==================== fetch_seq_ctrl_flat
**fetch_seq_ctrl_flat: the metal 1 layer**

Drawn at 6 px/um. Supply wires on this layer in gray. Cells faint in the background.
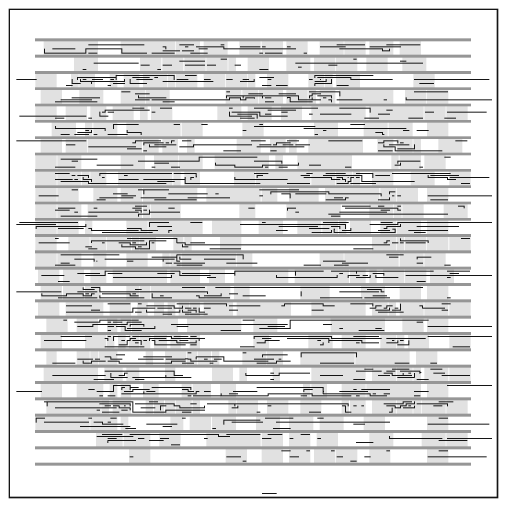
**fetch_seq_ctrl_flat: placed standard cells**

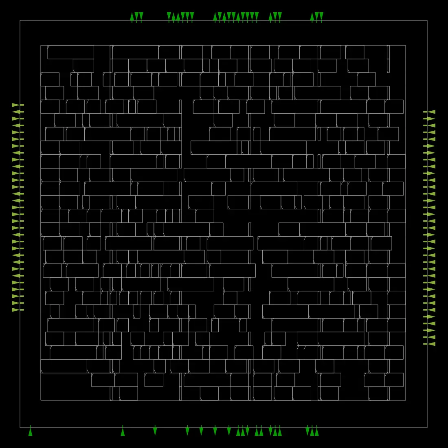
--- src/rtl/fetch_ctrl_pkg.sv ---
`default_nettype none
// ============================================================================
//  Module      : fetch_ctrl_pkg
//  Description : Shared types and helpers for the fetch sequencing controller.
//                Holds the sequencer state encoding and the boot-counter
//                width helper.
//  Revision    : 1.0  initial release
// ============================================================================
package fetch_ctrl_pkg;

    // Sequencer states: held after reset, normal fetch, waiting on imem.
    typedef enum logic [1:0] {
        BOOT  = 2'd0,
        RUN   = 2'd1,
        IMISS = 2'd2
    } fetch_state_t;

    // The boot counter runs 0 .. cycles-1, so it needs clog2(cycles) bits,
    // with a floor of one bit so a single-cycle boot still has a register.
    function automatic int boot_cnt_w(input int cycles);
        return (cycles <= 2) ? 1 : $clog2(cycles);
    endfunction

endpackage : fetch_ctrl_pkg
`default_nettype wire

--- src/rtl/fetch_seq_ctrl_if.sv ---
`default_nettype none
// ============================================================================
//  Module      : fetch_seq_ctrl_if
//  Description : Bundle between the EX/hazard/imem side of the pipeline and
//                the fetch sequencing controller.
//                slave  : controller view (EX/hazard/imem in, PC/pipe ctl out)
//                master : datapath view (drives EX/hazard/imem, reads ctl)
//  Ports       : none (signal bundle only); D_WIDTH sets address width.
//  Revision    : 1.0  initial release
// ============================================================================
interface fetch_seq_ctrl_if #(
    parameter int D_WIDTH = 32
) ();

    // EX-stage redirect information
    logic               branch_e;
    logic               cond_e;
    logic               jump_e;
    logic               jalr_e;
    logic [D_WIDTH-1:0] pc_target_e;
    logic [D_WIDTH-1:0] result_e;
    // Hazard unit and instruction memory status
    logic               load_use_haz;
    logic               imem_ready;
    // PC block and pipeline register control
    logic               pc_src;
    logic [D_WIDTH-1:0] target;
    logic               pc_en;
    logic               stall_d;
    logic               flush_d;
    logic               flush_e;

    modport slave (
        input  branch_e, cond_e, jump_e, jalr_e, pc_target_e, result_e,
        input  load_use_haz, imem_ready,
        output pc_src, target, pc_en, stall_d, flush_d, flush_e
    );

    modport master (
        output branch_e, cond_e, jump_e, jalr_e, pc_target_e, result_e,
        output load_use_haz, imem_ready,
        input  pc_src, target, pc_en, stall_d, flush_d, flush_e
    );

endinterface : fetch_seq_ctrl_if
`default_nettype wire

--- src/rtl/fetch_perf_ctr.sv ---
`default_nettype none
// ============================================================================
//  Module      : fetch_perf_ctr
//  Description : Saturating event counter. Increments once per cycle while
//                i_en is high and sticks at all-ones.
//  Ports       : clk, rst_n (async active-low), i_en, o_cnt[WIDTH-1:0]
//  Revision    : 1.0  initial release
// ============================================================================
module fetch_perf_ctr #(
    parameter int WIDTH = 16
) (
    input  wire logic             clk,
    input  wire logic             rst_n,
    input  wire logic             i_en,
    output logic      [WIDTH-1:0] o_cnt
);

    logic [WIDTH-1:0] r_cnt;

    always_ff @(posedge clk or negedge rst_n) begin
        if (!rst_n) begin
            r_cnt <= '0;
        end else if (i_en && (r_cnt != '1)) begin
            r_cnt <= r_cnt + 1'b1;
        end
    end

    assign o_cnt = r_cnt;

endmodule : fetch_perf_ctr
`default_nettype wire

--- src/rtl/fetch_seq_ctrl.sv ---
`default_nettype none
// ============================================================================
//  Module      : fetch_seq_ctrl
//  Description : Fetch sequencing controller. Each cycle decides whether the
//                PC advances, holds or redirects, and drives IF/ID and ID/EX
//                stall/flush. Resolves EX redirects (branch/JAL/JALR),
//                load-use stalls and imem wait states, and buffers one
//                redirect that arrives while a fetch miss is outstanding.
//  Ports       : clk, rst_n (async active-low)
//                ctrl  : fetch_seq_ctrl_if.slave (EX/hazard/imem in,
//                        pc_src/target/pc_en/stall_d/flush_d/flush_e out)
//                o_redir_cnt/o_stall_cnt/o_miss_cnt : perf counters
//                        (only with FETCH_PERF_EN)
//  Options     : FETCH_PERF_EN - adds the three saturating perf counters.
//  Revision    : 1.0  initial release
// ============================================================================
module fetch_seq_ctrl
    import fetch_ctrl_pkg::*;
#(
    parameter int D_WIDTH     = 32,
    parameter int BOOT_CYCLES = 2
`ifdef FETCH_PERF_EN
    ,
    parameter int CNT_WIDTH   = 16
`endif
) (
    input  wire logic            clk,
    input  wire logic            rst_n,
    fetch_seq_ctrl_if.slave      ctrl
`ifdef FETCH_PERF_EN
    ,
    output logic [CNT_WIDTH-1:0] o_redir_cnt,
    output logic [CNT_WIDTH-1:0] o_stall_cnt,
    output logic [CNT_WIDTH-1:0] o_miss_cnt
`endif
);

    localparam int                C_BOOT_CNT_W = boot_cnt_w(BOOT_CYCLES);
    localparam [C_BOOT_CNT_W-1:0] C_BOOT_LAST  = C_BOOT_CNT_W'(BOOT_CYCLES - 1);

    fetch_state_t            r_state;
    fetch_state_t            w_next_state;
    logic [C_BOOT_CNT_W-1:0] r_boot_cnt;
    logic                    r_pend_valid;
    logic [D_WIDTH-1:0]      r_pend_target;

    logic                    w_redir;
    logic [D_WIDTH-1:0]      w_redir_tgt;
    logic                    w_pend_set;
    logic                    w_pend_clr;
    logic                    w_unused;

    // JALR targets are forced half-word aligned; bit 0 of rs1+imm is dropped.
    assign w_redir     = (ctrl.branch_e & ctrl.cond_e) | ctrl.jump_e | ctrl.jalr_e;
    assign w_redir_tgt = ctrl.jalr_e ? {ctrl.result_e[D_WIDTH-1:1], 1'b0}
                                     : ctrl.pc_target_e;
    assign w_unused    = ctrl.result_e[0];

    // ------------------------------------------------------------------------
    // State, boot counter and pending-redirect registers
    // ------------------------------------------------------------------------
    always_ff @(posedge clk or negedge rst_n) begin
        if (!rst_n) begin
            r_state <= BOOT;
        end else begin
            r_state <= w_next_state;
        end
    end

    always_ff @(posedge clk or negedge rst_n) begin
        if (!rst_n) begin
            r_boot_cnt <= '0;
        end else if ((r_state == BOOT) && (r_boot_cnt != C_BOOT_LAST)) begin
            r_boot_cnt <= r_boot_cnt + 1'b1;
        end
    end

    always_ff @(posedge clk or negedge rst_n) begin
        if (!rst_n) begin
            r_pend_valid  <= 1'b0;
            r_pend_target <= '0;
        end else if (w_pend_set) begin
            r_pend_valid  <= 1'b1;
            r_pend_target <= w_redir_tgt;
        end else if (w_pend_clr) begin
            r_pend_valid  <= 1'b0;
        end
    end

    // ------------------------------------------------------------------------
    // Next state and outputs
    // ------------------------------------------------------------------------
    always_comb begin
        w_next_state = r_state;
        w_pend_set   = 1'b0;
        w_pend_clr   = 1'b0;
        ctrl.pc_src  = 1'b0;
        ctrl.target  = '0;
        ctrl.pc_en   = 1'b0;
        ctrl.stall_d = 1'b0;
        ctrl.flush_d = 1'b0;
        ctrl.flush_e = 1'b0;

        case (r_state)
            BOOT: begin
                // PC held and pipe kept empty; EX/hazard inputs are don't-care.
                ctrl.flush_d = 1'b1;
                ctrl.flush_e = 1'b1;
                if (r_boot_cnt == C_BOOT_LAST) begin
                    w_next_state = RUN;
                end
            end

            RUN: begin
                if (w_redir) begin
                    ctrl.pc_src  = 1'b1;
                    ctrl.target  = w_redir_tgt;
                    ctrl.pc_en   = 1'b1;
                    ctrl.flush_d = 1'b1;
                    ctrl.flush_e = 1'b1;
                end else if (ctrl.load_use_haz) begin
                    ctrl.stall_d = 1'b1;
                    ctrl.flush_e = 1'b1;
                end else if (!ctrl.imem_ready) begin
                    ctrl.flush_d = 1'b1;
                    w_next_state = IMISS;
                end else begin
                    ctrl.pc_en   = 1'b1;
                end
            end

            IMISS: begin
                if (ctrl.imem_ready) begin
                    // Fetch returns: a live redirect beats a buffered one,
                    // either way the buffer is emptied on the way to RUN.
                    w_next_state = RUN;
                    w_pend_clr   = 1'b1;
                    if (w_redir) begin
                        ctrl.pc_src  = 1'b1;
                        ctrl.target  = w_redir_tgt;
                        ctrl.pc_en   = 1'b1;
                        ctrl.flush_d = 1'b1;
                        ctrl.flush_e = 1'b1;
                    end else if (r_pend_valid) begin
                        ctrl.pc_src  = 1'b1;
                        ctrl.target  = r_pend_target;
                        ctrl.pc_en   = 1'b1;
                        ctrl.flush_d = 1'b1;
                    end else begin
                        ctrl.pc_en   = 1'b1;
                    end
                end else if (w_redir) begin
                    // PC cannot move yet; kill the EX instruction and remember
                    // where to go once the outstanding fetch completes.
                    ctrl.target  = w_redir_tgt;
                    ctrl.flush_d = 1'b1;
                    ctrl.flush_e = 1'b1;
                    w_pend_set   = !r_pend_valid;
                end else if (ctrl.load_use_haz) begin
                    ctrl.stall_d = 1'b1;
                    ctrl.flush_e = 1'b1;
                end else begin
                    ctrl.flush_d = 1'b1;
                end
            end

            default: begin
                w_next_state = BOOT;
                ctrl.flush_d = 1'b1;
                ctrl.flush_e = 1'b1;
            end
        endcase
    end

    // ------------------------------------------------------------------------
    // Optional performance counters
    // ------------------------------------------------------------------------
`ifdef FETCH_PERF_EN
    logic w_cnt_redir_en;
    logic w_cnt_stall_en;
    logic w_cnt_miss_en;

    assign w_cnt_redir_en = (r_state == RUN) && w_redir;
    assign w_cnt_stall_en = (r_state == RUN) && !w_redir && ctrl.load_use_haz;
    assign w_cnt_miss_en  = (r_state == IMISS) && !ctrl.imem_ready;

    fetch_perf_ctr #(.WIDTH(CNT_WIDTH)) u_redir_ctr (
        .clk   (clk),
        .rst_n (rst_n),
        .i_en  (w_cnt_redir_en),
        .o_cnt (o_redir_cnt)
    );

    fetch_perf_ctr #(.WIDTH(CNT_WIDTH)) u_stall_ctr (
        .clk   (clk),
        .rst_n (rst_n),
        .i_en  (w_cnt_stall_en),
        .o_cnt (o_stall_cnt)
    );

    fetch_perf_ctr #(.WIDTH(CNT_WIDTH)) u_miss_ctr (
        .clk   (clk),
        .rst_n (rst_n),
        .i_en  (w_cnt_miss_en),
        .o_cnt (o_miss_cnt)
    );
`else
`endif

    // ------------------------------------------------------------------------
    // Protocol checks
    // ------------------------------------------------------------------------
    a_no_stall_and_flush : assert property (@(posedge clk) disable iff (!rst_n)
        !(ctrl.stall_d && ctrl.flush_d));

    a_stall_holds_pc : assert property (@(posedge clk) disable iff (!rst_n)
        ctrl.stall_d |-> !ctrl.pc_en);

    // Only one redirect can be buffered during a miss; a second is dropped.
    a_single_pending : assert property (@(posedge clk) disable iff (!rst_n)
        ((r_state == IMISS) && !ctrl.imem_ready && w_redir) |-> !r_pend_valid);

endmodule : fetch_seq_ctrl
`default_nettype wire

--- src/flat_wrapper.sv ---
// flat-port wrapper written by rule: the top's interface ports become plain ports
module fetch_seq_ctrl_flat import fetch_ctrl_pkg::*;
#(
    parameter int D_WIDTH     = 32,
    parameter int BOOT_CYCLES = 2

)
  (clk, rst_n, ctrl_branch_e, ctrl_cond_e, ctrl_jump_e, ctrl_jalr_e, ctrl_pc_target_e, ctrl_result_e, ctrl_load_use_haz, ctrl_imem_ready, ctrl_pc_src, ctrl_target, ctrl_pc_en, ctrl_stall_d, ctrl_flush_d, ctrl_flush_e);
  fetch_seq_ctrl_if #(.D_WIDTH(D_WIDTH)) ctrl_i ();
  input  wire logic clk;
  input  wire logic rst_n;
  input wire logic [$bits(ctrl_i.branch_e)-1:0] ctrl_branch_e;
  input wire logic [$bits(ctrl_i.cond_e)-1:0] ctrl_cond_e;
  input wire logic [$bits(ctrl_i.jump_e)-1:0] ctrl_jump_e;
  input wire logic [$bits(ctrl_i.jalr_e)-1:0] ctrl_jalr_e;
  input wire logic [$bits(ctrl_i.pc_target_e)-1:0] ctrl_pc_target_e;
  input wire logic [$bits(ctrl_i.result_e)-1:0] ctrl_result_e;
  input wire logic [$bits(ctrl_i.load_use_haz)-1:0] ctrl_load_use_haz;
  input wire logic [$bits(ctrl_i.imem_ready)-1:0] ctrl_imem_ready;
  output wire logic [$bits(ctrl_i.pc_src)-1:0] ctrl_pc_src;
  output wire logic [$bits(ctrl_i.target)-1:0] ctrl_target;
  output wire logic [$bits(ctrl_i.pc_en)-1:0] ctrl_pc_en;
  output wire logic [$bits(ctrl_i.stall_d)-1:0] ctrl_stall_d;
  output wire logic [$bits(ctrl_i.flush_d)-1:0] ctrl_flush_d;
  output wire logic [$bits(ctrl_i.flush_e)-1:0] ctrl_flush_e;
  assign ctrl_i.branch_e = ctrl_branch_e;
  assign ctrl_i.cond_e = ctrl_cond_e;
  assign ctrl_i.jump_e = ctrl_jump_e;
  assign ctrl_i.jalr_e = ctrl_jalr_e;
  assign ctrl_i.pc_target_e = ctrl_pc_target_e;
  assign ctrl_i.result_e = ctrl_result_e;
  assign ctrl_i.load_use_haz = ctrl_load_use_haz;
  assign ctrl_i.imem_ready = ctrl_imem_ready;
  assign ctrl_pc_src = ctrl_i.pc_src;
  assign ctrl_target = ctrl_i.target;
  assign ctrl_pc_en = ctrl_i.pc_en;
  assign ctrl_stall_d = ctrl_i.stall_d;
  assign ctrl_flush_d = ctrl_i.flush_d;
  assign ctrl_flush_e = ctrl_i.flush_e;
  fetch_seq_ctrl #(.D_WIDTH(D_WIDTH), .BOOT_CYCLES(BOOT_CYCLES)) u_core (.clk(clk), .rst_n(rst_n), .ctrl(ctrl_i));
endmodule
--- config.mk ---
export PLATFORM = sky130hd
export DESIGN_NAME = fetch_seq_ctrl_flat
export DESIGN_NICKNAME = d
export VERILOG_FILES = /design/src/rtl/fetch_ctrl_pkg.sv /design/src/rtl/fetch_seq_ctrl_if.sv /design/src/rtl/fetch_perf_ctr.sv /design/src/rtl/fetch_seq_ctrl.sv /design/src/flat_wrapper.sv
export SDC_FILE = /design/constraint.sdc
export NUM_CORES = 1
export LEC_CHECK = 0
export CORE_MARGIN = 4
export CORE_UTILIZATION = 45
export DETAILED_ROUTE_END_ITERATION = 8
export PLACE_DENSITY = 0.84
export SYNTH_ARGS = -nofsm -noshare
export SYNTH_HDL_FRONTEND = slang
export SYNTH_SLANG_ARGS = --single-unit
--- constraint.sdc ---
create_clock -name clk -period 3.2 [get_ports clk]
set_input_delay 0.32 -clock clk [delete_from_list [all_inputs] [get_ports clk]]
set_output_delay 0.32 -clock clk [all_outputs]
set_load 0.01 [all_outputs]
==> impl_metrics.yaml <==
# implementation run metrics
final_timing:
  min_period_ns: 3.00
  final_hold_viol_count: 0
  fin_skew_ns: 0.00728
  rsz0062_at_grt: "no"
  fmax_mhz: 334
place:
  hpwl_um: 4580
  port_buffers: 107
  place_congestion: 0.755
floorplan:
  die_w_um: 81.1
  fp_util_pct: 46.8
  die_h_um: 81.1
detailed_routing:
  antenna_left: 0
  wl_per_cell_um: 15.2
  wl_met1_um: 2690
  dr.pass1.iters: 4
  wl_met2_um: 2830
  drc: 0
yosys:
  top_logic_kind: "multiplexers"
  synth_top_cell_by_count: "dfrtp_1"
  ys_sh_aoi_pct: 15.4
  yosysWarnings: 0
  synth.cells.most_frequent: "dfrtp_1 (36), nor2_1 (35), mux2_2 (34)"
  area_leaders: "dfrtp_1 (37%), mux2_2 (16%), mux2_1 (12%)"
  synth-xor-area-share_pct: 0
  synth-edff-count: 0
  yosysUniqueCellTypes: 31
  seq_area_frac_synth_pct: 37.4
  synth.avg_cell_area_um2: 10.4
  top_area_share_pct: 37.4
pwr:
  vdd_drop_max_mv: 0.380
  p_clk_share_pct: 18.1
  switching_share_pct: 32.9
  powerClk_uw: 328
  p_seq_share_pct: 35.1
  comb_power_uw: 850
final_layout:
  comb_area_mm2: 0.00136
  syn2layout_area_growth_pct: 48.5
  fin_nets: 408
  layout-drive-gt1-share_pct: 15.6
  seqCellArea_um2: 901
  fill_cells: 431
  sh_comb_area_pct: 38.2
  largest_class: "logic gates"
  n_antenna_cell: 0
worst_setup_path:
  end_kind: "output pin"
  crit_path_max_fanout: 17
  path_class: "register to output pin"
  critPathTopFamily: "buffers and inverters"
  path_cells: "inv_1, ha_1, o21ai_2, buf_4, nor2_1, clkdlybuf4s50_1"
clock_tree:
  post_cts_buffers: 0
  clock_latency_ns: 0.28
  cts_tree: "yes"
  cts-hold-fix-buffers: 0
global_routing:
  grt_pass1_wl_um: 9540
  antenna_found_initial: 0
  grt_use_met2_pct: 31.0
  overflow: 0
  gr-max-usage-layer: "met2"
job:
  warnings: 30
outcome:
  status: "complete, no violations"
Notes on 'the metal 1 layer' of fetch_seq_ctrl_flat above:
share of all routed wire: 44%
wire length on this layer: 2690 um
longest straight run: 34.5 um
nets with wire on the layer: 343
main direction: horizontal
Routed Wire Length: 6110 um
M1 GR Usage: 23.2%
vias: 2144

Notes on 'placed standard cells' of fetch_seq_ctrl_flat above:
Seq area share: 25.2%
flop count: 36

through the flow:
stage | setup slack [ns] | instances
floorplan | 1.34 | 231
global placement | 0.500 | 395
detailed placement | 0.460 | 395
CTS | 0.151 | 403
global route | 0.0420 | 403
finish | 0.203 | 403
cells in the final DEF, fill, tap and decap left out, drive strengths merged, types with 2 or more instances in the layout:
cell type        n
clkdlybuf4s50  106
mux2            60
dfrtp           36
nor2            36
a22oi           30
o21ai            9
clkbuf           8
a21oi            7
buf              7
inv              5
nand2            4
ha               4
nand3            2
mux2i            2
nor3             2
nor2b            2
nand2b           2
a21boi           2
worst paths after layout:
| kind | from | endpoint | slack, ns | cells past startpoint |
|---|---|---|---|---|
| worst min register to register | u_core.r_boot_cnt | u_core.r_boot_cnt | 0.48 | 1 |
| min in group clk | u_core.r_boot_cnt | u_core.r_boot_cnt | 0.48 | 1 |
| max in group asynchronous | rst_n | u_core.r_pend_target[7] | 2.55 | 1 |
| worst max-delay path | u_core.r_state[0] | ctrl_target[0] | 0.20 | 6 |
| worst min-delay path | rst_n | u_core.r_state[1] | 0.13 | 1 |
| worst max register to register | u_core.r_state[0] | u_core.r_pend_target[21] | 0.98 | 4 |

==================== handshake_sync_arbiter
--- src/rtl/handshake_sync_arbiter.sv ---
// Round-robin sequencer sharing one handshake synchronizer source port among NUM_REQ requesters.
// Optional watchdog: define HS_ARB_TIMEOUT_EN to build the sticky timeout_err counter.
module handshake_sync_arbiter #(
  parameter int NUM_REQ        = 4,
  parameter int WIDTH          = 32,
  parameter int TIMEOUT_CYCLES = 1024
) (
  input  logic                     src_clk,
  input  logic                     src_reset,
  input  logic [NUM_REQ-1:0]       req,
  input  logic [NUM_REQ*WIDTH-1:0] req_data,
  output logic [NUM_REQ-1:0]       grant,
  output logic [NUM_REQ-1:0]       done,
  output logic                     busy,
  output logic                     sync_start,
  output logic [WIDTH-1:0]         sync_data,
  input  logic                     sync_ready,
  output logic                     timeout_err
);
  localparam int IW = $clog2(NUM_REQ);
  localparam logic [NUM_REQ-1:0] ONE = {{(NUM_REQ-1){1'b0}}, 1'b1};

  typedef enum logic [2:0] {S_IDLE, S_LAUNCH, S_WAIT_BUSY, S_WAIT_DONE, S_DONE} state_e;

  state_e             state_q;
  logic [IW-1:0]      ptr_q, win_q;
  logic [NUM_REQ-1:0] grant_q, done_q;
  logic               busy_q, start_q;
  logic [WIDTH-1:0]   data_q;

  logic [IW-1:0]      win_d, ptr_d;
  logic               found_d;

  // Scan from the highest offset down so the nearest requester at/after ptr_q wins.
  always_comb begin
    win_d   = '0;
    found_d = 1'b0;
    for (int i = NUM_REQ-1; i >= 0; i--) begin
      int            p;
      logic [IW-1:0] idx;
      p   = int'(ptr_q) + i;
      idx = (p >= NUM_REQ) ? IW'(p - NUM_REQ) : IW'(p);
      if (req[idx]) begin
        win_d   = idx;
        found_d = 1'b1;
      end
    end
    ptr_d = (win_d == IW'(NUM_REQ-1)) ? '0 : win_d + 1'b1;
  end

  always_ff @(posedge src_clk) begin
    if (src_reset) begin
      state_q <= S_IDLE;
      ptr_q   <= '0;
      win_q   <= '0;
      grant_q <= '0;
      done_q  <= '0;
      busy_q  <= 1'b0;
      start_q <= 1'b0;
      data_q  <= '0;
    end else begin
      done_q  <= '0;
      start_q <= 1'b0;
      case (state_q)
        S_IDLE: if (found_d && sync_ready) begin
          state_q <= S_LAUNCH;
          win_q   <= win_d;
          grant_q <= ONE << win_d;
          data_q  <= req_data[int'(win_d)*WIDTH +: WIDTH];
          ptr_q   <= ptr_d;
          busy_q  <= 1'b1;
          start_q <= 1'b1;
        end
        S_LAUNCH:    state_q <= S_WAIT_BUSY;
        S_WAIT_BUSY: if (!sync_ready) state_q <= S_WAIT_DONE;
        S_WAIT_DONE: if (sync_ready) begin
          state_q <= S_DONE;
          done_q  <= ONE << win_q;
        end
        S_DONE: begin
          state_q <= S_IDLE;
          grant_q <= '0;
          busy_q  <= 1'b0;
        end
        default: state_q <= S_IDLE;
      endcase
    end
  end

  assign grant      = grant_q;
  assign done       = done_q;
  assign busy       = busy_q;
  assign sync_start = start_q;
  assign sync_data  = data_q;

`ifdef HS_ARB_TIMEOUT_EN
  localparam int CW = $clog2(TIMEOUT_CYCLES+1);
  logic [CW-1:0] tmo_cnt_q;
  logic          tmo_err_q;

  // Watchdog only flags; a live CDC handshake is never aborted.
  always_ff @(posedge src_clk) begin
    if (src_reset) begin
      tmo_cnt_q <= '0;
      tmo_err_q <= 1'b0;
    end else if (state_q == S_LAUNCH) begin
      tmo_cnt_q <= '0;
    end else if ((state_q == S_WAIT_BUSY || state_q == S_WAIT_DONE) &&
                 tmo_cnt_q != CW'(TIMEOUT_CYCLES)) begin
      tmo_cnt_q <= tmo_cnt_q + 1'b1;
      if (tmo_cnt_q == CW'(TIMEOUT_CYCLES-1)) tmo_err_q <= 1'b1;
    end
  end

  assign timeout_err = tmo_err_q;
`else
  logic unused_tmo_cfg;
  assign unused_tmo_cfg = ^32'(TIMEOUT_CYCLES);
  assign timeout_err    = 1'b0;
`endif

endmodule
--- config.mk ---
export PLATFORM = sky130hd
export DESIGN_NAME = handshake_sync_arbiter
export DESIGN_NICKNAME = d
export VERILOG_FILES = /design/src/rtl/handshake_sync_arbiter.sv
export SDC_FILE = /design/constraint.sdc
export NUM_CORES = 1
export LEC_CHECK = 0
export CAP_MARGIN = 0
export CORE_MARGIN = 5
export CORE_UTILIZATION = 35
export DETAILED_ROUTE_END_ITERATION = 8
export GPL_ROUTABILITY_DRIVEN = 0
export GPL_TIMING_DRIVEN = 0
export PLACE_DENSITY_LB_ADDON = 0.3
export RECOVER_POWER = 100
export SLEW_MARGIN = 30
export SYNTH_ARGS = -nofsm -noshare
export SYNTH_HDL_FRONTEND = slang
export SYNTH_SLANG_ARGS = --single-unit
--- constraint.sdc ---
create_clock -name src_clk -period 2.79 [get_ports src_clk]
set_input_delay 0.558 -clock src_clk [delete_from_list [all_inputs] [get_ports src_clk]]
set_output_delay 0.558 -clock src_clk [all_outputs]
set_load 0.01 [all_outputs]
**handshake_sync_arbiter: placement density heat map**

Drawn at 4 px/um. 10 x 10 tiles, from dark blue (low) to red (high), 0 to 100% covered.
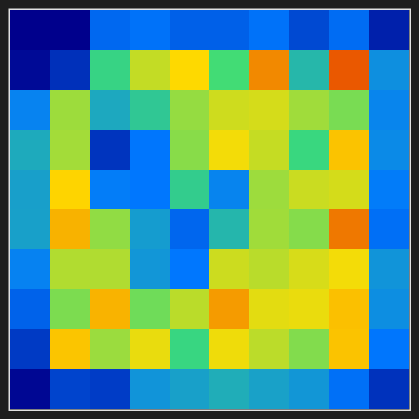
nearly empty tiles: 3.0%
fullest tile: 90%
tiles over 75% full: 12%
Pre-Place Util: 36.2%
final core utilization: 60.1%
Core ar.: 0.00781 mm^2

==> impl_metrics.yaml <==
# implementation run metrics
hold_path:
  holdPathStages: 2
  min_to: "sync_data[24]"
  worstHoldStart: "sync_data[24]"
final_timing:
  setup-tns-final_ns: 0
  finalClockPeriodUsage_pct: 87.8
  rsz0062_at_grt: "no"
  min_period_ns: 2.45
outcome:
  status: "complete, no violations"
global_routing:
  grt_max_degree: 17
  grt_pass1_vias: 2845
place:
  hpwl_um: 7800
  dp.cells: 533
  place_ws_ns: 0.131
worst_setup_path:
  path_cells: "dlygate4sd3_1, a21oi_1, o21ai_0, o2bb2a_1, buf_6, clkbuf_2, mux2i_1, o221ai_2"
  required_ns: 2.97
floorplan:
  die_w_um: 99.9
  io-pin-count: 178
final_layout:
  fill_cells: 706
  n_antenna_cell: 0
  sh_comb_area_pct: 32.3
detailed_routing:
  drt_wl_total_um: 9580
  antenna_left: 0
pwr:
  comb_power_uw: 759
  pg_seq_uw: 810
  p_comb_share_pct: 36.3
  p_int_mw: 1.48
clock_tree:
  cts-hold-fix-buffers: 0
  numCtsBuffers: 5
  cts_tree: "yes"
**handshake_sync_arbiter: placed standard cells**

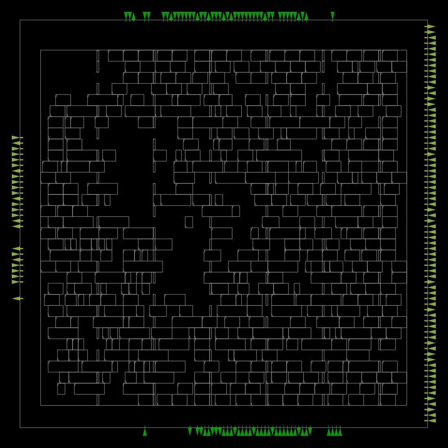
Post-Layout Cell Count: 541
TAP cells: 102
flop count: 49

[synth_stat cells (2+ instances only)]
library cell  instances
a22oi_1               4
a21oi_1               4
mux2i_1              67
o221ai_2             31
buf_6                10
buf_2                 6
and3_1                2
nand2_1              35
nand2b_1              2
clkbuf_1              2
dfxtp_1              49
ha_1                  4
inv_1                 3
nor2_1               11
a211oi_1              2
[per-layer routing]
layer	wire length [um]	global-route usage (%)	part of all wire (%)
met1	3850	22.6	40
met2	4800	33.2	50
met3	866	5.98	9.0
met4	68	3.57	0.71
met5	0	0	0
[logic make-up (layout without fill, tap and decap cells)]
logic type | after synthesis | after routing | synth area share [%]
multiplexers | 67 | 67 | 23.7
AND/OR/NAND/NOR | 60 | 60 | 10.5
AND-OR/OR-AND | 50 | 50 | 22.4
flip-flops | 49 | 49 | 34.7
buffers and inverters | 24 | 208 | 6.82
adder cells (fa/ha/maj) | 4 | 4 | 1.77
other | 1 | 1 | 0.133
[how the worst max path moves through the flow]
stage                      start            end
final                     req[0]  sync_data[18]
after floorplan           req[0]       ptr_q[1]
after global placement    req[0]  sync_data[31]
after CTS                 req[0]  sync_data[16]
after detailed placement  req[0]  sync_data[16]
after global routing      req[0]       grant[1]

==================== exec_trace_buffer_flat
**exec_trace_buffer_flat: the metal 1 layer**

Drawn at 1 px/um. Supply wires on this layer in gray. Cells faint in the background.
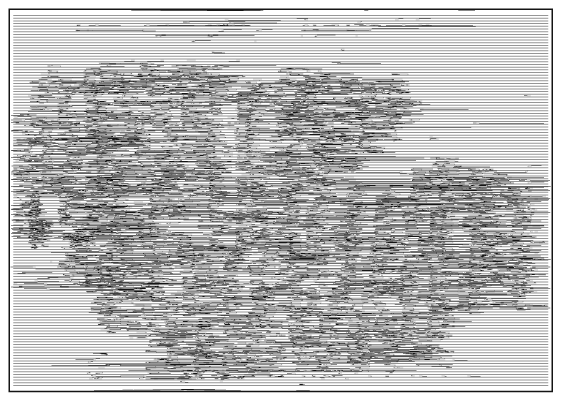
**exec_trace_buffer_flat: placed standard cells**

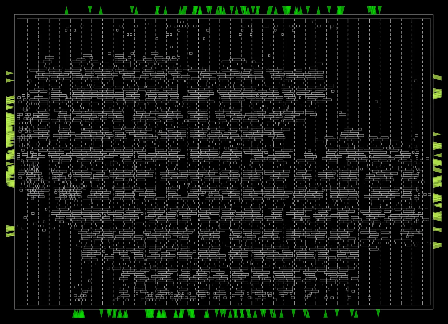
**exec_trace_buffer_flat: I/O nets highlighted**

Drawn at 1 px/um.
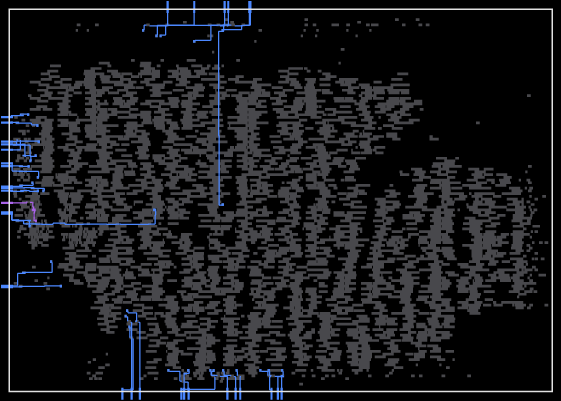
## src/rtl/exec_trace_buffer_if.sv

```systemverilog
// Trace drain bus between exec_trace_buffer and a debug host.
//   master (buffer): drives TraceValid and the head entry (TracePC/TraceInstr/TraceALU),
//                    samples TraceReady.
//   slave  (host)  : samples the head entry, drives TraceReady.
// An entry is transferred on a rising edge where TraceValid && TraceReady.
interface exec_trace_buffer_if;
  logic        TraceValid;
  logic        TraceReady;
  logic [31:0] TracePC;
  logic [31:0] TraceInstr;
  logic [31:0] TraceALU;

  modport master (
    output TraceValid,
    output TracePC,
    output TraceInstr,
    output TraceALU,
    input  TraceReady
  );

  modport slave (
    input  TraceValid,
    input  TracePC,
    input  TraceInstr,
    input  TraceALU,
    output TraceReady
  );
endinterface

```

## src/rtl/exec_trace_buffer.sv

```systemverilog
// Execution-trace capture FIFO placed downstream of the single-cycle core.
// Once armed, the first cycle whose PC equals TrigPC starts a window of CAPTURE_LEN consecutive
// (PC, Instr, ALUResult) samples. Samples are queued in a DEPTH-entry FIFO and drained to a
// debug host over the trace interface.
// Ports:
//   CLK, RST       clock; synchronous active-low reset
//   Arm            one-cycle arm / re-arm request (honoured in IDLE and DONE only)
//   TrigPC         PC value that opens the capture window
//   PC/Instr/ALUResult  core debug outputs, sampled every cycle
//   trace          drain bus (master side): head entry + valid/ready
//   Count          entries held, 0..DEPTH
//   State          0=IDLE 1=ARMED 2=CAPTURE 3=DONE
//   Overflow       sticky: a sample was dropped because the FIFO was full
//   Done           high while State==DONE
module exec_trace_buffer #(
  parameter int unsigned DEPTH       = 16,
  parameter int unsigned CAPTURE_LEN = 8
) (
  input  logic                      CLK,
  input  logic                      RST,
  input  logic                      Arm,
  input  logic [31:0]               TrigPC,
  input  logic [31:0]               PC,
  input  logic [31:0]               Instr,
  input  logic [31:0]               ALUResult,
  exec_trace_buffer_if.master       trace,
  output logic [$clog2(DEPTH):0]    Count,
  output logic [1:0]                State,
  output logic                      Overflow,
  output logic                      Done
);

  localparam int unsigned PtrW   = (DEPTH > 1) ? $clog2(DEPTH) : 1;
  localparam int unsigned CountW = $clog2(DEPTH) + 1;
  localparam int unsigned CapW   = $clog2(CAPTURE_LEN + 1);

  localparam logic [CountW-1:0] CountFull = CountW'(DEPTH);
  localparam logic [CapW-1:0]   CapLast   = CapW'(CAPTURE_LEN);

  typedef enum logic [1:0] {
    StIdle    = 2'd0,
    StArmed   = 2'd1,
    StCapture = 2'd2,
    StDone    = 2'd3
  } state_e;

  state_e            state_q;
  logic [PtrW-1:0]   wr_ptr_q, rd_ptr_q;
  logic [CountW-1:0] count_q;
  logic [CapW-1:0]   cap_cnt_q;
  logic              overflow_q;

  logic [31:0] mem_pc_q    [DEPTH];
  logic [31:0] mem_instr_q [DEPTH];
  logic [31:0] mem_alu_q   [DEPTH];

  logic valid, full, push, pop, push_ok;

  always_comb begin
    valid   = (count_q != '0);
    full    = (count_q == CountFull);
    push    = ((state_q == StArmed) && (PC == TrigPC)) || (state_q == StCapture);
    pop     = valid && trace.TraceReady;
    // A pop in the same cycle frees the slot, so a full FIFO still accepts the push.
    push_ok = push && (!full || pop);
  end

  always_ff @(posedge CLK) begin
    if (!RST) begin
      state_q    <= StIdle;
      wr_ptr_q   <= '0;
      rd_ptr_q   <= '0;
      count_q    <= '0;
      cap_cnt_q  <= '0;
      overflow_q <= 1'b0;
    end else begin
      unique case (state_q)
        StIdle, StDone: begin
          if (Arm) begin
            state_q    <= StArmed;
            overflow_q <= 1'b0;
            cap_cnt_q  <= '0;
          end
        end
        StArmed: begin
          if (PC == TrigPC) begin
            cap_cnt_q <= CapW'(1);
            state_q   <= (CAPTURE_LEN == 1) ? StDone : StCapture;
          end
        end
        StCapture: begin
          // Counter advances even when the sample is dropped, so the window length is fixed.
          cap_cnt_q <= cap_cnt_q + CapW'(1);
          if (cap_cnt_q == CapLast - CapW'(1)) state_q <= StDone;
        end
        default: state_q <= StIdle;
      endcase

      // Pushes only happen in ARMED/CAPTURE, so this never collides with the arm-time clear.
      if (push && !push_ok) overflow_q <= 1'b1;

      if (push_ok) begin
        mem_pc_q[wr_ptr_q]    <= PC;
        mem_instr_q[wr_ptr_q] <= Instr;
        mem_alu_q[wr_ptr_q]   <= ALUResult;
        wr_ptr_q              <= wr_ptr_q + PtrW'(1);
      end

      if (pop) rd_ptr_q <= rd_ptr_q + PtrW'(1);

      unique case ({push_ok, pop})
        2'b10:   count_q <= count_q + CountW'(1);
        2'b01:   count_q <= count_q - CountW'(1);
        default: count_q <= count_q;
      endcase
    end
  end

  // Head data is forced to zero when empty so stale entries never leak onto the bus.
  always_comb begin
    trace.TraceValid = valid;
    trace.TracePC    = valid ? mem_pc_q[rd_ptr_q]    : '0;
    trace.TraceInstr = valid ? mem_instr_q[rd_ptr_q] : '0;
    trace.TraceALU   = valid ? mem_alu_q[rd_ptr_q]   : '0;
    Count            = count_q;
    State            = state_q;
    Overflow         = overflow_q;
    Done             = (state_q == StDone);
  end

endmodule
```

## src/flat_wrapper.sv

```systemverilog
// flat-port wrapper written by rule: the top's interface ports become plain ports
module exec_trace_buffer_flat 
#(
  parameter int unsigned DEPTH       = 16,
  parameter int unsigned CAPTURE_LEN = 8
)
  (CLK, RST, Arm, TrigPC, PC, Instr, ALUResult, Count, State, Overflow, Done, trace_TraceValid, trace_TracePC, trace_TraceInstr, trace_TraceALU, trace_TraceReady);
  exec_trace_buffer_if trace_i ();
  input  logic CLK;
  input  logic RST;
  input  logic Arm;
  input  logic [31:0] TrigPC;
  input  logic [31:0] PC;
  input  logic [31:0] Instr;
  input  logic [31:0] ALUResult;
  output logic [$clog2(DEPTH):0] Count;
  output logic [1:0] State;
  output logic Overflow;
  output logic Done;
  output wire logic [$bits(trace_i.TraceValid)-1:0] trace_TraceValid;
  output wire logic [$bits(trace_i.TracePC)-1:0] trace_TracePC;
  output wire logic [$bits(trace_i.TraceInstr)-1:0] trace_TraceInstr;
  output wire logic [$bits(trace_i.TraceALU)-1:0] trace_TraceALU;
  input wire logic [$bits(trace_i.TraceReady)-1:0] trace_TraceReady;
  assign trace_TraceValid = trace_i.TraceValid;
  assign trace_TracePC = trace_i.TracePC;
  assign trace_TraceInstr = trace_i.TraceInstr;
  assign trace_TraceALU = trace_i.TraceALU;
  assign trace_i.TraceReady = trace_TraceReady;
  exec_trace_buffer #(.DEPTH(DEPTH), .CAPTURE_LEN(CAPTURE_LEN)) u_core (.CLK(CLK), .RST(RST), .Arm(Arm), .TrigPC(TrigPC), .PC(PC), .Instr(Instr), .ALUResult(ALUResult), .trace(trace_i), .Count(Count), .State(State), .Overflow(Overflow), .Done(Done));
endmodule
```

## config.mk

```make
export PLATFORM = sky130hd
export DESIGN_NAME = exec_trace_buffer_flat
export DESIGN_NICKNAME = d
export VERILOG_FILES = /design/src/rtl/exec_trace_buffer_if.sv /design/src/rtl/exec_trace_buffer.sv /design/src/flat_wrapper.sv
export SDC_FILE = /design/constraint.sdc
export NUM_CORES = 1
export LEC_CHECK = 0
export CORE_ASPECT_RATIO = 0.7
export CORE_MARGIN = 3
export CORE_UTILIZATION = 30
export CTS_CLUSTER_SIZE = 12
export DETAILED_ROUTE_END_ITERATION = 16
export HOLD_SLACK_MARGIN = 0.08
export PLACE_DENSITY = 0.51
export REMOVE_ABC_BUFFERS = 1
export SLEW_MARGIN = 30
export SYNTH_ARGS = -nofsm -noshare
export SYNTH_HDL_FRONTEND = slang
export SYNTH_SLANG_ARGS = --single-unit
```

## constraint.sdc

```tcl
create_clock -name CLK -period 13.5 [get_ports CLK]
set_clock_uncertainty 0.1 [all_clocks]
set_input_delay 2.7 -clock CLK [delete_from_list [all_inputs] [get_ports CLK]]
set_output_delay 2.7 -clock CLK [all_outputs]
set_load 0.02 [all_outputs]
```

==> impl_metrics.yaml <==
# implementation run metrics
yosys:
  synth-edff-count: 1536
  async_flop_share_pct: 0
  yosysWarnings: 0
  yosysUniqueCellTypes: 42
  synth-xor-area-share_pct: 0.582
  seq_area_frac_synth_pct: 77.4
  largest_area_cell: "edfxtp_1"
  top_area_share_pct: 76.6
  fa_ha_area_share_pct: 0.324
floorplan:
  io-pin-count: 238
  dieArea_mm2: 0.206
  fp_util_pct: 30.4
global_routing:
  grt_use_met2_pct: 21.7
  grtUsageMet3_pct: 3.29
  grt_max_degree: 156
  grt_pass1_vias: 28500
  overflow: 0
  grt_use_total_pct: 14.4
detailed_routing:
  drtIter0Drc: 2752
  viasPerCell: 4.92
  wl_met1_um: 68400
final_timing:
  finalSetupViolCount: 0
  final_hold_viol_count: 0
  slew_headroom_pct: 34.2
  rsz0062_at_grt: "no"
  timing.hold.ws_ns: 0.394
clock_tree:
  root_buffer: "clkbuf_16"
  cts_tree: "yes"
  numCtsBuffers: 155
  ctsResizeCount: 0
  clockBufferDepth: 3
  clock_latency_ns: 0.80
worst_setup_path:
  cp-start-kind: "register"
  end_kind: "output pin"
  worstRegToRegCells: 7
  cpMostUsedCell: "buf_12"
  reg2reg_from: "u_core.Count[1]"
  rrSetupSlack_ns: 9.27
  arrival_ns: 5.42
  crit_path_max_fanout: 100
final_layout:
  sh_comb_area_pct: 18.3
  layout.cells.most_common: "edfxtp_1"
  fin_nets: 2901
  comb_cells: 742
  sh_seq_area_pct: 66.3
  bufAreaShareNonClock_pct: 4.22
  nClkBuffers: 203
outcome:
  status: "complete, no violations"
pwr:
  powerDensity_mw_per_mm2: 170
  p_int_mw: 8.80
  p_comb_share_pct: 21.6
  p_clk_share_pct: 33.1
  pg_seq_mw: 5.42
  powerClk_mw: 3.97
  switching_share_pct: 26.6
  switching_power_mw: 3.19
  p_leak_nw: 20.7
hold_path:
  min_path_type: "register to register"
  min_to: "u_core.cap_cnt_q[1]"
  holdPathStages: 2
place:
  port_buffers: 237
  dp.cells: 5216
Notes on 'the metal 1 layer' of exec_trace_buffer_flat above:
longest straight run: 236 um
wire length on this layer: 68.4 mm
main direction: horizontal
vias: 26900
Routed Wire Length: 150000 um
M1 GR Usage: 21.3%

Notes on 'placed standard cells' of exec_trace_buffer_flat above:
Post-Layout Cell Count: 5466
final-layout fill cell count: 17800
flop count: 1560
Core Rows: 136
Core ar.: 0.198 mm^2

Notes on 'I/O nets highlighted' of exec_trace_buffer_flat above:
legend:
  trace_TracePC:
    color: blue
    bits: 32
    direction: output
    edge: 14 west, 12 south, 6 north
    end_cells: 32
    buffers: 32
    wire: 1720 um
  Arm:
    color: purple
    bits: 1
    direction: input
    edge: west
    end_cells: 3
    buffers: 1
    wire: 43.6 um

-- synthesized netlist by cell type (2+ instances only) --
| master | count |
|---|---|
| xnor2_1 | 37 |
| nor4_2 | 2 |
| buf_1 | 11 |
| or3b_1 | 2 |
| edfxtp_1 | 1536 |
| inv_1 | 6 |
| nand2b_1 | 3 |
| buf_6 | 36 |
| nand2_1 | 18 |
| dfxtp_1 | 24 |
| buf_4 | 3 |
| mux4_2 | 437 |
| nand3b_1 | 4 |
| mux4_1 | 43 |
| clkbuf_1 | 56 |
| o2bb2ai_1 | 2 |
| ha_1 | 14 |
| or3_1 | 5 |
| nor2_1 | 18 |
| and2_1 | 106 |
| buf_2 | 14 |
| a21o_1 | 2 |
| nor2b_1 | 3 |
| xor2_1 | 3 |
| nand4_1 | 9 |
| mux2i_1 | 4 |
| nand3_1 | 4 |
| a21oi_1 | 3 |
| a21boi_1 | 4 |
| buf_12 | 3 |
| o21ai_0 | 9 |
-- worst register-to-register path: stages, from the launching register on --
cell and delay (ns):
dfxtp_1 0.46, nor4_1 0.16, nand3b_1 0.16, a41oi_2 0.30
or3b_1 0.64, nor2_4 0.44, buf_4 0.64, buf_4 0.82

==================== hazard_info_pipe_flat
===== src/rtl/hazard_info_pipe_pkg.sv =====
// Shared types and encodings for the hazard-info pipeline and its forwarding selects.
package hazard_info_pipe_pkg;

  typedef logic [4:0] reg_idx_t;
  typedef logic [1:0] tnew_t;
  typedef logic [1:0] fwd_t;

  // Forward-mux select codes, higher value = nearer stage.
  localparam fwd_t FWD_RF = 2'd0;
  localparam fwd_t FWD_W  = 2'd1;
  localparam fwd_t FWD_M  = 2'd2;
  localparam fwd_t FWD_E  = 2'd3;

  // Cycles until the result exists, measured at E entry.
  localparam tnew_t TNEW_LOAD = 2'd2;
  localparam tnew_t TNEW_ALU  = 2'd1;
  localparam tnew_t TNEW_LINK = 2'd0;

  // One stage of progress toward the result, never below zero.
  function automatic tnew_t tnew_dec(tnew_t t);
    return (t == TNEW_LINK) ? TNEW_LINK : tnew_t'(t - 2'd1);
  endfunction

endpackage


===== src/rtl/hazard_info_pipe_if.sv =====
// D-stage inputs, per-stage hazard info and forwarding selects.
// slave = the hazard_info_pipe block, master = the surrounding pipeline.
interface hazard_info_pipe_if #(
  parameter int unsigned CNT_W = 32
);
  import hazard_info_pipe_pkg::*;

  reg_idx_t         A1_D, A2_D, A3_D;
  logic             W_D;
  tnew_t            Tnew_D;
  logic             stall;

  reg_idx_t         A3_E, A3_M, A3_W;
  logic             W_E, W_M, W_W;
  tnew_t            Tnew_E, Tnew_M;
  reg_idx_t         A1_E, A2_E, A2_M;
  fwd_t             FwdRS_D, FwdRT_D, FwdRS_E, FwdRT_E, FwdRT_M;
  logic [CNT_W-1:0] stall_cnt;

  modport slave (
    input  A1_D, A2_D, A3_D, W_D, Tnew_D, stall,
    output A3_E, A3_M, A3_W, W_E, W_M, W_W, Tnew_E, Tnew_M, A1_E, A2_E, A2_M,
           FwdRS_D, FwdRT_D, FwdRS_E, FwdRT_E, FwdRT_M, stall_cnt
  );

  modport master (
    output A1_D, A2_D, A3_D, W_D, Tnew_D, stall,
    input  A3_E, A3_M, A3_W, W_E, W_M, W_W, Tnew_E, Tnew_M, A1_E, A2_E, A2_M,
           FwdRS_D, FwdRT_D, FwdRS_E, FwdRT_E, FwdRT_M, stall_cnt
  );

endinterface


===== src/rtl/hazard_info_pipe_fwd_sel.sv =====
// Priority matcher: nearest producing stage (E, then M, then W) that writes src_i decides.
// Slot 2 = E, 1 = M, 0 = W. Tie a slot's write enable low to exclude that stage.
module hazard_info_pipe_fwd_sel
  import hazard_info_pipe_pkg::*;
(
  input  reg_idx_t       src_i,
  input  reg_idx_t [2:0] a3_i,
  input  logic     [2:0] we_i,
  input  tnew_t    [2:0] tnew_i,
  output fwd_t           code_o
);

  logic [2:0] hit;

  // A stage matches when it writes the same non-zero register.
  always_comb begin
    for (int i = 0; i < 3; i++) begin
      hit[i] = we_i[i] && (a3_i[i] == src_i) && (src_i != '0);
    end
  end

  // Nearest match wins; a result that is not ready yet falls back to the register file.
  always_comb begin
    code_o = FWD_RF;
    if (hit[2]) begin
      code_o = (tnew_i[2] == '0) ? FWD_E : FWD_RF;
    end else if (hit[1]) begin
      code_o = (tnew_i[1] == '0) ? FWD_M : FWD_RF;
    end else if (hit[0]) begin
      code_o = (tnew_i[0] == '0) ? FWD_W : FWD_RF;
    end
  end

endmodule


===== src/rtl/hazard_info_pipe.sv =====
// Carries destination/write-enable/Tnew from D through E, M, W, bubbles E on stall,
// and derives the forwarding selects for the D, E and M operand ports.
module hazard_info_pipe
  import hazard_info_pipe_pkg::*;
#(
  parameter int unsigned CNT_W = 32
) (
  input logic                clk,
  input logic                reset,
  hazard_info_pipe_if.slave  bus
);

  reg_idx_t         a1_e_q, a2_e_q, a3_e_q;
  logic             we_e_q;
  tnew_t            tnew_e_q;
  reg_idx_t         a2_m_q, a3_m_q;
  logic             we_m_q;
  tnew_t            tnew_m_q;
  reg_idx_t         a3_w_q;
  logic             we_w_q;
  logic [CNT_W-1:0] cnt_q;

  // Stage registers: E takes D or a bubble, M and W always advance.
  always_ff @(posedge clk or posedge reset) begin
    if (reset) begin
      a1_e_q   <= '0;
      a2_e_q   <= '0;
      a3_e_q   <= '0;
      we_e_q   <= 1'b0;
      tnew_e_q <= '0;
      a2_m_q   <= '0;
      a3_m_q   <= '0;
      we_m_q   <= 1'b0;
      tnew_m_q <= '0;
      a3_w_q   <= '0;
      we_w_q   <= 1'b0;
    end else begin
      if (bus.stall) begin
        a1_e_q   <= '0;
        a2_e_q   <= '0;
        a3_e_q   <= '0;
        we_e_q   <= 1'b0;
        tnew_e_q <= '0;
      end else begin
        a1_e_q   <= bus.A1_D;
        a2_e_q   <= bus.A2_D;
        a3_e_q   <= bus.A3_D;
        we_e_q   <= bus.W_D;
        tnew_e_q <= bus.Tnew_D;
      end
      a2_m_q   <= a2_e_q;
      a3_m_q   <= a3_e_q;
      we_m_q   <= we_e_q;
      tnew_m_q <= tnew_dec(tnew_e_q);
      a3_w_q   <= a3_m_q;
      we_w_q   <= we_m_q;
    end
  end

  // Stall-cycle counter, sticks at all-ones.
  always_ff @(posedge clk or posedge reset) begin
    if (reset) begin
      cnt_q <= '0;
    end else if (bus.stall && (cnt_q != '1)) begin
      cnt_q <= cnt_q + 1'b1;
    end
  end

  assign bus.A1_E      = a1_e_q;
  assign bus.A2_E      = a2_e_q;
  assign bus.A3_E      = a3_e_q;
  assign bus.W_E       = we_e_q;
  assign bus.Tnew_E    = tnew_e_q;
  assign bus.A2_M      = a2_m_q;
  assign bus.A3_M      = a3_m_q;
  assign bus.W_M       = we_m_q;
  assign bus.Tnew_M    = tnew_m_q;
  assign bus.A3_W      = a3_w_q;
  assign bus.W_W       = we_w_q;
  assign bus.stall_cnt = cnt_q;

  // D consumers see E, M and W.
  hazard_info_pipe_fwd_sel u_fwd_rs_d (
    .src_i  (bus.A1_D),
    .a3_i   ({a3_e_q, a3_m_q, a3_w_q}),
    .we_i   ({we_e_q, we_m_q, we_w_q}),
    .tnew_i ({tnew_e_q, tnew_m_q, TNEW_LINK}),
    .code_o (bus.FwdRS_D)
  );

  hazard_info_pipe_fwd_sel u_fwd_rt_d (
    .src_i  (bus.A2_D),
    .a3_i   ({a3_e_q, a3_m_q, a3_w_q}),
    .we_i   ({we_e_q, we_m_q, we_w_q}),
    .tnew_i ({tnew_e_q, tnew_m_q, TNEW_LINK}),
    .code_o (bus.FwdRT_D)
  );

  // E consumers see M and W only.
  hazard_info_pipe_fwd_sel u_fwd_rs_e (
    .src_i  (a1_e_q),
    .a3_i   ({5'd0, a3_m_q, a3_w_q}),
    .we_i   ({1'b0, we_m_q, we_w_q}),
    .tnew_i ({TNEW_LINK, tnew_m_q, TNEW_LINK}),
    .code_o (bus.FwdRS_E)
  );

  hazard_info_pipe_fwd_sel u_fwd_rt_e (
    .src_i  (a2_e_q),
    .a3_i   ({5'd0, a3_m_q, a3_w_q}),
    .we_i   ({1'b0, we_m_q, we_w_q}),
    .tnew_i ({TNEW_LINK, tnew_m_q, TNEW_LINK}),
    .code_o (bus.FwdRT_E)
  );

  // Store data in M sees W only.
  hazard_info_pipe_fwd_sel u_fwd_rt_m (
    .src_i  (a2_m_q),
    .a3_i   ({5'd0, 5'd0, a3_w_q}),
    .we_i   ({1'b0, 1'b0, we_w_q}),
    .tnew_i ({TNEW_LINK, TNEW_LINK, TNEW_LINK}),
    .code_o (bus.FwdRT_M)
  );

endmodule


===== src/flat_wrapper.sv =====
// flat-port wrapper written by rule: the top's interface ports become plain ports
module hazard_info_pipe_flat import hazard_info_pipe_pkg::*;
#(
  parameter int unsigned CNT_W = 32
)
  (clk, reset, bus_A1_D, bus_A2_D, bus_A3_D, bus_W_D, bus_Tnew_D, bus_stall, bus_A3_E, bus_A3_M, bus_A3_W, bus_W_E, bus_W_M, bus_W_W, bus_Tnew_E, bus_Tnew_M, bus_A1_E, bus_A2_E, bus_A2_M, bus_FwdRS_D, bus_FwdRT_D, bus_FwdRS_E, bus_FwdRT_E, bus_FwdRT_M, bus_stall_cnt);
  hazard_info_pipe_if #(.CNT_W(CNT_W)) bus_i ();
  input logic clk;
  input logic reset;
  input wire logic [$bits(bus_i.A1_D)-1:0] bus_A1_D;
  input wire logic [$bits(bus_i.A2_D)-1:0] bus_A2_D;
  input wire logic [$bits(bus_i.A3_D)-1:0] bus_A3_D;
  input wire logic [$bits(bus_i.W_D)-1:0] bus_W_D;
  input wire logic [$bits(bus_i.Tnew_D)-1:0] bus_Tnew_D;
  input wire logic [$bits(bus_i.stall)-1:0] bus_stall;
  output wire logic [$bits(bus_i.A3_E)-1:0] bus_A3_E;
  output wire logic [$bits(bus_i.A3_M)-1:0] bus_A3_M;
  output wire logic [$bits(bus_i.A3_W)-1:0] bus_A3_W;
  output wire logic [$bits(bus_i.W_E)-1:0] bus_W_E;
  output wire logic [$bits(bus_i.W_M)-1:0] bus_W_M;
  output wire logic [$bits(bus_i.W_W)-1:0] bus_W_W;
  output wire logic [$bits(bus_i.Tnew_E)-1:0] bus_Tnew_E;
  output wire logic [$bits(bus_i.Tnew_M)-1:0] bus_Tnew_M;
  output wire logic [$bits(bus_i.A1_E)-1:0] bus_A1_E;
  output wire logic [$bits(bus_i.A2_E)-1:0] bus_A2_E;
  output wire logic [$bits(bus_i.A2_M)-1:0] bus_A2_M;
  output wire logic [$bits(bus_i.FwdRS_D)-1:0] bus_FwdRS_D;
  output wire logic [$bits(bus_i.FwdRT_D)-1:0] bus_FwdRT_D;
  output wire logic [$bits(bus_i.FwdRS_E)-1:0] bus_FwdRS_E;
  output wire logic [$bits(bus_i.FwdRT_E)-1:0] bus_FwdRT_E;
  output wire logic [$bits(bus_i.FwdRT_M)-1:0] bus_FwdRT_M;
  output wire logic [$bits(bus_i.stall_cnt)-1:0] bus_stall_cnt;
  assign bus_i.A1_D = bus_A1_D;
  assign bus_i.A2_D = bus_A2_D;
  assign bus_i.A3_D = bus_A3_D;
  assign bus_i.W_D = bus_W_D;
  assign bus_i.Tnew_D = bus_Tnew_D;
  assign bus_i.stall = bus_stall;
  assign bus_A3_E = bus_i.A3_E;
  assign bus_A3_M = bus_i.A3_M;
  assign bus_A3_W = bus_i.A3_W;
  assign bus_W_E = bus_i.W_E;
  assign bus_W_M = bus_i.W_M;
  assign bus_W_W = bus_i.W_W;
  assign bus_Tnew_E = bus_i.Tnew_E;
  assign bus_Tnew_M = bus_i.Tnew_M;
  assign bus_A1_E = bus_i.A1_E;
  assign bus_A2_E = bus_i.A2_E;
  assign bus_A2_M = bus_i.A2_M;
  assign bus_FwdRS_D = bus_i.FwdRS_D;
  assign bus_FwdRT_D = bus_i.FwdRT_D;
  assign bus_FwdRS_E = bus_i.FwdRS_E;
  assign bus_FwdRT_E = bus_i.FwdRT_E;
  assign bus_FwdRT_M = bus_i.FwdRT_M;
  assign bus_stall_cnt = bus_i.stall_cnt;
  hazard_info_pipe #(.CNT_W(CNT_W)) u_core (.clk(clk), .reset(reset), .bus(bus_i));
endmodule

===== config.mk =====
export PLATFORM = sky130hd
export DESIGN_NAME = hazard_info_pipe_flat
export DESIGN_NICKNAME = d
export VERILOG_FILES = /design/src/rtl/hazard_info_pipe_pkg.sv /design/src/rtl/hazard_info_pipe_if.sv /design/src/rtl/hazard_info_pipe_fwd_sel.sv /design/src/rtl/hazard_info_pipe.sv /design/src/flat_wrapper.sv
export SDC_FILE = /design/constraint.sdc
export NUM_CORES = 1
export LEC_CHECK = 0
export CORE_ASPECT_RATIO = 1.25
export CORE_MARGIN = 2
export CORE_UTILIZATION = 46
export CTS_BUF_LIST = sky130_fd_sc_hd__clkbuf_4
export DETAILED_ROUTE_END_ITERATION = 10
export PLACE_DENSITY_LB_ADDON = 0.3
export SKIP_LAST_GASP = 1
export SLEW_MARGIN = 40
export SYNTH_ARGS = -nofsm -noshare
export SYNTH_HDL_FRONTEND = slang
export SYNTH_HIERARCHICAL = 1
export SYNTH_SLANG_ARGS = --single-unit

===== constraint.sdc =====
create_clock -name clk -period 2.3 [get_ports clk]
set_input_delay 0.46 -clock clk [delete_from_list [all_inputs] [get_ports clk]]
set_output_delay 0.46 -clock clk [all_outputs]
set_load 0.03 [all_outputs]

**hazard_info_pipe_flat: cell classes on the final placement**

Drawn at 3 px/um.
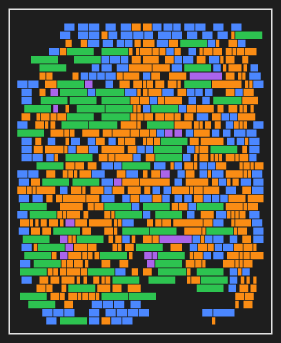
legend:
  remaining logic cells:
    color: orange
    cells: 340
    share_of_their_area: 43%
  remaining buffers and delay cells:
    color: blue
    cells: 189
    share_of_their_area: 27%
  clock drivers and dummy loads:
    color: purple
    cells: 16
    share_of_their_area: 2.6%
  sequential cells:
    color: green
    cells: 69
    share_of_their_area: 28%

==> impl_metrics.yaml <==
# implementation run metrics
final_layout:
  sh_comb_area_pct: 41.5
  syn2layout_area_growth_pct: 62.5
  nNonClkInverters: 5
  fin_nets: 631
  comb_area_mm2: 0.00267
final_timing:
  finalClockPeriodUsage_pct: 116
  finalSetupViolCount: 9
  timing.hold.ws_ns: 0.425
  worst_slack_ns: -0.367
  worst_slew_pin_slew_ns: 0.596
  fmax_mhz: 375
worst_setup_path:
  critPathTopFamily: "buffers and inverters"
  cp.depth: 7
  path_cells: "buf_6, xor2_2, nor4_2, buf_4, nand4b_1, mux2i_1, buf_4"
  path_class: "register to output pin"
yosys:
  synth.avg_cell_area_um2: 10.8
  yosysChipArea_mm2: 0.00396
  syn_area_mm2: 0.00396
  ys_cells: 365
  synth_top_cell_by_count: "dfrtp_1"
  flop_cell: "dfrtp_1"
  fa_ha_area_share_pct: 0.316
  top_logic_kind: "simple AND/OR/NAND/NOR gates"
  yosysUniqueCellTypes: 41
  ys_sh_aoi_pct: 1.90
detailed_routing:
  wl_met2_um: 6670
  antenna_left: 0
global_routing:
  grt_pass1_vias: 3819
  grt_use_met2_pct: 46.9
  antenna_found_initial: 1
outcome:
  violations: "negative setup slack"
  status: "finished, violations left"
clock_tree:
  clockBufferDepth: 2
  clk_pin_slew_ns: 0.11
  ctsResizeCount: 69
place:
  port_buffers: 98
floorplan:
  dieArea_mm2: 0.00937
pwr:
  p_clk_share_pct: 27.2
  switching_power_mw: 1.12
  power_mw: 3.34
**hazard_info_pipe_flat: placed standard cells**

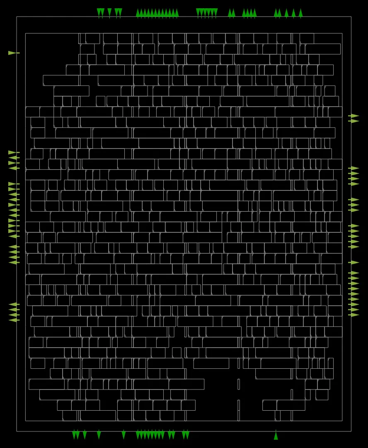
final core utilization: 77.6%
final-layout fill cell count: 517
Post-Layout Cell Count: 712
TAP cells: 97
Core Rows: 37

==> layout by cell type, fill, tap and decap left out, types with 6 or more instances in the layout <==
| cell | instances |
|---|---|
| nor4_4 | 6 |
| xor2_1 | 34 |
| nand4_1 | 20 |
| nor2b_1 | 19 |
| dlygate4sd2_1 | 6 |
| nor4_2 | 10 |
| or2_2 | 6 |
| conb_1 | 48 |
| buf_4 | 82 |
| clkdlybuf4s50_1 | 80 |
| nand2_1 | 17 |
| dfrtp_2 | 9 |
| xnor2_2 | 7 |
| nor3_1 | 8 |
| xnor2_1 | 55 |
| clkbuf_4 | 10 |
| xor2_2 | 8 |
| dfrtp_1 | 60 |
| nand3_1 | 15 |
| nor2_1 | 23 |
| buf_6 | 17 |
==> registers in the layout, indices dropped and copies added, names as in the netlist, 2 cells and up <==
name	cells
u_core/bus.Tnew_E	2
u_core/bus.A3_M	5
u_core/bus.A3_W	5
u_core/bus.stall_cnt	32
u_core/bus.A2_M	5
u_core/bus.A2_E	5
u_core/bus.Tnew_M	2
u_core/bus.A1_E	5
u_core/bus.A3_E	5

==================== spi_shift_engine
==> config.mk <==
export PLATFORM = sky130hd
export DESIGN_NAME = spi_shift_engine
export DESIGN_NICKNAME = d
export VERILOG_FILES = /design/src/rtl/spi_host_pkg.sv /design/src/rtl/spi_edge_sel.sv /design/src/rtl/spi_shift_engine.sv
export SDC_FILE = /design/constraint.sdc
export NUM_CORES = 1
export LEC_CHECK = 0
export CAP_MARGIN = 5
export CORE_MARGIN = 2
export CORE_UTILIZATION = 31
export CTS_BUF_LIST = sky130_fd_sc_hd__clkbuf_8
export DETAILED_ROUTE_END_ITERATION = 6
export MAX_ROUTING_LAYER = met4
export PLACE_DENSITY_LB_ADDON = 0.3
export SLEW_MARGIN = 0
export SYNTH_ARGS = -nofsm -noshare
export SYNTH_HDL_FRONTEND = slang
export SYNTH_SLANG_ARGS = --single-unit
==> constraint.sdc <==
create_clock -name clk_i -period 3.2 [get_ports clk_i]
set_input_delay 0.64 -clock clk_i [delete_from_list [all_inputs] [get_ports clk_i]]
set_output_delay 0.64 -clock clk_i [all_outputs]
set_load 0.02 [all_outputs]
==> src/rtl/spi_host_pkg.sv <==
// Shared definitions for the SPI host: transfer sizing, engine states and
// the bit-index helper used by both the launch and sample paths.
package spi_host_pkg;

    localparam int MAX_LEN = 128;
    localparam int LEN_W   = 7;

    typedef enum logic {
        IDLE = 1'b0,
        XFER = 1'b1
    } state_e;

    // Maps a running bit count onto the word index for the selected bit order.
    function automatic logic [LEN_W-1:0] bit_idx(
        input logic [LEN_W:0] cnt,
        input logic [LEN_W:0] len_eff,
        input logic           lsb_first
    );
        logic [LEN_W:0] rev;
        rev = len_eff - (LEN_W+1)'(1) - cnt;
        return lsb_first ? cnt[LEN_W-1:0] : rev[LEN_W-1:0];
    endfunction

endpackage

==> src/rtl/spi_edge_sel.sv <==
// Routes the clock generator strobes onto the launch and sample paths
// according to the polarity bits latched at the start of a transfer.
module spi_edge_sel (
    input  logic pos_edge_i,
    input  logic neg_edge_i,
    input  logic tx_negedge_i,
    input  logic rx_negedge_i,
    input  logic active_i,
    output logic tx_edge_o,
    output logic rx_edge_o
);

    assign tx_edge_o = active_i & (tx_negedge_i ? neg_edge_i : pos_edge_i);
    assign rx_edge_o = active_i & (rx_negedge_i ? neg_edge_i : pos_edge_i);

endmodule

==> src/rtl/spi_shift_engine.sv <==
// SPI host serial engine: loads a parallel word on go, shifts it out on MOSI,
// assembles MISO into rx_data and pulses done after the programmed bit count.
//
//   state | meaning
//   IDLE  | waiting for go; strobes ignored, rx_data held
//   XFER  | shifting; tip high, counters advance on selected strobes
module spi_shift_engine
    import spi_host_pkg::*;
(
    input  logic               clk_i,
    input  logic               rst_ni,
    input  logic               go,
    input  logic [LEN_W-1:0]   len,
    input  logic               lsb_first,
    input  logic               tx_negedge,
    input  logic               rx_negedge,
    input  logic               pos_edge,
    input  logic               neg_edge,
    input  logic [MAX_LEN-1:0] tx_data,
    input  logic               s_in,
    output logic               s_out,
    output logic               tip,
    output logic               last_clk,
    output logic [MAX_LEN-1:0] rx_data,
    output logic               done
);

    state_e               state_q, state_d;
    logic [MAX_LEN-1:0]   tx_q, tx_d;
    logic [MAX_LEN-1:0]   rx_q, rx_d;
    logic [LEN_W:0]       len_q, len_d;
    logic [LEN_W:0]       tx_cnt_q, tx_cnt_d;
    logic [LEN_W:0]       rx_cnt_q, rx_cnt_d;
    logic                 lsb_q, lsb_d;
    logic                 txneg_q, txneg_d;
    logic                 rxneg_q, rxneg_d;
    logic                 s_out_q, s_out_d;
    logic                 done_q, done_d;
    logic                 tx_edge, rx_edge;
    logic [LEN_W:0]       len_in;

    assign len_in = (len == '0) ? (LEN_W+1)'(MAX_LEN) : {1'b0, len};

    spi_edge_sel u_edge_sel (
        .pos_edge_i   (pos_edge),
        .neg_edge_i   (neg_edge),
        .tx_negedge_i (txneg_q),
        .rx_negedge_i (rxneg_q),
        .active_i     (state_q == XFER),
        .tx_edge_o    (tx_edge),
        .rx_edge_o    (rx_edge)
    );

    always_comb begin
        state_d  = state_q;
        tx_d     = tx_q;
        rx_d     = rx_q;
        len_d    = len_q;
        tx_cnt_d = tx_cnt_q;
        rx_cnt_d = rx_cnt_q;
        lsb_d    = lsb_q;
        txneg_d  = txneg_q;
        rxneg_d  = rxneg_q;
        s_out_d  = s_out_q;
        done_d   = 1'b0;

        case (state_q)
            IDLE: begin
                if (go) begin
                    tx_d     = tx_data;
                    len_d    = len_in;
                    lsb_d    = lsb_first;
                    txneg_d  = tx_negedge;
                    rxneg_d  = rx_negedge;
                    rx_d     = '0;
                    s_out_d  = tx_data[bit_idx('0, len_in, lsb_first)];
                    tx_cnt_d = (LEN_W+1)'(1);
                    rx_cnt_d = '0;
                    state_d  = XFER;
                end
            end
            XFER: begin
                if (tx_edge && (tx_cnt_q < len_q)) begin
                    s_out_d  = tx_q[bit_idx(tx_cnt_q, len_q, lsb_q)];
                    tx_cnt_d = tx_cnt_q + (LEN_W+1)'(1);
                end
                // Sampling uses the pre-edge s_in, so a shared edge samples before launching.
                if (rx_edge && (rx_cnt_q < len_q)) begin
                    rx_d[bit_idx(rx_cnt_q, len_q, lsb_q)] = s_in;
                    rx_cnt_d = rx_cnt_q + (LEN_W+1)'(1);
                    if (rx_cnt_d == len_q) begin
                        state_d = IDLE;
                        done_d  = 1'b1;
                    end
                end
            end
            default: state_d = IDLE;
        endcase
    end

    always_ff @(posedge clk_i or negedge rst_ni) begin
        if (!rst_ni) begin
            state_q  <= IDLE;
            tx_q     <= '0;
            rx_q     <= '0;
            len_q    <= '0;
            tx_cnt_q <= '0;
            rx_cnt_q <= '0;
            lsb_q    <= 1'b0;
            txneg_q  <= 1'b0;
            rxneg_q  <= 1'b0;
            s_out_q  <= 1'b0;
            done_q   <= 1'b0;
        end else begin
            state_q  <= state_d;
            tx_q     <= tx_d;
            rx_q     <= rx_d;
            len_q    <= len_d;
            tx_cnt_q <= tx_cnt_d;
            rx_cnt_q <= rx_cnt_d;
            lsb_q    <= lsb_d;
            txneg_q  <= txneg_d;
            rxneg_q  <= rxneg_d;
            s_out_q  <= s_out_d;
            done_q   <= done_d;
        end
    end

    assign s_out    = s_out_q;
    assign tip      = (state_q == XFER);
    assign last_clk = tip && (tx_cnt_q == len_q);
    assign rx_data  = rx_q;
    assign done     = done_q;

endmodule

**spi_shift_engine: I/O nets highlighted**

Drawn at 1 px/um.
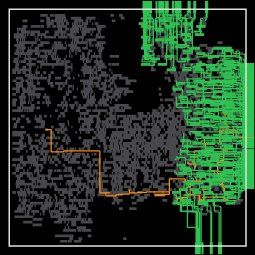
legend:
  tip:
    color: orange
    bits: 1
    direction: output
    edge: east
    end_cells: 1
    buffers: 2
    wire: 671 um
  rx_data:
    color: green
    bits: 128
    direction: output
    edge: 90 east, 28 north, 10 south
    end_cells: 128
    buffers: 128
    wire: 6770 um

==> impl_metrics.yaml <==
# implementation run metrics
final_timing:
  worst_slew_pin_slew_ns: 0.909
  worst_slack_ns: -0.137
  finalSetupViolCount: 112
outcome:
  status: "finished, violations left"
  violations: "negative setup slack"
worst_setup_path:
  r2r_end: "rx_data[103]"
  path_class: "register to register"
  rrSetupSlack_ns: -0.14
  reg2reg_from: "len_q[1]"
final_layout:
  most-common-layout-cells: "nand2_1 (664), dfrtp_1 (283), clkdlybuf4s50_1 (273)"
  clockNetworkAreaShare_pct: 4.41
  seqCellArea_mm2: 0.00716
clock_tree:
  cts-hold-fix-buffers: 1
  cts_tree: "yes"
hold_path:
  min_path_type: "register to register"
  holdPathStages: 2
  min_to: "tx_q[56]"
yosys:
  synth.avg_cell_area_um2: 8.42
  flop_cell: "dfrtp_1"
**spi_shift_engine: the metal 1 layer**

Drawn at 2 px/um. Supply wires on this layer in gray. Cells faint in the background.
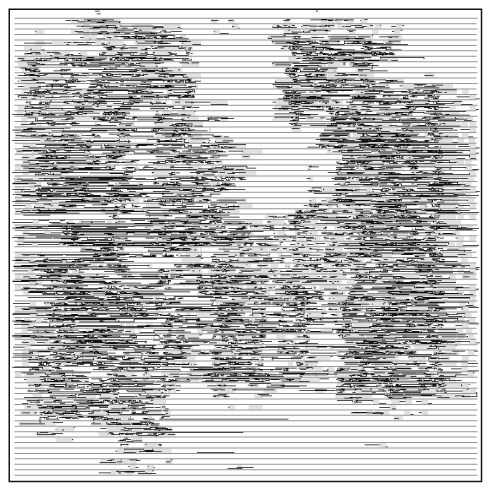
nets with wire on the layer: 2327
longest straight run: 62.1 um

==> layer usage <==
metal	part of all wire, %	vias to the layer above	routed length [um]	global-route usage (%)
met5	0	-	0	-
met1	41	8737	29500	32.6
li1	-	7934	-	-
met2	49	924	34700	42.1
met3	6.7	158	4810	3.66
met4	3.2	0	2280	8.59
==> power by group through the flow <==
stage / Clock [mW] / Sequential, mW / Combinational (mW)
after floorplan: 0 / 6.68 / 9.55
after global placement: 0 / 6.20 / 19.2
after detailed placement: 0 / 6.25 / 19.4
after CTS: 3.71 / 6.21 / 22.9
after global routing: 3.88 / 6.41 / 26.2
final: 3.65 / 6.24 / 24.9
==> worst max-delay path by stage <==
stage / start / endpoint / slack, ns
CTS: len_q[1] / rx_data[96] / -0.09
floorplan: len_q[1] / rx_data[56] / 0.01
finish: len_q[1] / rx_data[103] / -0.14
detailed placement: len[0] / s_out / -0.56
global route: len_q[2] / rx_data[2] / -0.27
global placement: len[0] / s_out / -0.65
==> logic make-up after synthesis <==
logic type | synth area share (%)
simple gates | 22.9
flops | 43.1
xor+xnor | 1.48
buf+inv | 4.92
fa+ha+maj | 2.73
mux | 4.01
compound gates | 20.8

==================== alu_mc
File: config.mk
export PLATFORM = sky130hd
export DESIGN_NAME = alu_mc
export DESIGN_NICKNAME = d
export VERILOG_FILES = /design/src/rtl/alu_mc_pkg.sv /design/src/rtl/alu_mc_iter.sv /design/src/rtl/alu_mc.sv
export SDC_FILE = /design/constraint.sdc
export NUM_CORES = 1
export LEC_CHECK = 0
export CAP_MARGIN = 20
export CORE_MARGIN = 1
export CORE_UTILIZATION = 56
export CTS_CLUSTER_DIAMETER = 60
export CTS_CLUSTER_SIZE = 16
export DETAILED_ROUTE_END_ITERATION = 6
export MAX_ROUTING_LAYER = met4
export PLACE_DENSITY_LB_ADDON = 0.3
export SETUP_SLACK_MARGIN = 0.2
export SLEW_MARGIN = 20
export SYNTH_ARGS = -nofsm -noshare
export SYNTH_HDL_FRONTEND = slang
export SYNTH_SLANG_ARGS = --single-unit
File: constraint.sdc
create_clock -name clk -period 5.5 [get_ports clk]
set_input_delay 1.1 -clock clk [delete_from_list [all_inputs] [get_ports clk]]
set_output_delay 1.1 -clock clk [all_outputs]
set_load 0.02 [all_outputs]
File: src/rtl/alu_mc_pkg.sv
// Shared definitions for the multi-cycle ALU: op-code encodings and FSM states.
// The control FSM and the ALU decode the same names from here.
package alu_mc_pkg;

    // Legacy 3-bit encodings keep their values in the low bits.
    localparam logic [3:0] OP_AND   = 4'b0000;
    localparam logic [3:0] OP_OR    = 4'b0001;
    localparam logic [3:0] OP_ADD   = 4'b0010;
    localparam logic [3:0] OP_XOR   = 4'b0011;
    localparam logic [3:0] OP_NOR   = 4'b0100;
    localparam logic [3:0] OP_SRL   = 4'b0101;
    localparam logic [3:0] OP_SUB   = 4'b0110;
    localparam logic [3:0] OP_SLT   = 4'b0111;
    localparam logic [3:0] OP_SRA   = 4'b1000;
    localparam logic [3:0] OP_SLTU  = 4'b1001;
    localparam logic [3:0] OP_MUL   = 4'b1010;
    localparam logic [3:0] OP_MULHU = 4'b1011;
    localparam logic [3:0] OP_DIVU  = 4'b1100;
    localparam logic [3:0] OP_REMU  = 4'b1101;

    typedef enum logic [1:0] {
        ST_IDLE = 2'd0,
        ST_BUSY = 2'd1,
        ST_DONE = 2'd2
    } state_t;

    // True for the ops served by the iterative engine.
    function automatic logic is_muldiv(input logic [3:0] op);
        return (op == OP_MUL) || (op == OP_MULHU) || (op == OP_DIVU) || (op == OP_REMU);
    endfunction

endpackage

File: src/rtl/alu_mc_iter.sv
// Iterative engine: shift-add unsigned multiply and restoring unsigned divide.
// Loaded on start, performs one iteration per step cycle for WIDTH steps.
// 'last' flags the final step; lo_nx/hi_nx are the values that step produces,
// so the caller can register the answer on the same edge.
//   multiply: {hi,lo} = product            (lo = low half, hi = high half)
//   divide  : lo = quotient, hi = remainder
// A zero divisor needs no special case: every trial subtract succeeds, giving
// an all-ones quotient and the dividend as remainder.
module alu_mc_iter
    import alu_mc_pkg::*;
#(
    parameter int WIDTH = 32,
    parameter int SHW   = $clog2(WIDTH)
) (
    input  logic             clk,
    input  logic             rst_n,
    input  logic             start,
    input  logic             is_div,
    input  logic [WIDTH-1:0] a,
    input  logic [WIDTH-1:0] b,
    input  logic             step,
    output logic             last,
    output logic [WIDTH-1:0] lo_nx,
    output logic [WIDTH-1:0] hi_nx,
    output logic             dbz
);

    logic [WIDTH-1:0] hi_q, hi_d;
    logic [WIDTH-1:0] lo_q, lo_d;
    logic [WIDTH-1:0] opnd_q, opnd_d;
    logic             is_div_q, is_div_d;
    logic [SHW-1:0]   cnt_q, cnt_d;

    logic [WIDTH:0]   sum;
    logic [WIDTH:0]   rem_sh;
    logic [WIDTH-1:0] rem_sub;
    logic             ge;

    // One iteration of either algorithm, plus load/advance of the registers.
    always_comb begin
        sum     = {1'b0, hi_q} + (lo_q[0] ? {1'b0, opnd_q} : '0);
        rem_sh  = {hi_q, lo_q[WIDTH-1]};
        ge      = (rem_sh >= {1'b0, opnd_q});
        rem_sub = rem_sh[WIDTH-1:0] - opnd_q;

        if (is_div_q) begin
            hi_nx = ge ? rem_sub : rem_sh[WIDTH-1:0];
            lo_nx = {lo_q[WIDTH-2:0], ge};
        end else begin
            hi_nx = sum[WIDTH:1];
            lo_nx = {sum[0], lo_q[WIDTH-1:1]};
        end

        last = step && (cnt_q == SHW'(WIDTH - 1));
        dbz  = is_div_q && (opnd_q == '0);

        hi_d     = hi_q;
        lo_d     = lo_q;
        opnd_d   = opnd_q;
        is_div_d = is_div_q;
        cnt_d    = cnt_q;
        if (start) begin
            hi_d     = '0;
            lo_d     = is_div ? a : b;
            opnd_d   = is_div ? b : a;
            is_div_d = is_div;
            cnt_d    = '0;
        end else if (step) begin
            hi_d  = hi_nx;
            lo_d  = lo_nx;
            cnt_d = cnt_q + 1'b1;
        end
    end

    // Engine state registers.
    always_ff @(posedge clk or negedge rst_n) begin
        if (!rst_n) begin
            hi_q     <= '0;
            lo_q     <= '0;
            opnd_q   <= '0;
            is_div_q <= 1'b0;
            cnt_q    <= '0;
        end else begin
            hi_q     <= hi_d;
            lo_q     <= lo_d;
            opnd_q   <= opnd_d;
            is_div_q <= is_div_d;
            cnt_q    <= cnt_d;
        end
    end

endmodule

File: src/rtl/alu_mc.sv
// Multi-cycle ALU with valid/ready operand and result handshakes.
// Optional feature macro: ALU_MC_MULDIV_EN enables MUL/MULHU/DIVU/REMU through
// the iterative engine; without it those codes are reported as illegal.
//
// Handshake: an operand set is taken on a clock edge where in_valid && in_ready;
// a result is released on an edge where out_valid && out_ready. in_ready is high
// only in IDLE, out_valid only in DONE, so the two never overlap and the block
// holds exactly one operation at a time.
module alu_mc
    import alu_mc_pkg::*;
#(
    parameter int WIDTH = 32,
    parameter int SHW   = $clog2(WIDTH)
) (
    input  logic             clk,
    input  logic             rst_n,
    input  logic             in_valid,
    output logic             in_ready,
    input  logic [WIDTH-1:0] Adat,
    input  logic [WIDTH-1:0] Bdat,
    input  logic [3:0]       ALUop,
    output logic             out_valid,
    input  logic             out_ready,
    output logic [WIDTH-1:0] result,
    output logic             zero,
    output logic             overflow,
    output logic             dbz,
    output logic             illegal
);

    state_t           state_q, state_d;
    logic [WIDTH-1:0] result_q, result_d;
    logic             zero_q, zero_d;
    logic             ovf_q, ovf_d;
    logic             dbz_q, dbz_d;
    logic             ill_q, ill_d;
    logic             out_valid_q, out_valid_d;

    logic [WIDTH-1:0] alu_res;
    logic             alu_ovf;
    logic             alu_ill;
    logic [WIDTH-1:0] add_res;
    logic [WIDTH-1:0] sub_res;
    logic [SHW-1:0]   sh;

    // Held low during reset so nothing is accepted while the block is cleared.
    assign in_ready  = rst_n && (state_q == ST_IDLE);
    assign out_valid = out_valid_q;
    assign result    = result_q;
    assign zero      = zero_q;
    assign overflow  = ovf_q;
    assign dbz       = dbz_q;
    assign illegal   = ill_q;

`ifdef ALU_MC_MULDIV_EN
    logic             sel_hi_q, sel_hi_d;
    logic             iter_start;
    logic             iter_last;
    logic             iter_dbz;
    logic [WIDTH-1:0] iter_lo;
    logic [WIDTH-1:0] iter_hi;

    assign iter_start = in_valid && in_ready && is_muldiv(ALUop);

    alu_mc_iter #(
        .WIDTH (WIDTH),
        .SHW   (SHW)
    ) u_iter (
        .clk    (clk),
        .rst_n  (rst_n),
        .start  (iter_start),
        .is_div (ALUop[2]),
        .a      (Adat),
        .b      (Bdat),
        .step   (state_q == ST_BUSY),
        .last   (iter_last),
        .lo_nx  (iter_lo),
        .hi_nx  (iter_hi),
        .dbz    (iter_dbz)
    );
`endif

    // Single-cycle datapath: result, overflow and legality for the current op.
    always_comb begin
        sh      = Adat[SHW-1:0];
        add_res = Adat + Bdat;
        sub_res = Adat - Bdat;
        alu_res = '0;
        alu_ovf = 1'b0;
        alu_ill = 1'b0;
        case (ALUop)
            OP_AND:  alu_res = Adat & Bdat;
            OP_OR:   alu_res = Adat | Bdat;
            OP_ADD: begin
                alu_res = add_res;
                alu_ovf = (Adat[WIDTH-1] == Bdat[WIDTH-1]) && (add_res[WIDTH-1] != Adat[WIDTH-1]);
            end
            OP_XOR:  alu_res = Adat ^ Bdat;
            OP_NOR:  alu_res = ~(Adat | Bdat);
            OP_SRL:  alu_res = Bdat >> sh;
            OP_SUB: begin
                alu_res = sub_res;
                alu_ovf = (Adat[WIDTH-1] != Bdat[WIDTH-1]) && (sub_res[WIDTH-1] != Adat[WIDTH-1]);
            end
            OP_SLT:  alu_res = {{(WIDTH-1){1'b0}}, ($signed(Adat) < $signed(Bdat))};
            OP_SRA:  alu_res = $unsigned($signed(Bdat) >>> sh);
            OP_SLTU: alu_res = {{(WIDTH-1){1'b0}}, (Adat < Bdat)};
            default: alu_ill = 1'b1;
        endcase
    end

    // Control FSM next state; result and flags change only when entering DONE.
    always_comb begin
        state_d  = state_q;
        result_d = result_q;
        zero_d   = zero_q;
        ovf_d    = ovf_q;
        dbz_d    = dbz_q;
        ill_d    = ill_q;
`ifdef ALU_MC_MULDIV_EN
        sel_hi_d = sel_hi_q;
`endif
        case (state_q)
            ST_IDLE: begin
                if (in_valid) begin
`ifdef ALU_MC_MULDIV_EN
                    if (is_muldiv(ALUop)) begin
                        state_d  = ST_BUSY;
                        sel_hi_d = ALUop[0];
                    end else begin
`endif
                        state_d  = ST_DONE;
                        result_d = alu_res;
                        zero_d   = (alu_res == '0);
                        ovf_d    = alu_ovf;
                        dbz_d    = 1'b0;
                        ill_d    = alu_ill;
`ifdef ALU_MC_MULDIV_EN
                    end
`endif
                end
            end
`ifdef ALU_MC_MULDIV_EN
            ST_BUSY: begin
                if (iter_last) begin
                    state_d  = ST_DONE;
                    result_d = sel_hi_q ? iter_hi : iter_lo;
                    zero_d   = ((sel_hi_q ? iter_hi : iter_lo) == '0);
                    ovf_d    = 1'b0;
                    dbz_d    = iter_dbz;
                    ill_d    = 1'b0;
                end
            end
`endif
            ST_DONE: begin
                if (out_ready) begin
                    state_d = ST_IDLE;
                end
            end
            default: state_d = ST_IDLE;
        endcase
        out_valid_d = (state_d == ST_DONE);
    end

    // Control and output registers; reset discards any in-flight op.
    always_ff @(posedge clk or negedge rst_n) begin
        if (!rst_n) begin
            state_q     <= ST_IDLE;
            result_q    <= '0;
            zero_q      <= 1'b0;
            ovf_q       <= 1'b0;
            dbz_q       <= 1'b0;
            ill_q       <= 1'b0;
            out_valid_q <= 1'b0;
`ifdef ALU_MC_MULDIV_EN
            sel_hi_q    <= 1'b0;
`endif
        end else begin
            state_q     <= state_d;
            result_q    <= result_d;
            zero_q      <= zero_d;
            ovf_q       <= ovf_d;
            dbz_q       <= dbz_d;
            ill_q       <= ill_d;
            out_valid_q <= out_valid_d;
`ifdef ALU_MC_MULDIV_EN
            sel_hi_q    <= sel_hi_d;
`endif
        end
    end

endmodule

**alu_mc: cell classes on the final placement**

Drawn at 3 px/um.
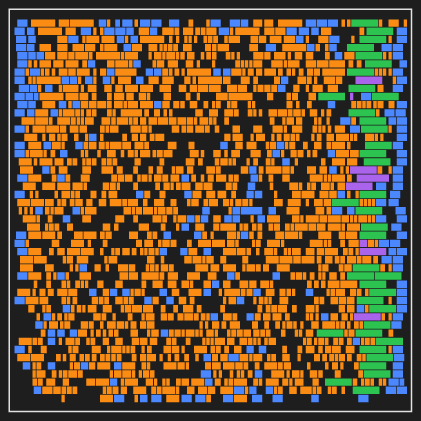
legend:
  remaining logic cells:
    color: orange
    cells: 1247
    share_of_their_area: 72%
  remaining buffers and delay cells:
    color: blue
    cells: 236
    share_of_their_area: 18%
  sequential cells:
    color: green
    cells: 38
    share_of_their_area: 8.3%
  clock drivers and dummy loads:
    color: purple
    cells: 8
    share_of_their_area: 1.5%
Core ar.: 0.0168 mm^2
final instance area: 0.0117 mm^2
Seq area share: 8.10%
Core Rows: 47
final core utilization: 70.0%

**alu_mc: the metal 1 layer**

Drawn at 4 px/um. Supply wires on this layer in gray. Cells faint in the background.
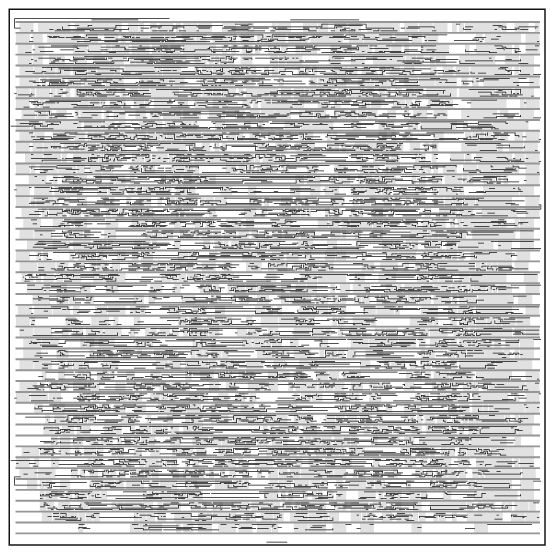
longest straight run: 50.6 um
wire length on this layer: 15700 um
share of all routed wire: 36%
main direction: horizontal
vias: 12500
M1 GR Usage: 61.2%
Routed Wire Length: 43900 um

==> impl_metrics.yaml <==
# implementation run metrics
yosys:
  synth.cells.most_frequent: "nand2_1 (137), nor2_1 (133), a21oi_1 (115)"
  top_logic_kind: "AND-OR/OR-AND gates"
  synth-edff-count: 0
clock_tree:
  cts_num_sinks: 38
  root_buffer: "clkbuf_16"
  post_cts_buffers: 0
hold_path:
  worstHoldStart: "result[16]"
  holdPathStages: 2
  min_to: "result[16]"
  min_path_type: "register to register"
worst_setup_path:
  cp_slowest_cell: "clkdlybuf4s50_1"
  arrival_ns: 5.40
  critPathTopFamily: "AND-OR/OR-AND gates"
  critPathMaxStageDelay_ns: 0.55
detailed_routing:
  antenna_left: 0
  drc: 17
  wl_met2_um: 19000
final_layout:
  buffers_excl_clock: 236
  seqCellArea_um2: 951
  comb_area_mm2: 0.00792
global_routing:
  grt_use_met2_pct: 76.5
  gr-max-usage-layer: "met2"
  overflow: 0
  grtUsageMet3_pct: 7.46
floorplan:
  fp_util_pct: 57.8
place:
  place_congestion: 1.13
final_timing:
  worst_slew_pin_slew_ns: 0.858
  fmax_mhz: 191
outcome:
  status: "finished, violations left"
  violations: "design-rule violations"
pwr:
  powerDensity_mw_per_mm2: 169
**alu_mc: I/O nets highlighted**

Drawn at 2 px/um.
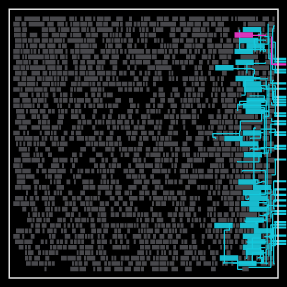
legend:
  out_valid:
    color: magenta
    bits: 1
    direction: output
    edge: east
    end_cells: 1
    buffers: 1
    wire: 22.6 um
  result:
    color: cyan
    bits: 32
    direction: output
    edge: east
    end_cells: 32
    buffers: 32
    wire: 976 um

## how the worst max path moves through the flow
stage / endpoint / startpoint / slack [ns] / depth (start not counted)
6_report: zero / Adat[1] / 0.27 / 14
5_1_grt: zero / Bdat[11] / 0.19 / 15
4_1_cts: zero / Adat[1] / 0.40 / 15
3_5_place_dp: zero / Adat[9] / -0.08 / 14
3_3_place_gp: zero / Adat[9] / -0.04 / 14
2_1_floorplan: zero / Adat[3] / 0.66 / 15
## where the power goes
group | switching (mW) | internal, mW
Combinational | 0.787 | 0.518
Clock | 0.110 | 0.214
Sequential | 0.0287 | 0.328
Total | 0.925 | 1.06
## stage by stage
step	std cells	setup TNS, ns	power [mW]	utilization, %	worst slack (ns)
floorplan	1383	0	1.08	-	0.659
global placement	1741	-0.0413	1.58	68.8	-0.0413
detailed placement	1741	-0.0842	1.60	68.8	-0.0842
CTS	1749	0	1.93	69.9	0.397
global route	1749	0	2.07	70.0	0.186
finish	1751	0	1.99	70.0	0.274
## state kept, by name (all words and copies together), names as in the netlist
register and flops:
out_valid 1, zero 1, illegal 1, state_q 2
result 32, overflow 1

==================== width_down_conv
**width_down_conv: the metal 1 layer**

Drawn at 6 px/um. Supply wires on this layer in gray. Cells faint in the background.
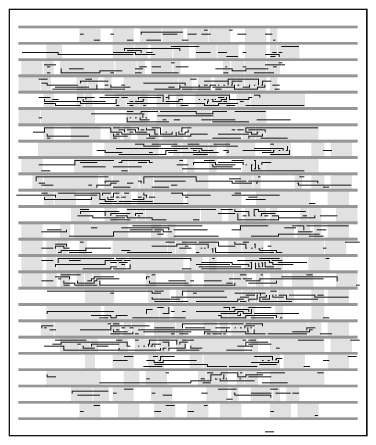
**width_down_conv: cell classes on the final placement**

Drawn at 6 px/um.
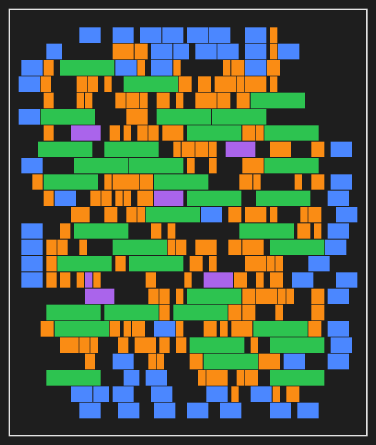
**width_down_conv: placement density heat map**

Drawn at 6 px/um. 6 x 7 tiles, from dark blue (low) to red (high), 0 to 100% covered.
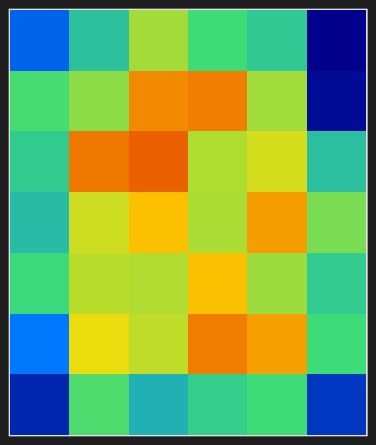
--- src/rtl/mips_pkg.sv ---
// Shared widths and state encoding for the store/transfer path.
// Also provides the chunk-count helper used by width_down_conv.
package mips_pkg;

  localparam int DATA_WIDTH_IN  = 16;
  localparam int DATA_WIDTH_OUT = 32;

  typedef enum logic {IDLE, SEND} conv_state_t;

  function automatic int num_chunks(input int win, input int wout);
    return (wout + win - 1) / win;
  endfunction

endpackage

--- src/rtl/upper_zero_detect.sv ---
// Reduction-NOR over a bit vector.
// width_down_conv uses it to spot a buffer whose remaining upper chunks are all zero.
module upper_zero_detect #(
  parameter int W = 16
) (
  input  logic [W-1:0] bits,
  output logic         all_zero
);

  assign all_zero = ~|bits;

endmodule

--- src/rtl/width_down_conv.sv ---
// Width-down converter: splits one DATA_WIDTH_OUT word into DATA_WIDTH_IN chunks, LSB chunk first.
// Optional feature macro: WIDTH_DOWN_ZERO_SKIP_EN (suppress trailing all-zero chunks).
module width_down_conv #(
  parameter int DATA_WIDTH_IN  = mips_pkg::DATA_WIDTH_IN,
  parameter int DATA_WIDTH_OUT = mips_pkg::DATA_WIDTH_OUT
) (
  input  logic                      clk,
  input  logic                      rst_n,
  input  logic                      in_valid,
  output logic                      in_ready,
  input  logic [DATA_WIDTH_OUT-1:0] in_data,
  output logic                      out_valid,
  input  logic                      out_ready,
  output logic [DATA_WIDTH_IN-1:0]  out_data,
  output logic                      out_last
);

  import mips_pkg::*;

  localparam int NUM_CHUNKS = num_chunks(DATA_WIDTH_IN, DATA_WIDTH_OUT);
  localparam int PAD_WIDTH  = NUM_CHUNKS * DATA_WIDTH_IN;
  localparam int CW         = $clog2(NUM_CHUNKS) + 1;

  conv_state_t          state_q, state_d;
  logic [PAD_WIDTH-1:0] data_buf, buf_d;
  logic [CW-1:0]        count_q, count_d;
  logic [PAD_WIDTH-1:0] padded;
  logic                 count_last;
  logic                 last_cond;
  logic                 fire;
  logic                 load;

  assign padded     = PAD_WIDTH'(in_data);
  assign count_last = (count_q == CW'(NUM_CHUNKS - 1));

`ifdef WIDTH_DOWN_ZERO_SKIP_EN
  logic upper_zero;

  // A single-chunk word has no upper bits, so it is always its own last chunk.
  if (NUM_CHUNKS > 1) begin : g_zd
    upper_zero_detect #(.W(PAD_WIDTH - DATA_WIDTH_IN)) u_zd (
      .bits     (data_buf[PAD_WIDTH-1:DATA_WIDTH_IN]),
      .all_zero (upper_zero)
    );
  end else begin : g_nozd
    assign upper_zero = 1'b1;
  end

  assign last_cond = count_last || upper_zero;
`else
  assign last_cond = count_last;
`endif

  always_ff @(posedge clk or negedge rst_n) begin
    if (!rst_n) begin
      state_q  <= IDLE;
      data_buf <= '0;
      count_q  <= '0;
    end else begin
      state_q  <= state_d;
      data_buf <= buf_d;
      count_q  <= count_d;
    end
  end

  // A load on the final-chunk beat refills the buffer directly, giving bubble-free streaming.
  always_comb begin
    state_d   = state_q;
    buf_d     = data_buf;
    count_d   = count_q;
    out_valid = (state_q == SEND);
    out_data  = out_valid ? data_buf[DATA_WIDTH_IN-1:0] : '0;
    out_last  = out_valid && last_cond;
    fire      = out_valid && out_ready;
    in_ready  = (state_q == IDLE) || (fire && out_last);
    load      = in_valid && in_ready;

    if (load) begin
      state_d = SEND;
      buf_d   = padded;
      count_d = '0;
    end else if (fire && out_last) begin
      state_d = IDLE;
    end else if (fire) begin
      buf_d   = data_buf >> DATA_WIDTH_IN;
      count_d = count_q + CW'(1);
    end
  end

endmodule

--- config.mk ---
export PLATFORM = sky130hd
export DESIGN_NAME = width_down_conv
export DESIGN_NICKNAME = d
export VERILOG_FILES = /design/src/rtl/mips_pkg.sv /design/src/rtl/upper_zero_detect.sv /design/src/rtl/width_down_conv.sv
export SDC_FILE = /design/constraint.sdc
export NUM_CORES = 1
export LEC_CHECK = 0
export CORE_ASPECT_RATIO = 1.2
export CORE_UTILIZATION = 45
export CTS_BUF_LIST = sky130_fd_sc_hd__clkbuf_8
export DETAILED_ROUTE_END_ITERATION = 7
export PLACE_DENSITY = 0.77
export SYNTH_ARGS = -nofsm -noshare
export SYNTH_HDL_FRONTEND = slang
export SYNTH_SLANG_ARGS = --single-unit
--- constraint.sdc ---
create_clock -name clk -period 5 [get_ports clk]
set_input_delay 1.25 -clock clk [delete_from_list [all_inputs] [get_ports clk]]
set_output_delay 1.25 -clock clk [all_outputs]
set_load 0.005 [all_outputs]
==> impl_metrics.yaml <==
# implementation run metrics
final_layout:
  comb_area_um2: 671
  comb_cells: 109
  layout-drive-gt1-share_pct: 4.55
  nNonClkInverters: 34
clock_tree:
  cts_tree: "yes"
  cts_num_sinks: 35
worst_setup_path:
  reg2reg_from: "out_valid"
  path_cells: "clkdlybuf4s50_1, buf_4, a21bo_1, clkdlybuf4s50_1"
  cp-start-kind: "primary input"
floorplan:
  io-pin-count: 55
pwr:
  top_power_group: "combinational logic"
detailed_routing:
  drc: 0
  top_layer: "met4"
global_routing:
  grt_max_degree: 38
  grt_use_total_pct: 22.3
  antenna_found_initial: 0
outcome:
  status: "complete, no violations"
Notes on 'the metal 1 layer' of width_down_conv above:
share of all routed wire: 44%
longest straight run: 22.5 um
nets with wire on the layer: 248
main direction: horizontal
wire length on this layer: 1830 um

Notes on 'cell classes on the final placement' of width_down_conv above:
legend:
  remaining logic cells:
    color: orange
    cells: 143
    share_of_their_area: 34%
  remaining buffers and delay cells:
    color: blue
    cells: 58
    share_of_their_area: 25%
  clock drivers and dummy loads:
    color: purple
    cells: 6
    share_of_their_area: 3.1%
  sequential cells:
    color: green
    cells: 35
    share_of_their_area: 38%

Notes on 'placement density heat map' of width_down_conv above:
emptiest ninth of the die: north-east
fullest tile: 89%
tiles over 75% full: 21%
mean over tiles: 55%
nearly empty tiles: 2.4%
Core ar.: 0.00369 mm^2
final core utilization: 64.5%
Pre-Place Util: 48.1%

## cells in the mapped netlist, drive strengths merged
cell and number:
ha 1, xor2 1, buf 6, nand3 16, nand2 17, or2 1
inv 34, nand3b 1, a222oi 16, o21ai 16, clkbuf 12, dfrtp 35
nand2b 2, nor2 1, a21bo 1, o22ai 16, a21oi 2, and2 18
## kinds of logic after synthesis
group / count (synthesis) / share of synthesized area (%)
buffers and inverters: 52 / 13.0
AND-OR/OR-AND: 51 / 20.3
XOR/XNOR: 1 / 0.493
flip-flops: 35 / 49.3
adder cells (fa/ha/maj): 1 / 0.704
AND/OR/NAND/NOR: 56 / 16.3
## stage by stage
step | setup slack [ns] | cells | utilization, % | cell area (um^2) | hold WS [ns]
after floorplan | 1.82 | 196 | - | 1780 | 0.501
after global placement | 1.15 | 288 | 62.5 | 2310 | 0.512
after detailed placement | 1.17 | 288 | 62.5 | 2310 | 0.523
after CTS | 1.15 | 294 | 64.5 | 2380 | 0.532
after global routing | 1.09 | 294 | 64.5 | 2380 | 0.553
final | 1.17 | 294 | 64.5 | 2380 | 0.532
## state kept, by name, summed over array words and instances, names as in the netlist
signal / cells
data_buf: 32
count_q: 2
out_valid: 1

==================== hs_stream_src
**hs_stream_src: placed standard cells**

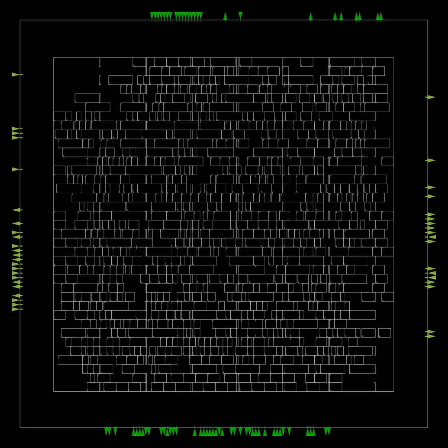
**hs_stream_src: the metal 1 layer**

Drawn at 4 px/um. Supply wires on this layer in gray. Cells faint in the background.
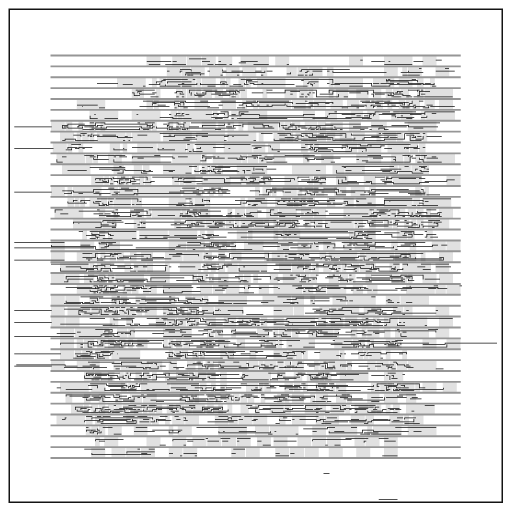
File: config.mk
export PLATFORM = sky130hd
export DESIGN_NAME = hs_stream_src
export DESIGN_NICKNAME = d
export VERILOG_FILES = /design/src/rtl/hs_stream_pkg.sv /design/src/rtl/hs_lfsr_step.sv /design/src/rtl/hs_stream_src.sv
export SDC_FILE = /design/constraint.sdc
export NUM_CORES = 1
export LEC_CHECK = 0
export CORE_MARGIN = 10
export CORE_UTILIZATION = 53
export DETAILED_ROUTE_END_ITERATION = 16
export PLACE_DENSITY = 0.78
export SKIP_LAST_GASP = 1
export SLEW_MARGIN = 25
export SYNTH_ARGS = -nofsm -noshare
export SYNTH_HDL_FRONTEND = slang
export SYNTH_HIERARCHICAL = 1
export SYNTH_SLANG_ARGS = --single-unit
File: constraint.sdc
create_clock -name clk -period 3.4 [get_ports clk]
set_input_delay 0.34 -clock clk [delete_from_list [all_inputs] [get_ports clk]]
set_output_delay 0.34 -clock clk [all_outputs]
set_load 0.02 [all_outputs]
File: src/rtl/hs_stream_pkg.sv
`default_nettype none
// ============================================================================
// Module      : hs_stream_pkg
// Description : Shared types, constants and data-step helper for the stream
//               source and its matching sink/checker.
// Revision    : 1.0 - initial release
// ============================================================================
package hs_stream_pkg;

    typedef enum logic [1:0] {
        ST_IDLE = 2'd0,
        ST_SEND = 2'd1,
        ST_GAP  = 2'd2,
        ST_DONE = 2'd3
    } hs_state_e;

    localparam logic        MODE_INC     = 1'b0;
    localparam logic        MODE_LFSR    = 1'b1;
    localparam logic [31:0] DEFAULT_POLY = 32'h8020_0003;

    // Operates at 64 bits; callers zero-extend d/poly and keep the low WIDTH
    // bits of the result, which yields the mod-2^WIDTH wrap for free.
    function automatic logic [63:0] next_data(input logic        mode,
                                              input logic [63:0] d,
                                              input logic [63:0] poly);
        if (mode == MODE_LFSR) begin
            return (d >> 1) ^ (d[0] ? poly : 64'd0);
        end
        return d + 64'd1;
    endfunction

endpackage
`default_nettype wire

File: src/rtl/hs_lfsr_step.sv
`default_nettype none
// ============================================================================
// Module      : hs_lfsr_step
// Description : One combinational step of a right-shifting Galois LFSR.
// Revision    : 1.0 - initial release
// ============================================================================
module hs_lfsr_step #(
    parameter int               WIDTH = 32,
    parameter logic [WIDTH-1:0] POLY  = WIDTH'(32'h8020_0003)
) (
    input  logic [WIDTH-1:0] i_d,
    output logic [WIDTH-1:0] o_q
);

    assign o_q = (i_d >> 1) ^ (i_d[0] ? POLY : '0);

endmodule
`default_nettype wire

File: src/rtl/hs_stream_src.sv
`default_nettype none
// ============================================================================
// Module      : hs_stream_src
// Description : Valid/ready burst source emitting incrementing or LFSR data
//               with optional idle gaps between beats.
// Revision    : 1.0 - initial release
// ============================================================================
module hs_stream_src
    import hs_stream_pkg::*;
#(
    parameter int          WIDTH = 32,
    parameter int          LEN_W = 16,
    parameter int          GAP_W = 4,
    parameter logic [31:0] POLY  = DEFAULT_POLY
) (
    input  logic             clk,
    input  logic             rst_n,
    input  logic             start_i,
    input  logic [LEN_W-1:0] len_i,
    input  logic [WIDTH-1:0] seed_i,
    input  logic             mode_i,
    input  logic [GAP_W-1:0] gap_i,
    output logic             valid_o,
    input  logic             ready_i,
    output logic [WIDTH-1:0] data_o,
    output logic             last_o,
    output logic             busy_o,
    output logic             done_o,
    output logic [LEN_W-1:0] beat_cnt_o
);

    localparam logic [WIDTH-1:0] c_poly    = WIDTH'(POLY);
    localparam logic [WIDTH-1:0] c_one     = WIDTH'(1);
    localparam logic [LEN_W-1:0] c_len_one = LEN_W'(1);
    localparam logic [GAP_W-1:0] c_gap_one = GAP_W'(1);

    hs_state_e        r_state, w_state_nxt;
    logic [LEN_W-1:0] r_len, w_len_nxt;
    logic [LEN_W-1:0] r_cnt, w_cnt_nxt;
    logic [GAP_W-1:0] r_gap, w_gap_nxt;
    logic [GAP_W-1:0] r_gap_cnt, w_gap_cnt_nxt;
    logic             r_mode, w_mode_nxt;
    logic [WIDTH-1:0] r_data, w_data_nxt;
    logic             r_valid, w_valid_nxt;
    logic             r_last, w_last_nxt;
    logic             w_xfer;
    logic [WIDTH-1:0] w_lfsr_q;
    logic [WIDTH-1:0] w_data_adv;

    hs_lfsr_step #(
        .WIDTH (WIDTH),
        .POLY  (c_poly)
    ) u_lfsr_step (
        .i_d (r_data),
        .o_q (w_lfsr_q)
    );

    assign w_data_adv = (r_mode == MODE_LFSR) ? w_lfsr_q : (r_data + c_one);
    assign w_xfer     = r_valid && ready_i;

    always_comb begin
        w_state_nxt   = r_state;
        w_len_nxt     = r_len;
        w_cnt_nxt     = r_cnt;
        w_gap_nxt     = r_gap;
        w_gap_cnt_nxt = r_gap_cnt;
        w_mode_nxt    = r_mode;
        w_data_nxt    = r_data;
        w_valid_nxt   = r_valid;
        w_last_nxt    = r_last;

        case (r_state)
            ST_IDLE: begin
                if (start_i) begin
                    w_len_nxt  = len_i;
                    w_mode_nxt = mode_i;
                    w_gap_nxt  = gap_i;
                    w_cnt_nxt  = '0;
                    if (len_i != '0) begin
                        // A zero seed would lock the LFSR at zero forever.
                        w_data_nxt  = (mode_i == MODE_LFSR && seed_i == '0) ? c_one : seed_i;
                        w_last_nxt  = (len_i == c_len_one);
                        w_valid_nxt = 1'b1;
                        w_state_nxt = ST_SEND;
                    end else begin
                        w_state_nxt = ST_DONE;
                    end
                end
            end
            ST_SEND: begin
                if (w_xfer) begin
                    w_cnt_nxt = r_cnt + c_len_one;
                    if (r_last) begin
                        w_valid_nxt = 1'b0;
                        w_last_nxt  = 1'b0;
                        w_state_nxt = ST_DONE;
                    end else begin
                        w_data_nxt = w_data_adv;
                        if (r_gap == '0) begin
                            w_last_nxt = (w_cnt_nxt == r_len - c_len_one);
                        end else begin
                            w_valid_nxt   = 1'b0;
                            w_gap_cnt_nxt = r_gap;
                            w_state_nxt   = ST_GAP;
                        end
                    end
                end
            end
            ST_GAP: begin
                if (r_gap_cnt == c_gap_one) begin
                    w_valid_nxt = 1'b1;
                    w_last_nxt  = (r_cnt == r_len - c_len_one);
                    w_state_nxt = ST_SEND;
                end else begin
                    w_gap_cnt_nxt = r_gap_cnt - c_gap_one;
                end
            end
            ST_DONE: begin
                w_state_nxt = ST_IDLE;
            end
            default: begin
                w_state_nxt = ST_IDLE;
            end
        endcase
    end

    always_ff @(posedge clk) begin
        if (!rst_n) begin
            r_state   <= ST_IDLE;
            r_len     <= '0;
            r_cnt     <= '0;
            r_gap     <= '0;
            r_gap_cnt <= '0;
            r_mode    <= MODE_INC;
            r_data    <= '0;
            r_valid   <= 1'b0;
            r_last    <= 1'b0;
        end else begin
            r_state   <= w_state_nxt;
            r_len     <= w_len_nxt;
            r_cnt     <= w_cnt_nxt;
            r_gap     <= w_gap_nxt;
            r_gap_cnt <= w_gap_cnt_nxt;
            r_mode    <= w_mode_nxt;
            r_data    <= w_data_nxt;
            r_valid   <= w_valid_nxt;
            r_last    <= w_last_nxt;
        end
    end

    assign valid_o    = r_valid;
    assign data_o     = r_data;
    assign last_o     = r_last;
    assign beat_cnt_o = r_cnt;
    assign done_o     = (r_state == ST_DONE);
    assign busy_o     = (r_state != ST_IDLE);

endmodule
`default_nettype wire

==> impl_metrics.yaml <==
# implementation run metrics
place:
  hpwl_um: 12500
  place_congestion: 0.928
  port_buffers: 108
pwr:
  switching_power_mw: 2.25
  p_seq_share_pct: 30.1
  p_clk_share_pct: 15.1
  vdd_drop_max_mv: 0.409
  powerDensity_mw_per_mm2: 721
worst_setup_path:
  cp_slowest_cell: "nand3_1"
  path_cells: "inv_1, ha_1, inv_1, nor2_1, a21oi_1, a21boi_0, nand3_1, buf_4, a21oi_1, o21ai_0, o211a_1"
  reg2reg_from: "r_state[0]"
  critPathTopFamily: "AND-OR/OR-AND gates"
  cp-start-kind: "register"
  critPathBufInv: 3
  end_kind: "register"
final_timing:
  final_hold_viol_count: 0
  slew_headroom_pct: 52.0
  setup-tns-final_ns: 0
  worst_slew_pin_slew_ns: 0.718
  min_period_ns: 2.84
  fmax_mhz: 352
clock_tree:
  clock_latency_ns: 0.36
  numCtsBuffers: 9
  cts_tree: "yes"
  cts_num_sinks: 77
floorplan:
  io-pin-count: 109
yosys:
  synth-seq-cells: 77
  seq_area_frac_synth_pct: 27.5
  async_flop_share_pct: 0
  synthCells: 769
  synth.avg_cell_area_um2: 7.30
  ys_sh_aoi_pct: 22.0
  fa_ha_area_share_pct: 2.23
  synth-xor-area-share_pct: 10.1
  synth_top_cell_by_count: "nand2_1"
  area_leaders: "dfxtp_1 (27%), a21oi_1 (7.0%), nand2_1 (6.8%)"
  yosysUniqueCellTypes: 62
final_layout:
  sh_seq_area_pct: 22.7
  layout.cells.most_common: "clkdlybuf4s50_1"
  comb_area_mm2: 0.00362
  fin_nets: 895
  largest_reg_flops: 32
  n_antenna_cell: 0
  seqCellArea_mm2: 0.00154
  buffers_excl_clock: 122
  clockNetworkAreaShare_pct: 3.02
  nClkBuffers: 10
  largest_class: "logic gates"
  syn2layout_area_growth_pct: 20.9
outcome:
  status: "complete, no violations"
detailed_routing:
  wl_met2_um: 8180
  drt_wl_total_um: 17000
  drc: 0
  wl_per_cell_um: 17.5
  met3_length_um: 1280
  viasPerCell: 6.02
  wl_met1_um: 7340
  drtIter0Drc: 575
global_routing:
  gr-max-usage-layer: "met2"
  overflow: 0
  grt_max_degree: 58
  grt_use_met2_pct: 36.3
  grtUsageMet3_pct: 4.18
job:
  max_cap_viol_count: 0
hold_path:
  min_path_type: "register to register"
About 'placed standard cells' of hs_stream_src:
Core Rows: 37
final core utilization: 65.7%
Post-Layout Cell Count: 969
TAP cells: 136
flop count: 77

About 'the metal 1 layer' of hs_stream_src:
wire length on this layer: 7340 um
longest straight run: 48.3 um
vias: 5838
M1 GR Usage: 28.5%

==> through the flow <==
stage / power, mW / utilization (%) / instance area [um^2] / instances / setup WS [ns]
2_1_floorplan: 3.38 / - / 5610 / 769 / 0.903
3_5_place_dp: 4.13 / 63.7 / 6580 / 953 / 0.610
5_1_grt: 5.23 / 65.7 / 6780 / 969 / 0.350
6_report: 4.89 / 65.7 / 6780 / 969 / 0.562
4_1_cts: 4.88 / 65.7 / 6780 / 969 / 0.651
3_3_place_gp: 4.05 / 63.7 / 6580 / 953 / 0.773
==> power groups by stage <==
stage | registers, mW | logic, mW | clock network [mW]
2_1_floorplan | 1.59 | 1.79 | 0
3_3_place_gp | 1.47 | 2.59 | 0
3_5_place_dp | 1.48 | 2.65 | 0
4_1_cts | 1.46 | 2.66 | 0.752
5_1_grt | 1.51 | 2.94 | 0.786
6_report | 1.47 | 2.68 | 0.740
==> path summary, 6_finish.rpt <==
kind           endpoint  slack, ns  cells past startpoint
max          data_o[17]       0.56                     11
min            r_gap[3]       0.49                      2
min reg2reg    r_gap[3]       0.49                      2
max reg2reg  data_o[17]       0.56                     11

==================== gearbox_arbiter
[src/rtl/gearbox_arbiter.sv]
// Two-producer arbiter in front of a shared 16->20 gearbox.
// Grants 5-word bursts, tags every 20-bit output word with its owner.
//
// Ports:
//   clk, res_n                 clock, async active-low reset
//   req0/data0/ack0            producer 0 (16-bit words)
//   req1/data1/ack1            producer 1 (16-bit words)
//   gb_shift_in/gb_data_in     push side of the gearbox
//   gb_full                    gearbox input backpressure
//   gb_valid_out/gb_data_out   gearbox output word
//   gb_shift_out               pop the gearbox output word
//   sink_valid/sink_data       output word to the sink
//   sink_src/sink_ready        owner of the word, sink accept
//   busy                       burst in progress or tags in flight
module gearbox_arbiter #(
  parameter int IN_PER_BURST  = 5,
  parameter int OUT_PER_BURST = 4,
  parameter int TAG_DEPTH     = 4
) (
  input  logic        clk,
  input  logic        res_n,
  input  logic        req0,
  input  logic [15:0] data0,
  output logic        ack0,
  input  logic        req1,
  input  logic [15:0] data1,
  output logic        ack1,
  output logic        gb_shift_in,
  output logic [15:0] gb_data_in,
  input  logic        gb_full,
  input  logic        gb_valid_out,
  input  logic [19:0] gb_data_out,
  output logic        gb_shift_out,
  output logic        sink_valid,
  output logic [19:0] sink_data,
  output logic        sink_src,
  input  logic        sink_ready,
  output logic        busy
);

  localparam int ICW = $clog2(IN_PER_BURST);
  localparam int OCW = $clog2(OUT_PER_BURST);
  localparam int AW  = $clog2(TAG_DEPTH);

  localparam logic [1:0] IDLE   = 2'd0;
  localparam logic [1:0] GRANT0 = 2'd1;
  localparam logic [1:0] GRANT1 = 2'd2;

  logic [1:0]           state;
  logic [ICW-1:0]       in_cnt;
  logic [OCW-1:0]       out_cnt;
  logic                 last_grant;
  logic [TAG_DEPTH-1:0] tag_mem;
  logic [AW-1:0]        wr_ptr;
  logic [AW-1:0]        rd_ptr;
  logic [AW:0]          tag_cnt;

  logic idle;
  logic g0;
  logic g1;
  logic xfer;
  logic in_last;
  logic out_last;
  logic tag_empty;
  logic tag_full;
  logic pick0;
  logic pick1;
  logic push;
  logic pop;

  assign idle      = (state == IDLE);
  assign g0        = (state == GRANT0);
  assign g1        = (state == GRANT1);
  assign tag_empty = (tag_cnt == '0);
  assign tag_full  = (tag_cnt == (AW+1)'(TAG_DEPTH));
  assign in_last   = (in_cnt == ICW'(IN_PER_BURST - 1));
  assign out_last  = (out_cnt == OCW'(OUT_PER_BURST - 1));

  // last_grant=1 favours source 0 on a tie, and vice versa
  assign pick0 = idle & ~tag_full & req0 & (~req1 | last_grant);
  assign pick1 = idle & ~tag_full & req1 & ~(req0 & last_grant);
  assign push  = pick0 | pick1;

  assign ack0        = g0 & req0 & ~gb_full;
  assign ack1        = g1 & req1 & ~gb_full;
  assign xfer        = ack0 | ack1;
  assign gb_shift_in = xfer;

  always_comb begin
    gb_data_in = '0;
    unique case (1'b1)
      g0:      gb_data_in = data0;
      g1:      gb_data_in = data1;
      default: gb_data_in = '0;
    endcase
  end

  // words leaving the gearbox with no owner on record are held back
  assign sink_valid   = gb_valid_out & ~tag_empty;
  assign gb_shift_out = sink_valid & sink_ready;
  assign sink_data    = gb_data_out;
  assign sink_src     = ~tag_empty & tag_mem[rd_ptr];
  assign pop          = gb_shift_out & out_last;

  assign busy = ~idle | ~tag_empty;

  always_ff @(posedge clk or negedge res_n) begin
    if (!res_n) begin
      state      <= IDLE;
      in_cnt     <= '0;
      last_grant <= 1'b1;
    end else begin
      unique case (state)
        IDLE: begin
          if (pick0) begin
            state      <= GRANT0;
            last_grant <= 1'b0;
          end else if (pick1) begin
            state      <= GRANT1;
            last_grant <= 1'b1;
          end
        end
        GRANT0, GRANT1: begin
          if (xfer) begin
            if (in_last) begin
              in_cnt <= '0;
              state  <= IDLE;
            end else begin
              in_cnt <= in_cnt + 1'b1;
            end
          end
        end
        default: state <= IDLE;
      endcase
    end
  end

  always_ff @(posedge clk or negedge res_n) begin
    if (!res_n) begin
      out_cnt <= '0;
    end else if (gb_shift_out) begin
      out_cnt <= out_last ? '0 : out_cnt + 1'b1;
    end
  end

  always_ff @(posedge clk or negedge res_n) begin
    if (!res_n) begin
      tag_mem <= '0;
      wr_ptr  <= '0;
      rd_ptr  <= '0;
      tag_cnt <= '0;
    end else begin
      if (push) begin
        tag_mem[wr_ptr] <= pick1;
        wr_ptr          <= wr_ptr + 1'b1;
      end
      if (pop) begin
        rd_ptr <= rd_ptr + 1'b1;
      end
      unique case ({push, pop})
        2'b10:   tag_cnt <= tag_cnt + 1'b1;
        2'b01:   tag_cnt <= tag_cnt - 1'b1;
        default: tag_cnt <= tag_cnt;
      endcase
    end
  end

endmodule

[config.mk]
export PLATFORM = sky130hd
export DESIGN_NAME = gearbox_arbiter
export DESIGN_NICKNAME = d
export VERILOG_FILES = /design/src/rtl/gearbox_arbiter.sv
export SDC_FILE = /design/constraint.sdc
export NUM_CORES = 1
export LEC_CHECK = 0
export CAP_MARGIN = 0
export CORE_ASPECT_RATIO = 0.9
export CORE_MARGIN = 1
export CORE_UTILIZATION = 33
export DETAILED_ROUTE_END_ITERATION = 8
export PLACE_DENSITY = 0.77
export SETUP_SLACK_MARGIN = 0.4
export SLEW_MARGIN = 10
export SYNTH_ARGS = -nofsm -noshare
export SYNTH_HDL_FRONTEND = slang
export SYNTH_SLANG_ARGS = --single-unit
[constraint.sdc]
create_clock -name clk -period 2 [get_ports clk]
set_clock_uncertainty 0.05 [all_clocks]
set_input_delay 0.4 -clock clk [delete_from_list [all_inputs] [get_ports clk]]
set_output_delay 0.4 -clock clk [all_outputs]
set_load 0.01 [all_outputs]
**gearbox_arbiter: cell classes on the final placement**

Drawn at 4 px/um.
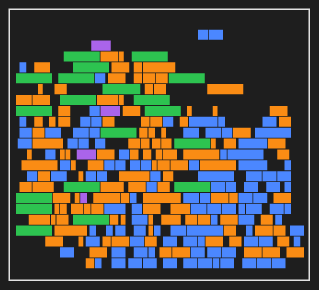
legend:
  remaining buffers and delay cells:
    color: blue
    cells: 106
    share_of_their_area: 37%
  remaining logic cells:
    color: orange
    cells: 117
    share_of_their_area: 43%
  clock drivers and dummy loads:
    color: purple
    cells: 4
    share_of_their_area: 1.7%
  sequential cells:
    color: green
    cells: 19
    share_of_their_area: 18%
Seq area share: 17.4%
Core ar.: 0.00452 mm^2
final core utilization: 60.8%
final instance area: 0.00275 mm^2
Core Rows: 23

==> impl_metrics.yaml <==
# implementation run metrics
clock_tree:
  htreeDepth: 1
  root_buffer: "clkbuf_8"
worst_setup_path:
  end_kind: "register"
yosys:
  synthCells: 164
  seq_area_frac_synth_pct: 30.4
  ys_sh_aoi_pct: 20.0
  flop_cell: "dfrtp_1"
detailed_routing:
  antenna_left: 0
  wl_met2_um: 2550
  top_layer: "met4"
  wl_met1_um: 2060
final_timing:
  rsz0062_at_grt: "yes"
  worst_slack_ns: -0.0508
  finalSetupViolCount: 7
global_routing:
  overflow: 0
  grt_pass1_wl_um: 6490
  grt_use_total_pct: 17.1
  antenna_found_initial: 0
  gr-max-usage-layer: "met2"
outcome:
  status: "finished, violations left"
  violations: "negative setup slack"
place:
  hpwl_um: 3220
final_layout:
  largestRegisters: "tag_mem: 4 flops, in_cnt: 3 flops, tag_cnt: 3 flops"
  layout.cells.non_filler: 308
  max_flop_register: "tag_mem"
floorplan:
  dieArea_mm2: 0.00503
[what timing repair did]
item,CTS,global route
resized,97,51
pin swaps,7,14
gates cloned,0,6
setup buffers,8,6
setup endpoints to repair,35,31
[power breakdown]
group          total [mW]  internal [mW]  switching [mW]
Clock               0.275          0.139           0.137
Sequential          0.762          0.593           0.169
Combinational        3.25           1.90            1.35
Total                4.29           2.64            1.65
[cell type report]
class                      count  area (um^2)
clock buffer                   3         41.3
sequential                    19          477
inverter                      11         41.3
timing repair buffer         106          998
tap                           62         77.6
multi-input combinational    106         1110
fill                         371         1770
clock inverter                 1         5.00
[worst paths after layout]
check	startpoint	end	depth (start not counted)
max	tag_cnt[1]	tag_cnt[2]	8
min	res_n	state[1]	2
max reg2reg	tag_cnt[1]	tag_cnt[2]	8
min reg2reg	tag_mem[3]	tag_mem[3]	1
max in group asynchronous	res_n	last_grant	2
min in group clk	tag_mem[3]	tag_mem[3]	1
[per-stage QoR]
step	setup WS, ns	TNS [ns]	utilization, %
detailed placement	-0.350	-2.11	51.8
global route	-0.135	-1.06	60.8
CTS	-0.0332	-0.183	56.3
floorplan	-0.0924	-0.0924	-
finish	-0.0508	-0.176	60.8
global placement	-0.275	-1.60	51.8


==> gallery <==
The metal 1 layer.
picture 1
Drawn at 4 px/um. Supply wires on this layer in gray. Cells faint in the background.
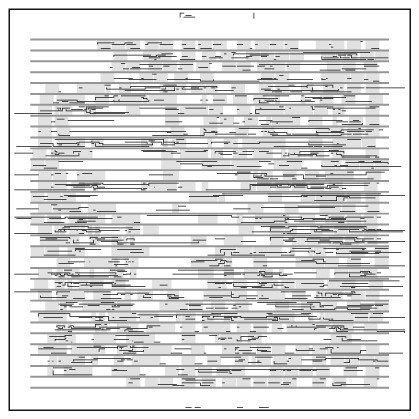
picture 2
Drawn at 6 px/um. Supply wires on this layer in gray. Cells faint in the background.
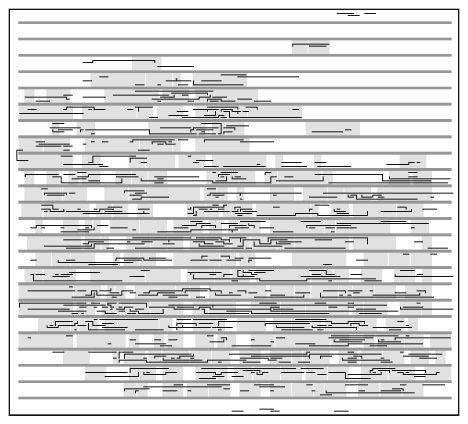
picture 3
Drawn at 4 px/um. Supply wires on this layer in gray. Cells faint in the background.
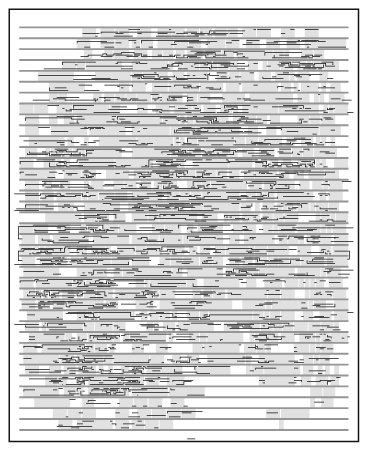
Of these, smallest die: picture 2
Picture 3 comes from hazard_info_pipe_flat.
Picture 2 comes from gearbox_arbiter.
Picture 1 comes from handshake_sync_arbiter.


==> layout pictures side by side <==
Placement density heat map.
shot_01.png
Drawn at 4 px/um. 7 x 7 tiles, from dark blue (low) to red (high), 0 to 100% covered.
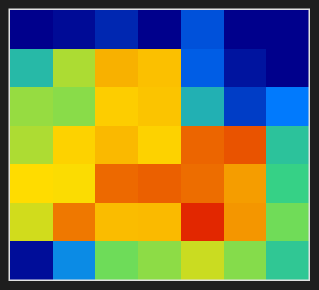
shot_02.png
Drawn at 3 px/um. 13 x 13 tiles, from dark blue (low) to red (high), 0 to 100% covered.
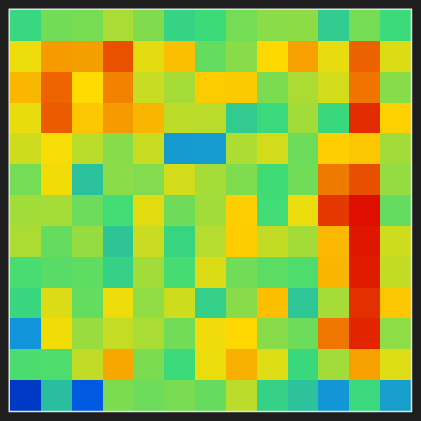
shot_03.png
27 x 19 tiles, from dark blue (low) to red (high), 0 to 100% covered.
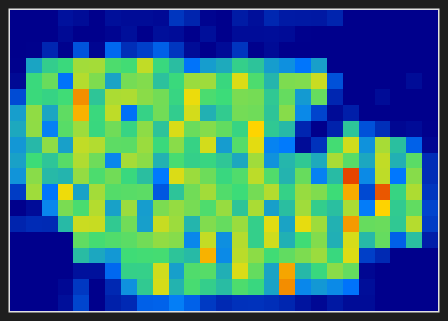
shot_04.png
Drawn at 3 px/um. 12 x 12 tiles, from dark blue (low) to red (high), 0 to 100% covered.
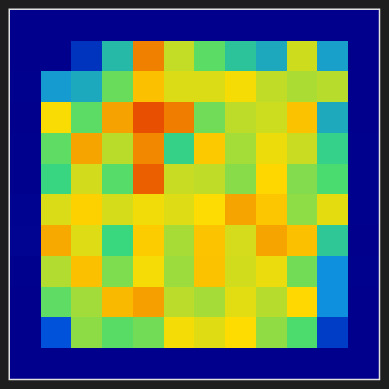
shot_05.png
Drawn at 1.5 px/um. 24 x 24 tiles, from dark blue (low) to red (high), 0 to 100% covered.
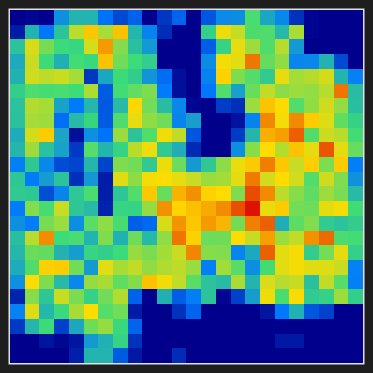
shot_06.png
Drawn at 4 px/um. 8 x 8 tiles, from dark blue (low) to red (high), 0 to 100% covered.
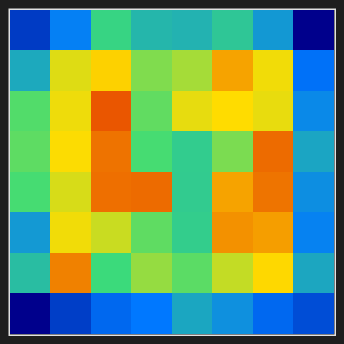
shot_02.png -> alu_mc
shot_01.png -> gearbox_arbiter
shot_05.png -> spi_shift_engine
shot_06.png -> fetch_seq_ctrl_flat
shot_03.png -> exec_trace_buffer_flat
shot_04.png -> hs_stream_src

Key to shot_03.png:
tiles over 75% full: 2.1%
mean over tiles: 33%
fullest tile: 92%
emptiest ninth of the die: north-east
nearly empty tiles: 22%

Power figures rest on the tool's default switching activity, not on a simulated workload.
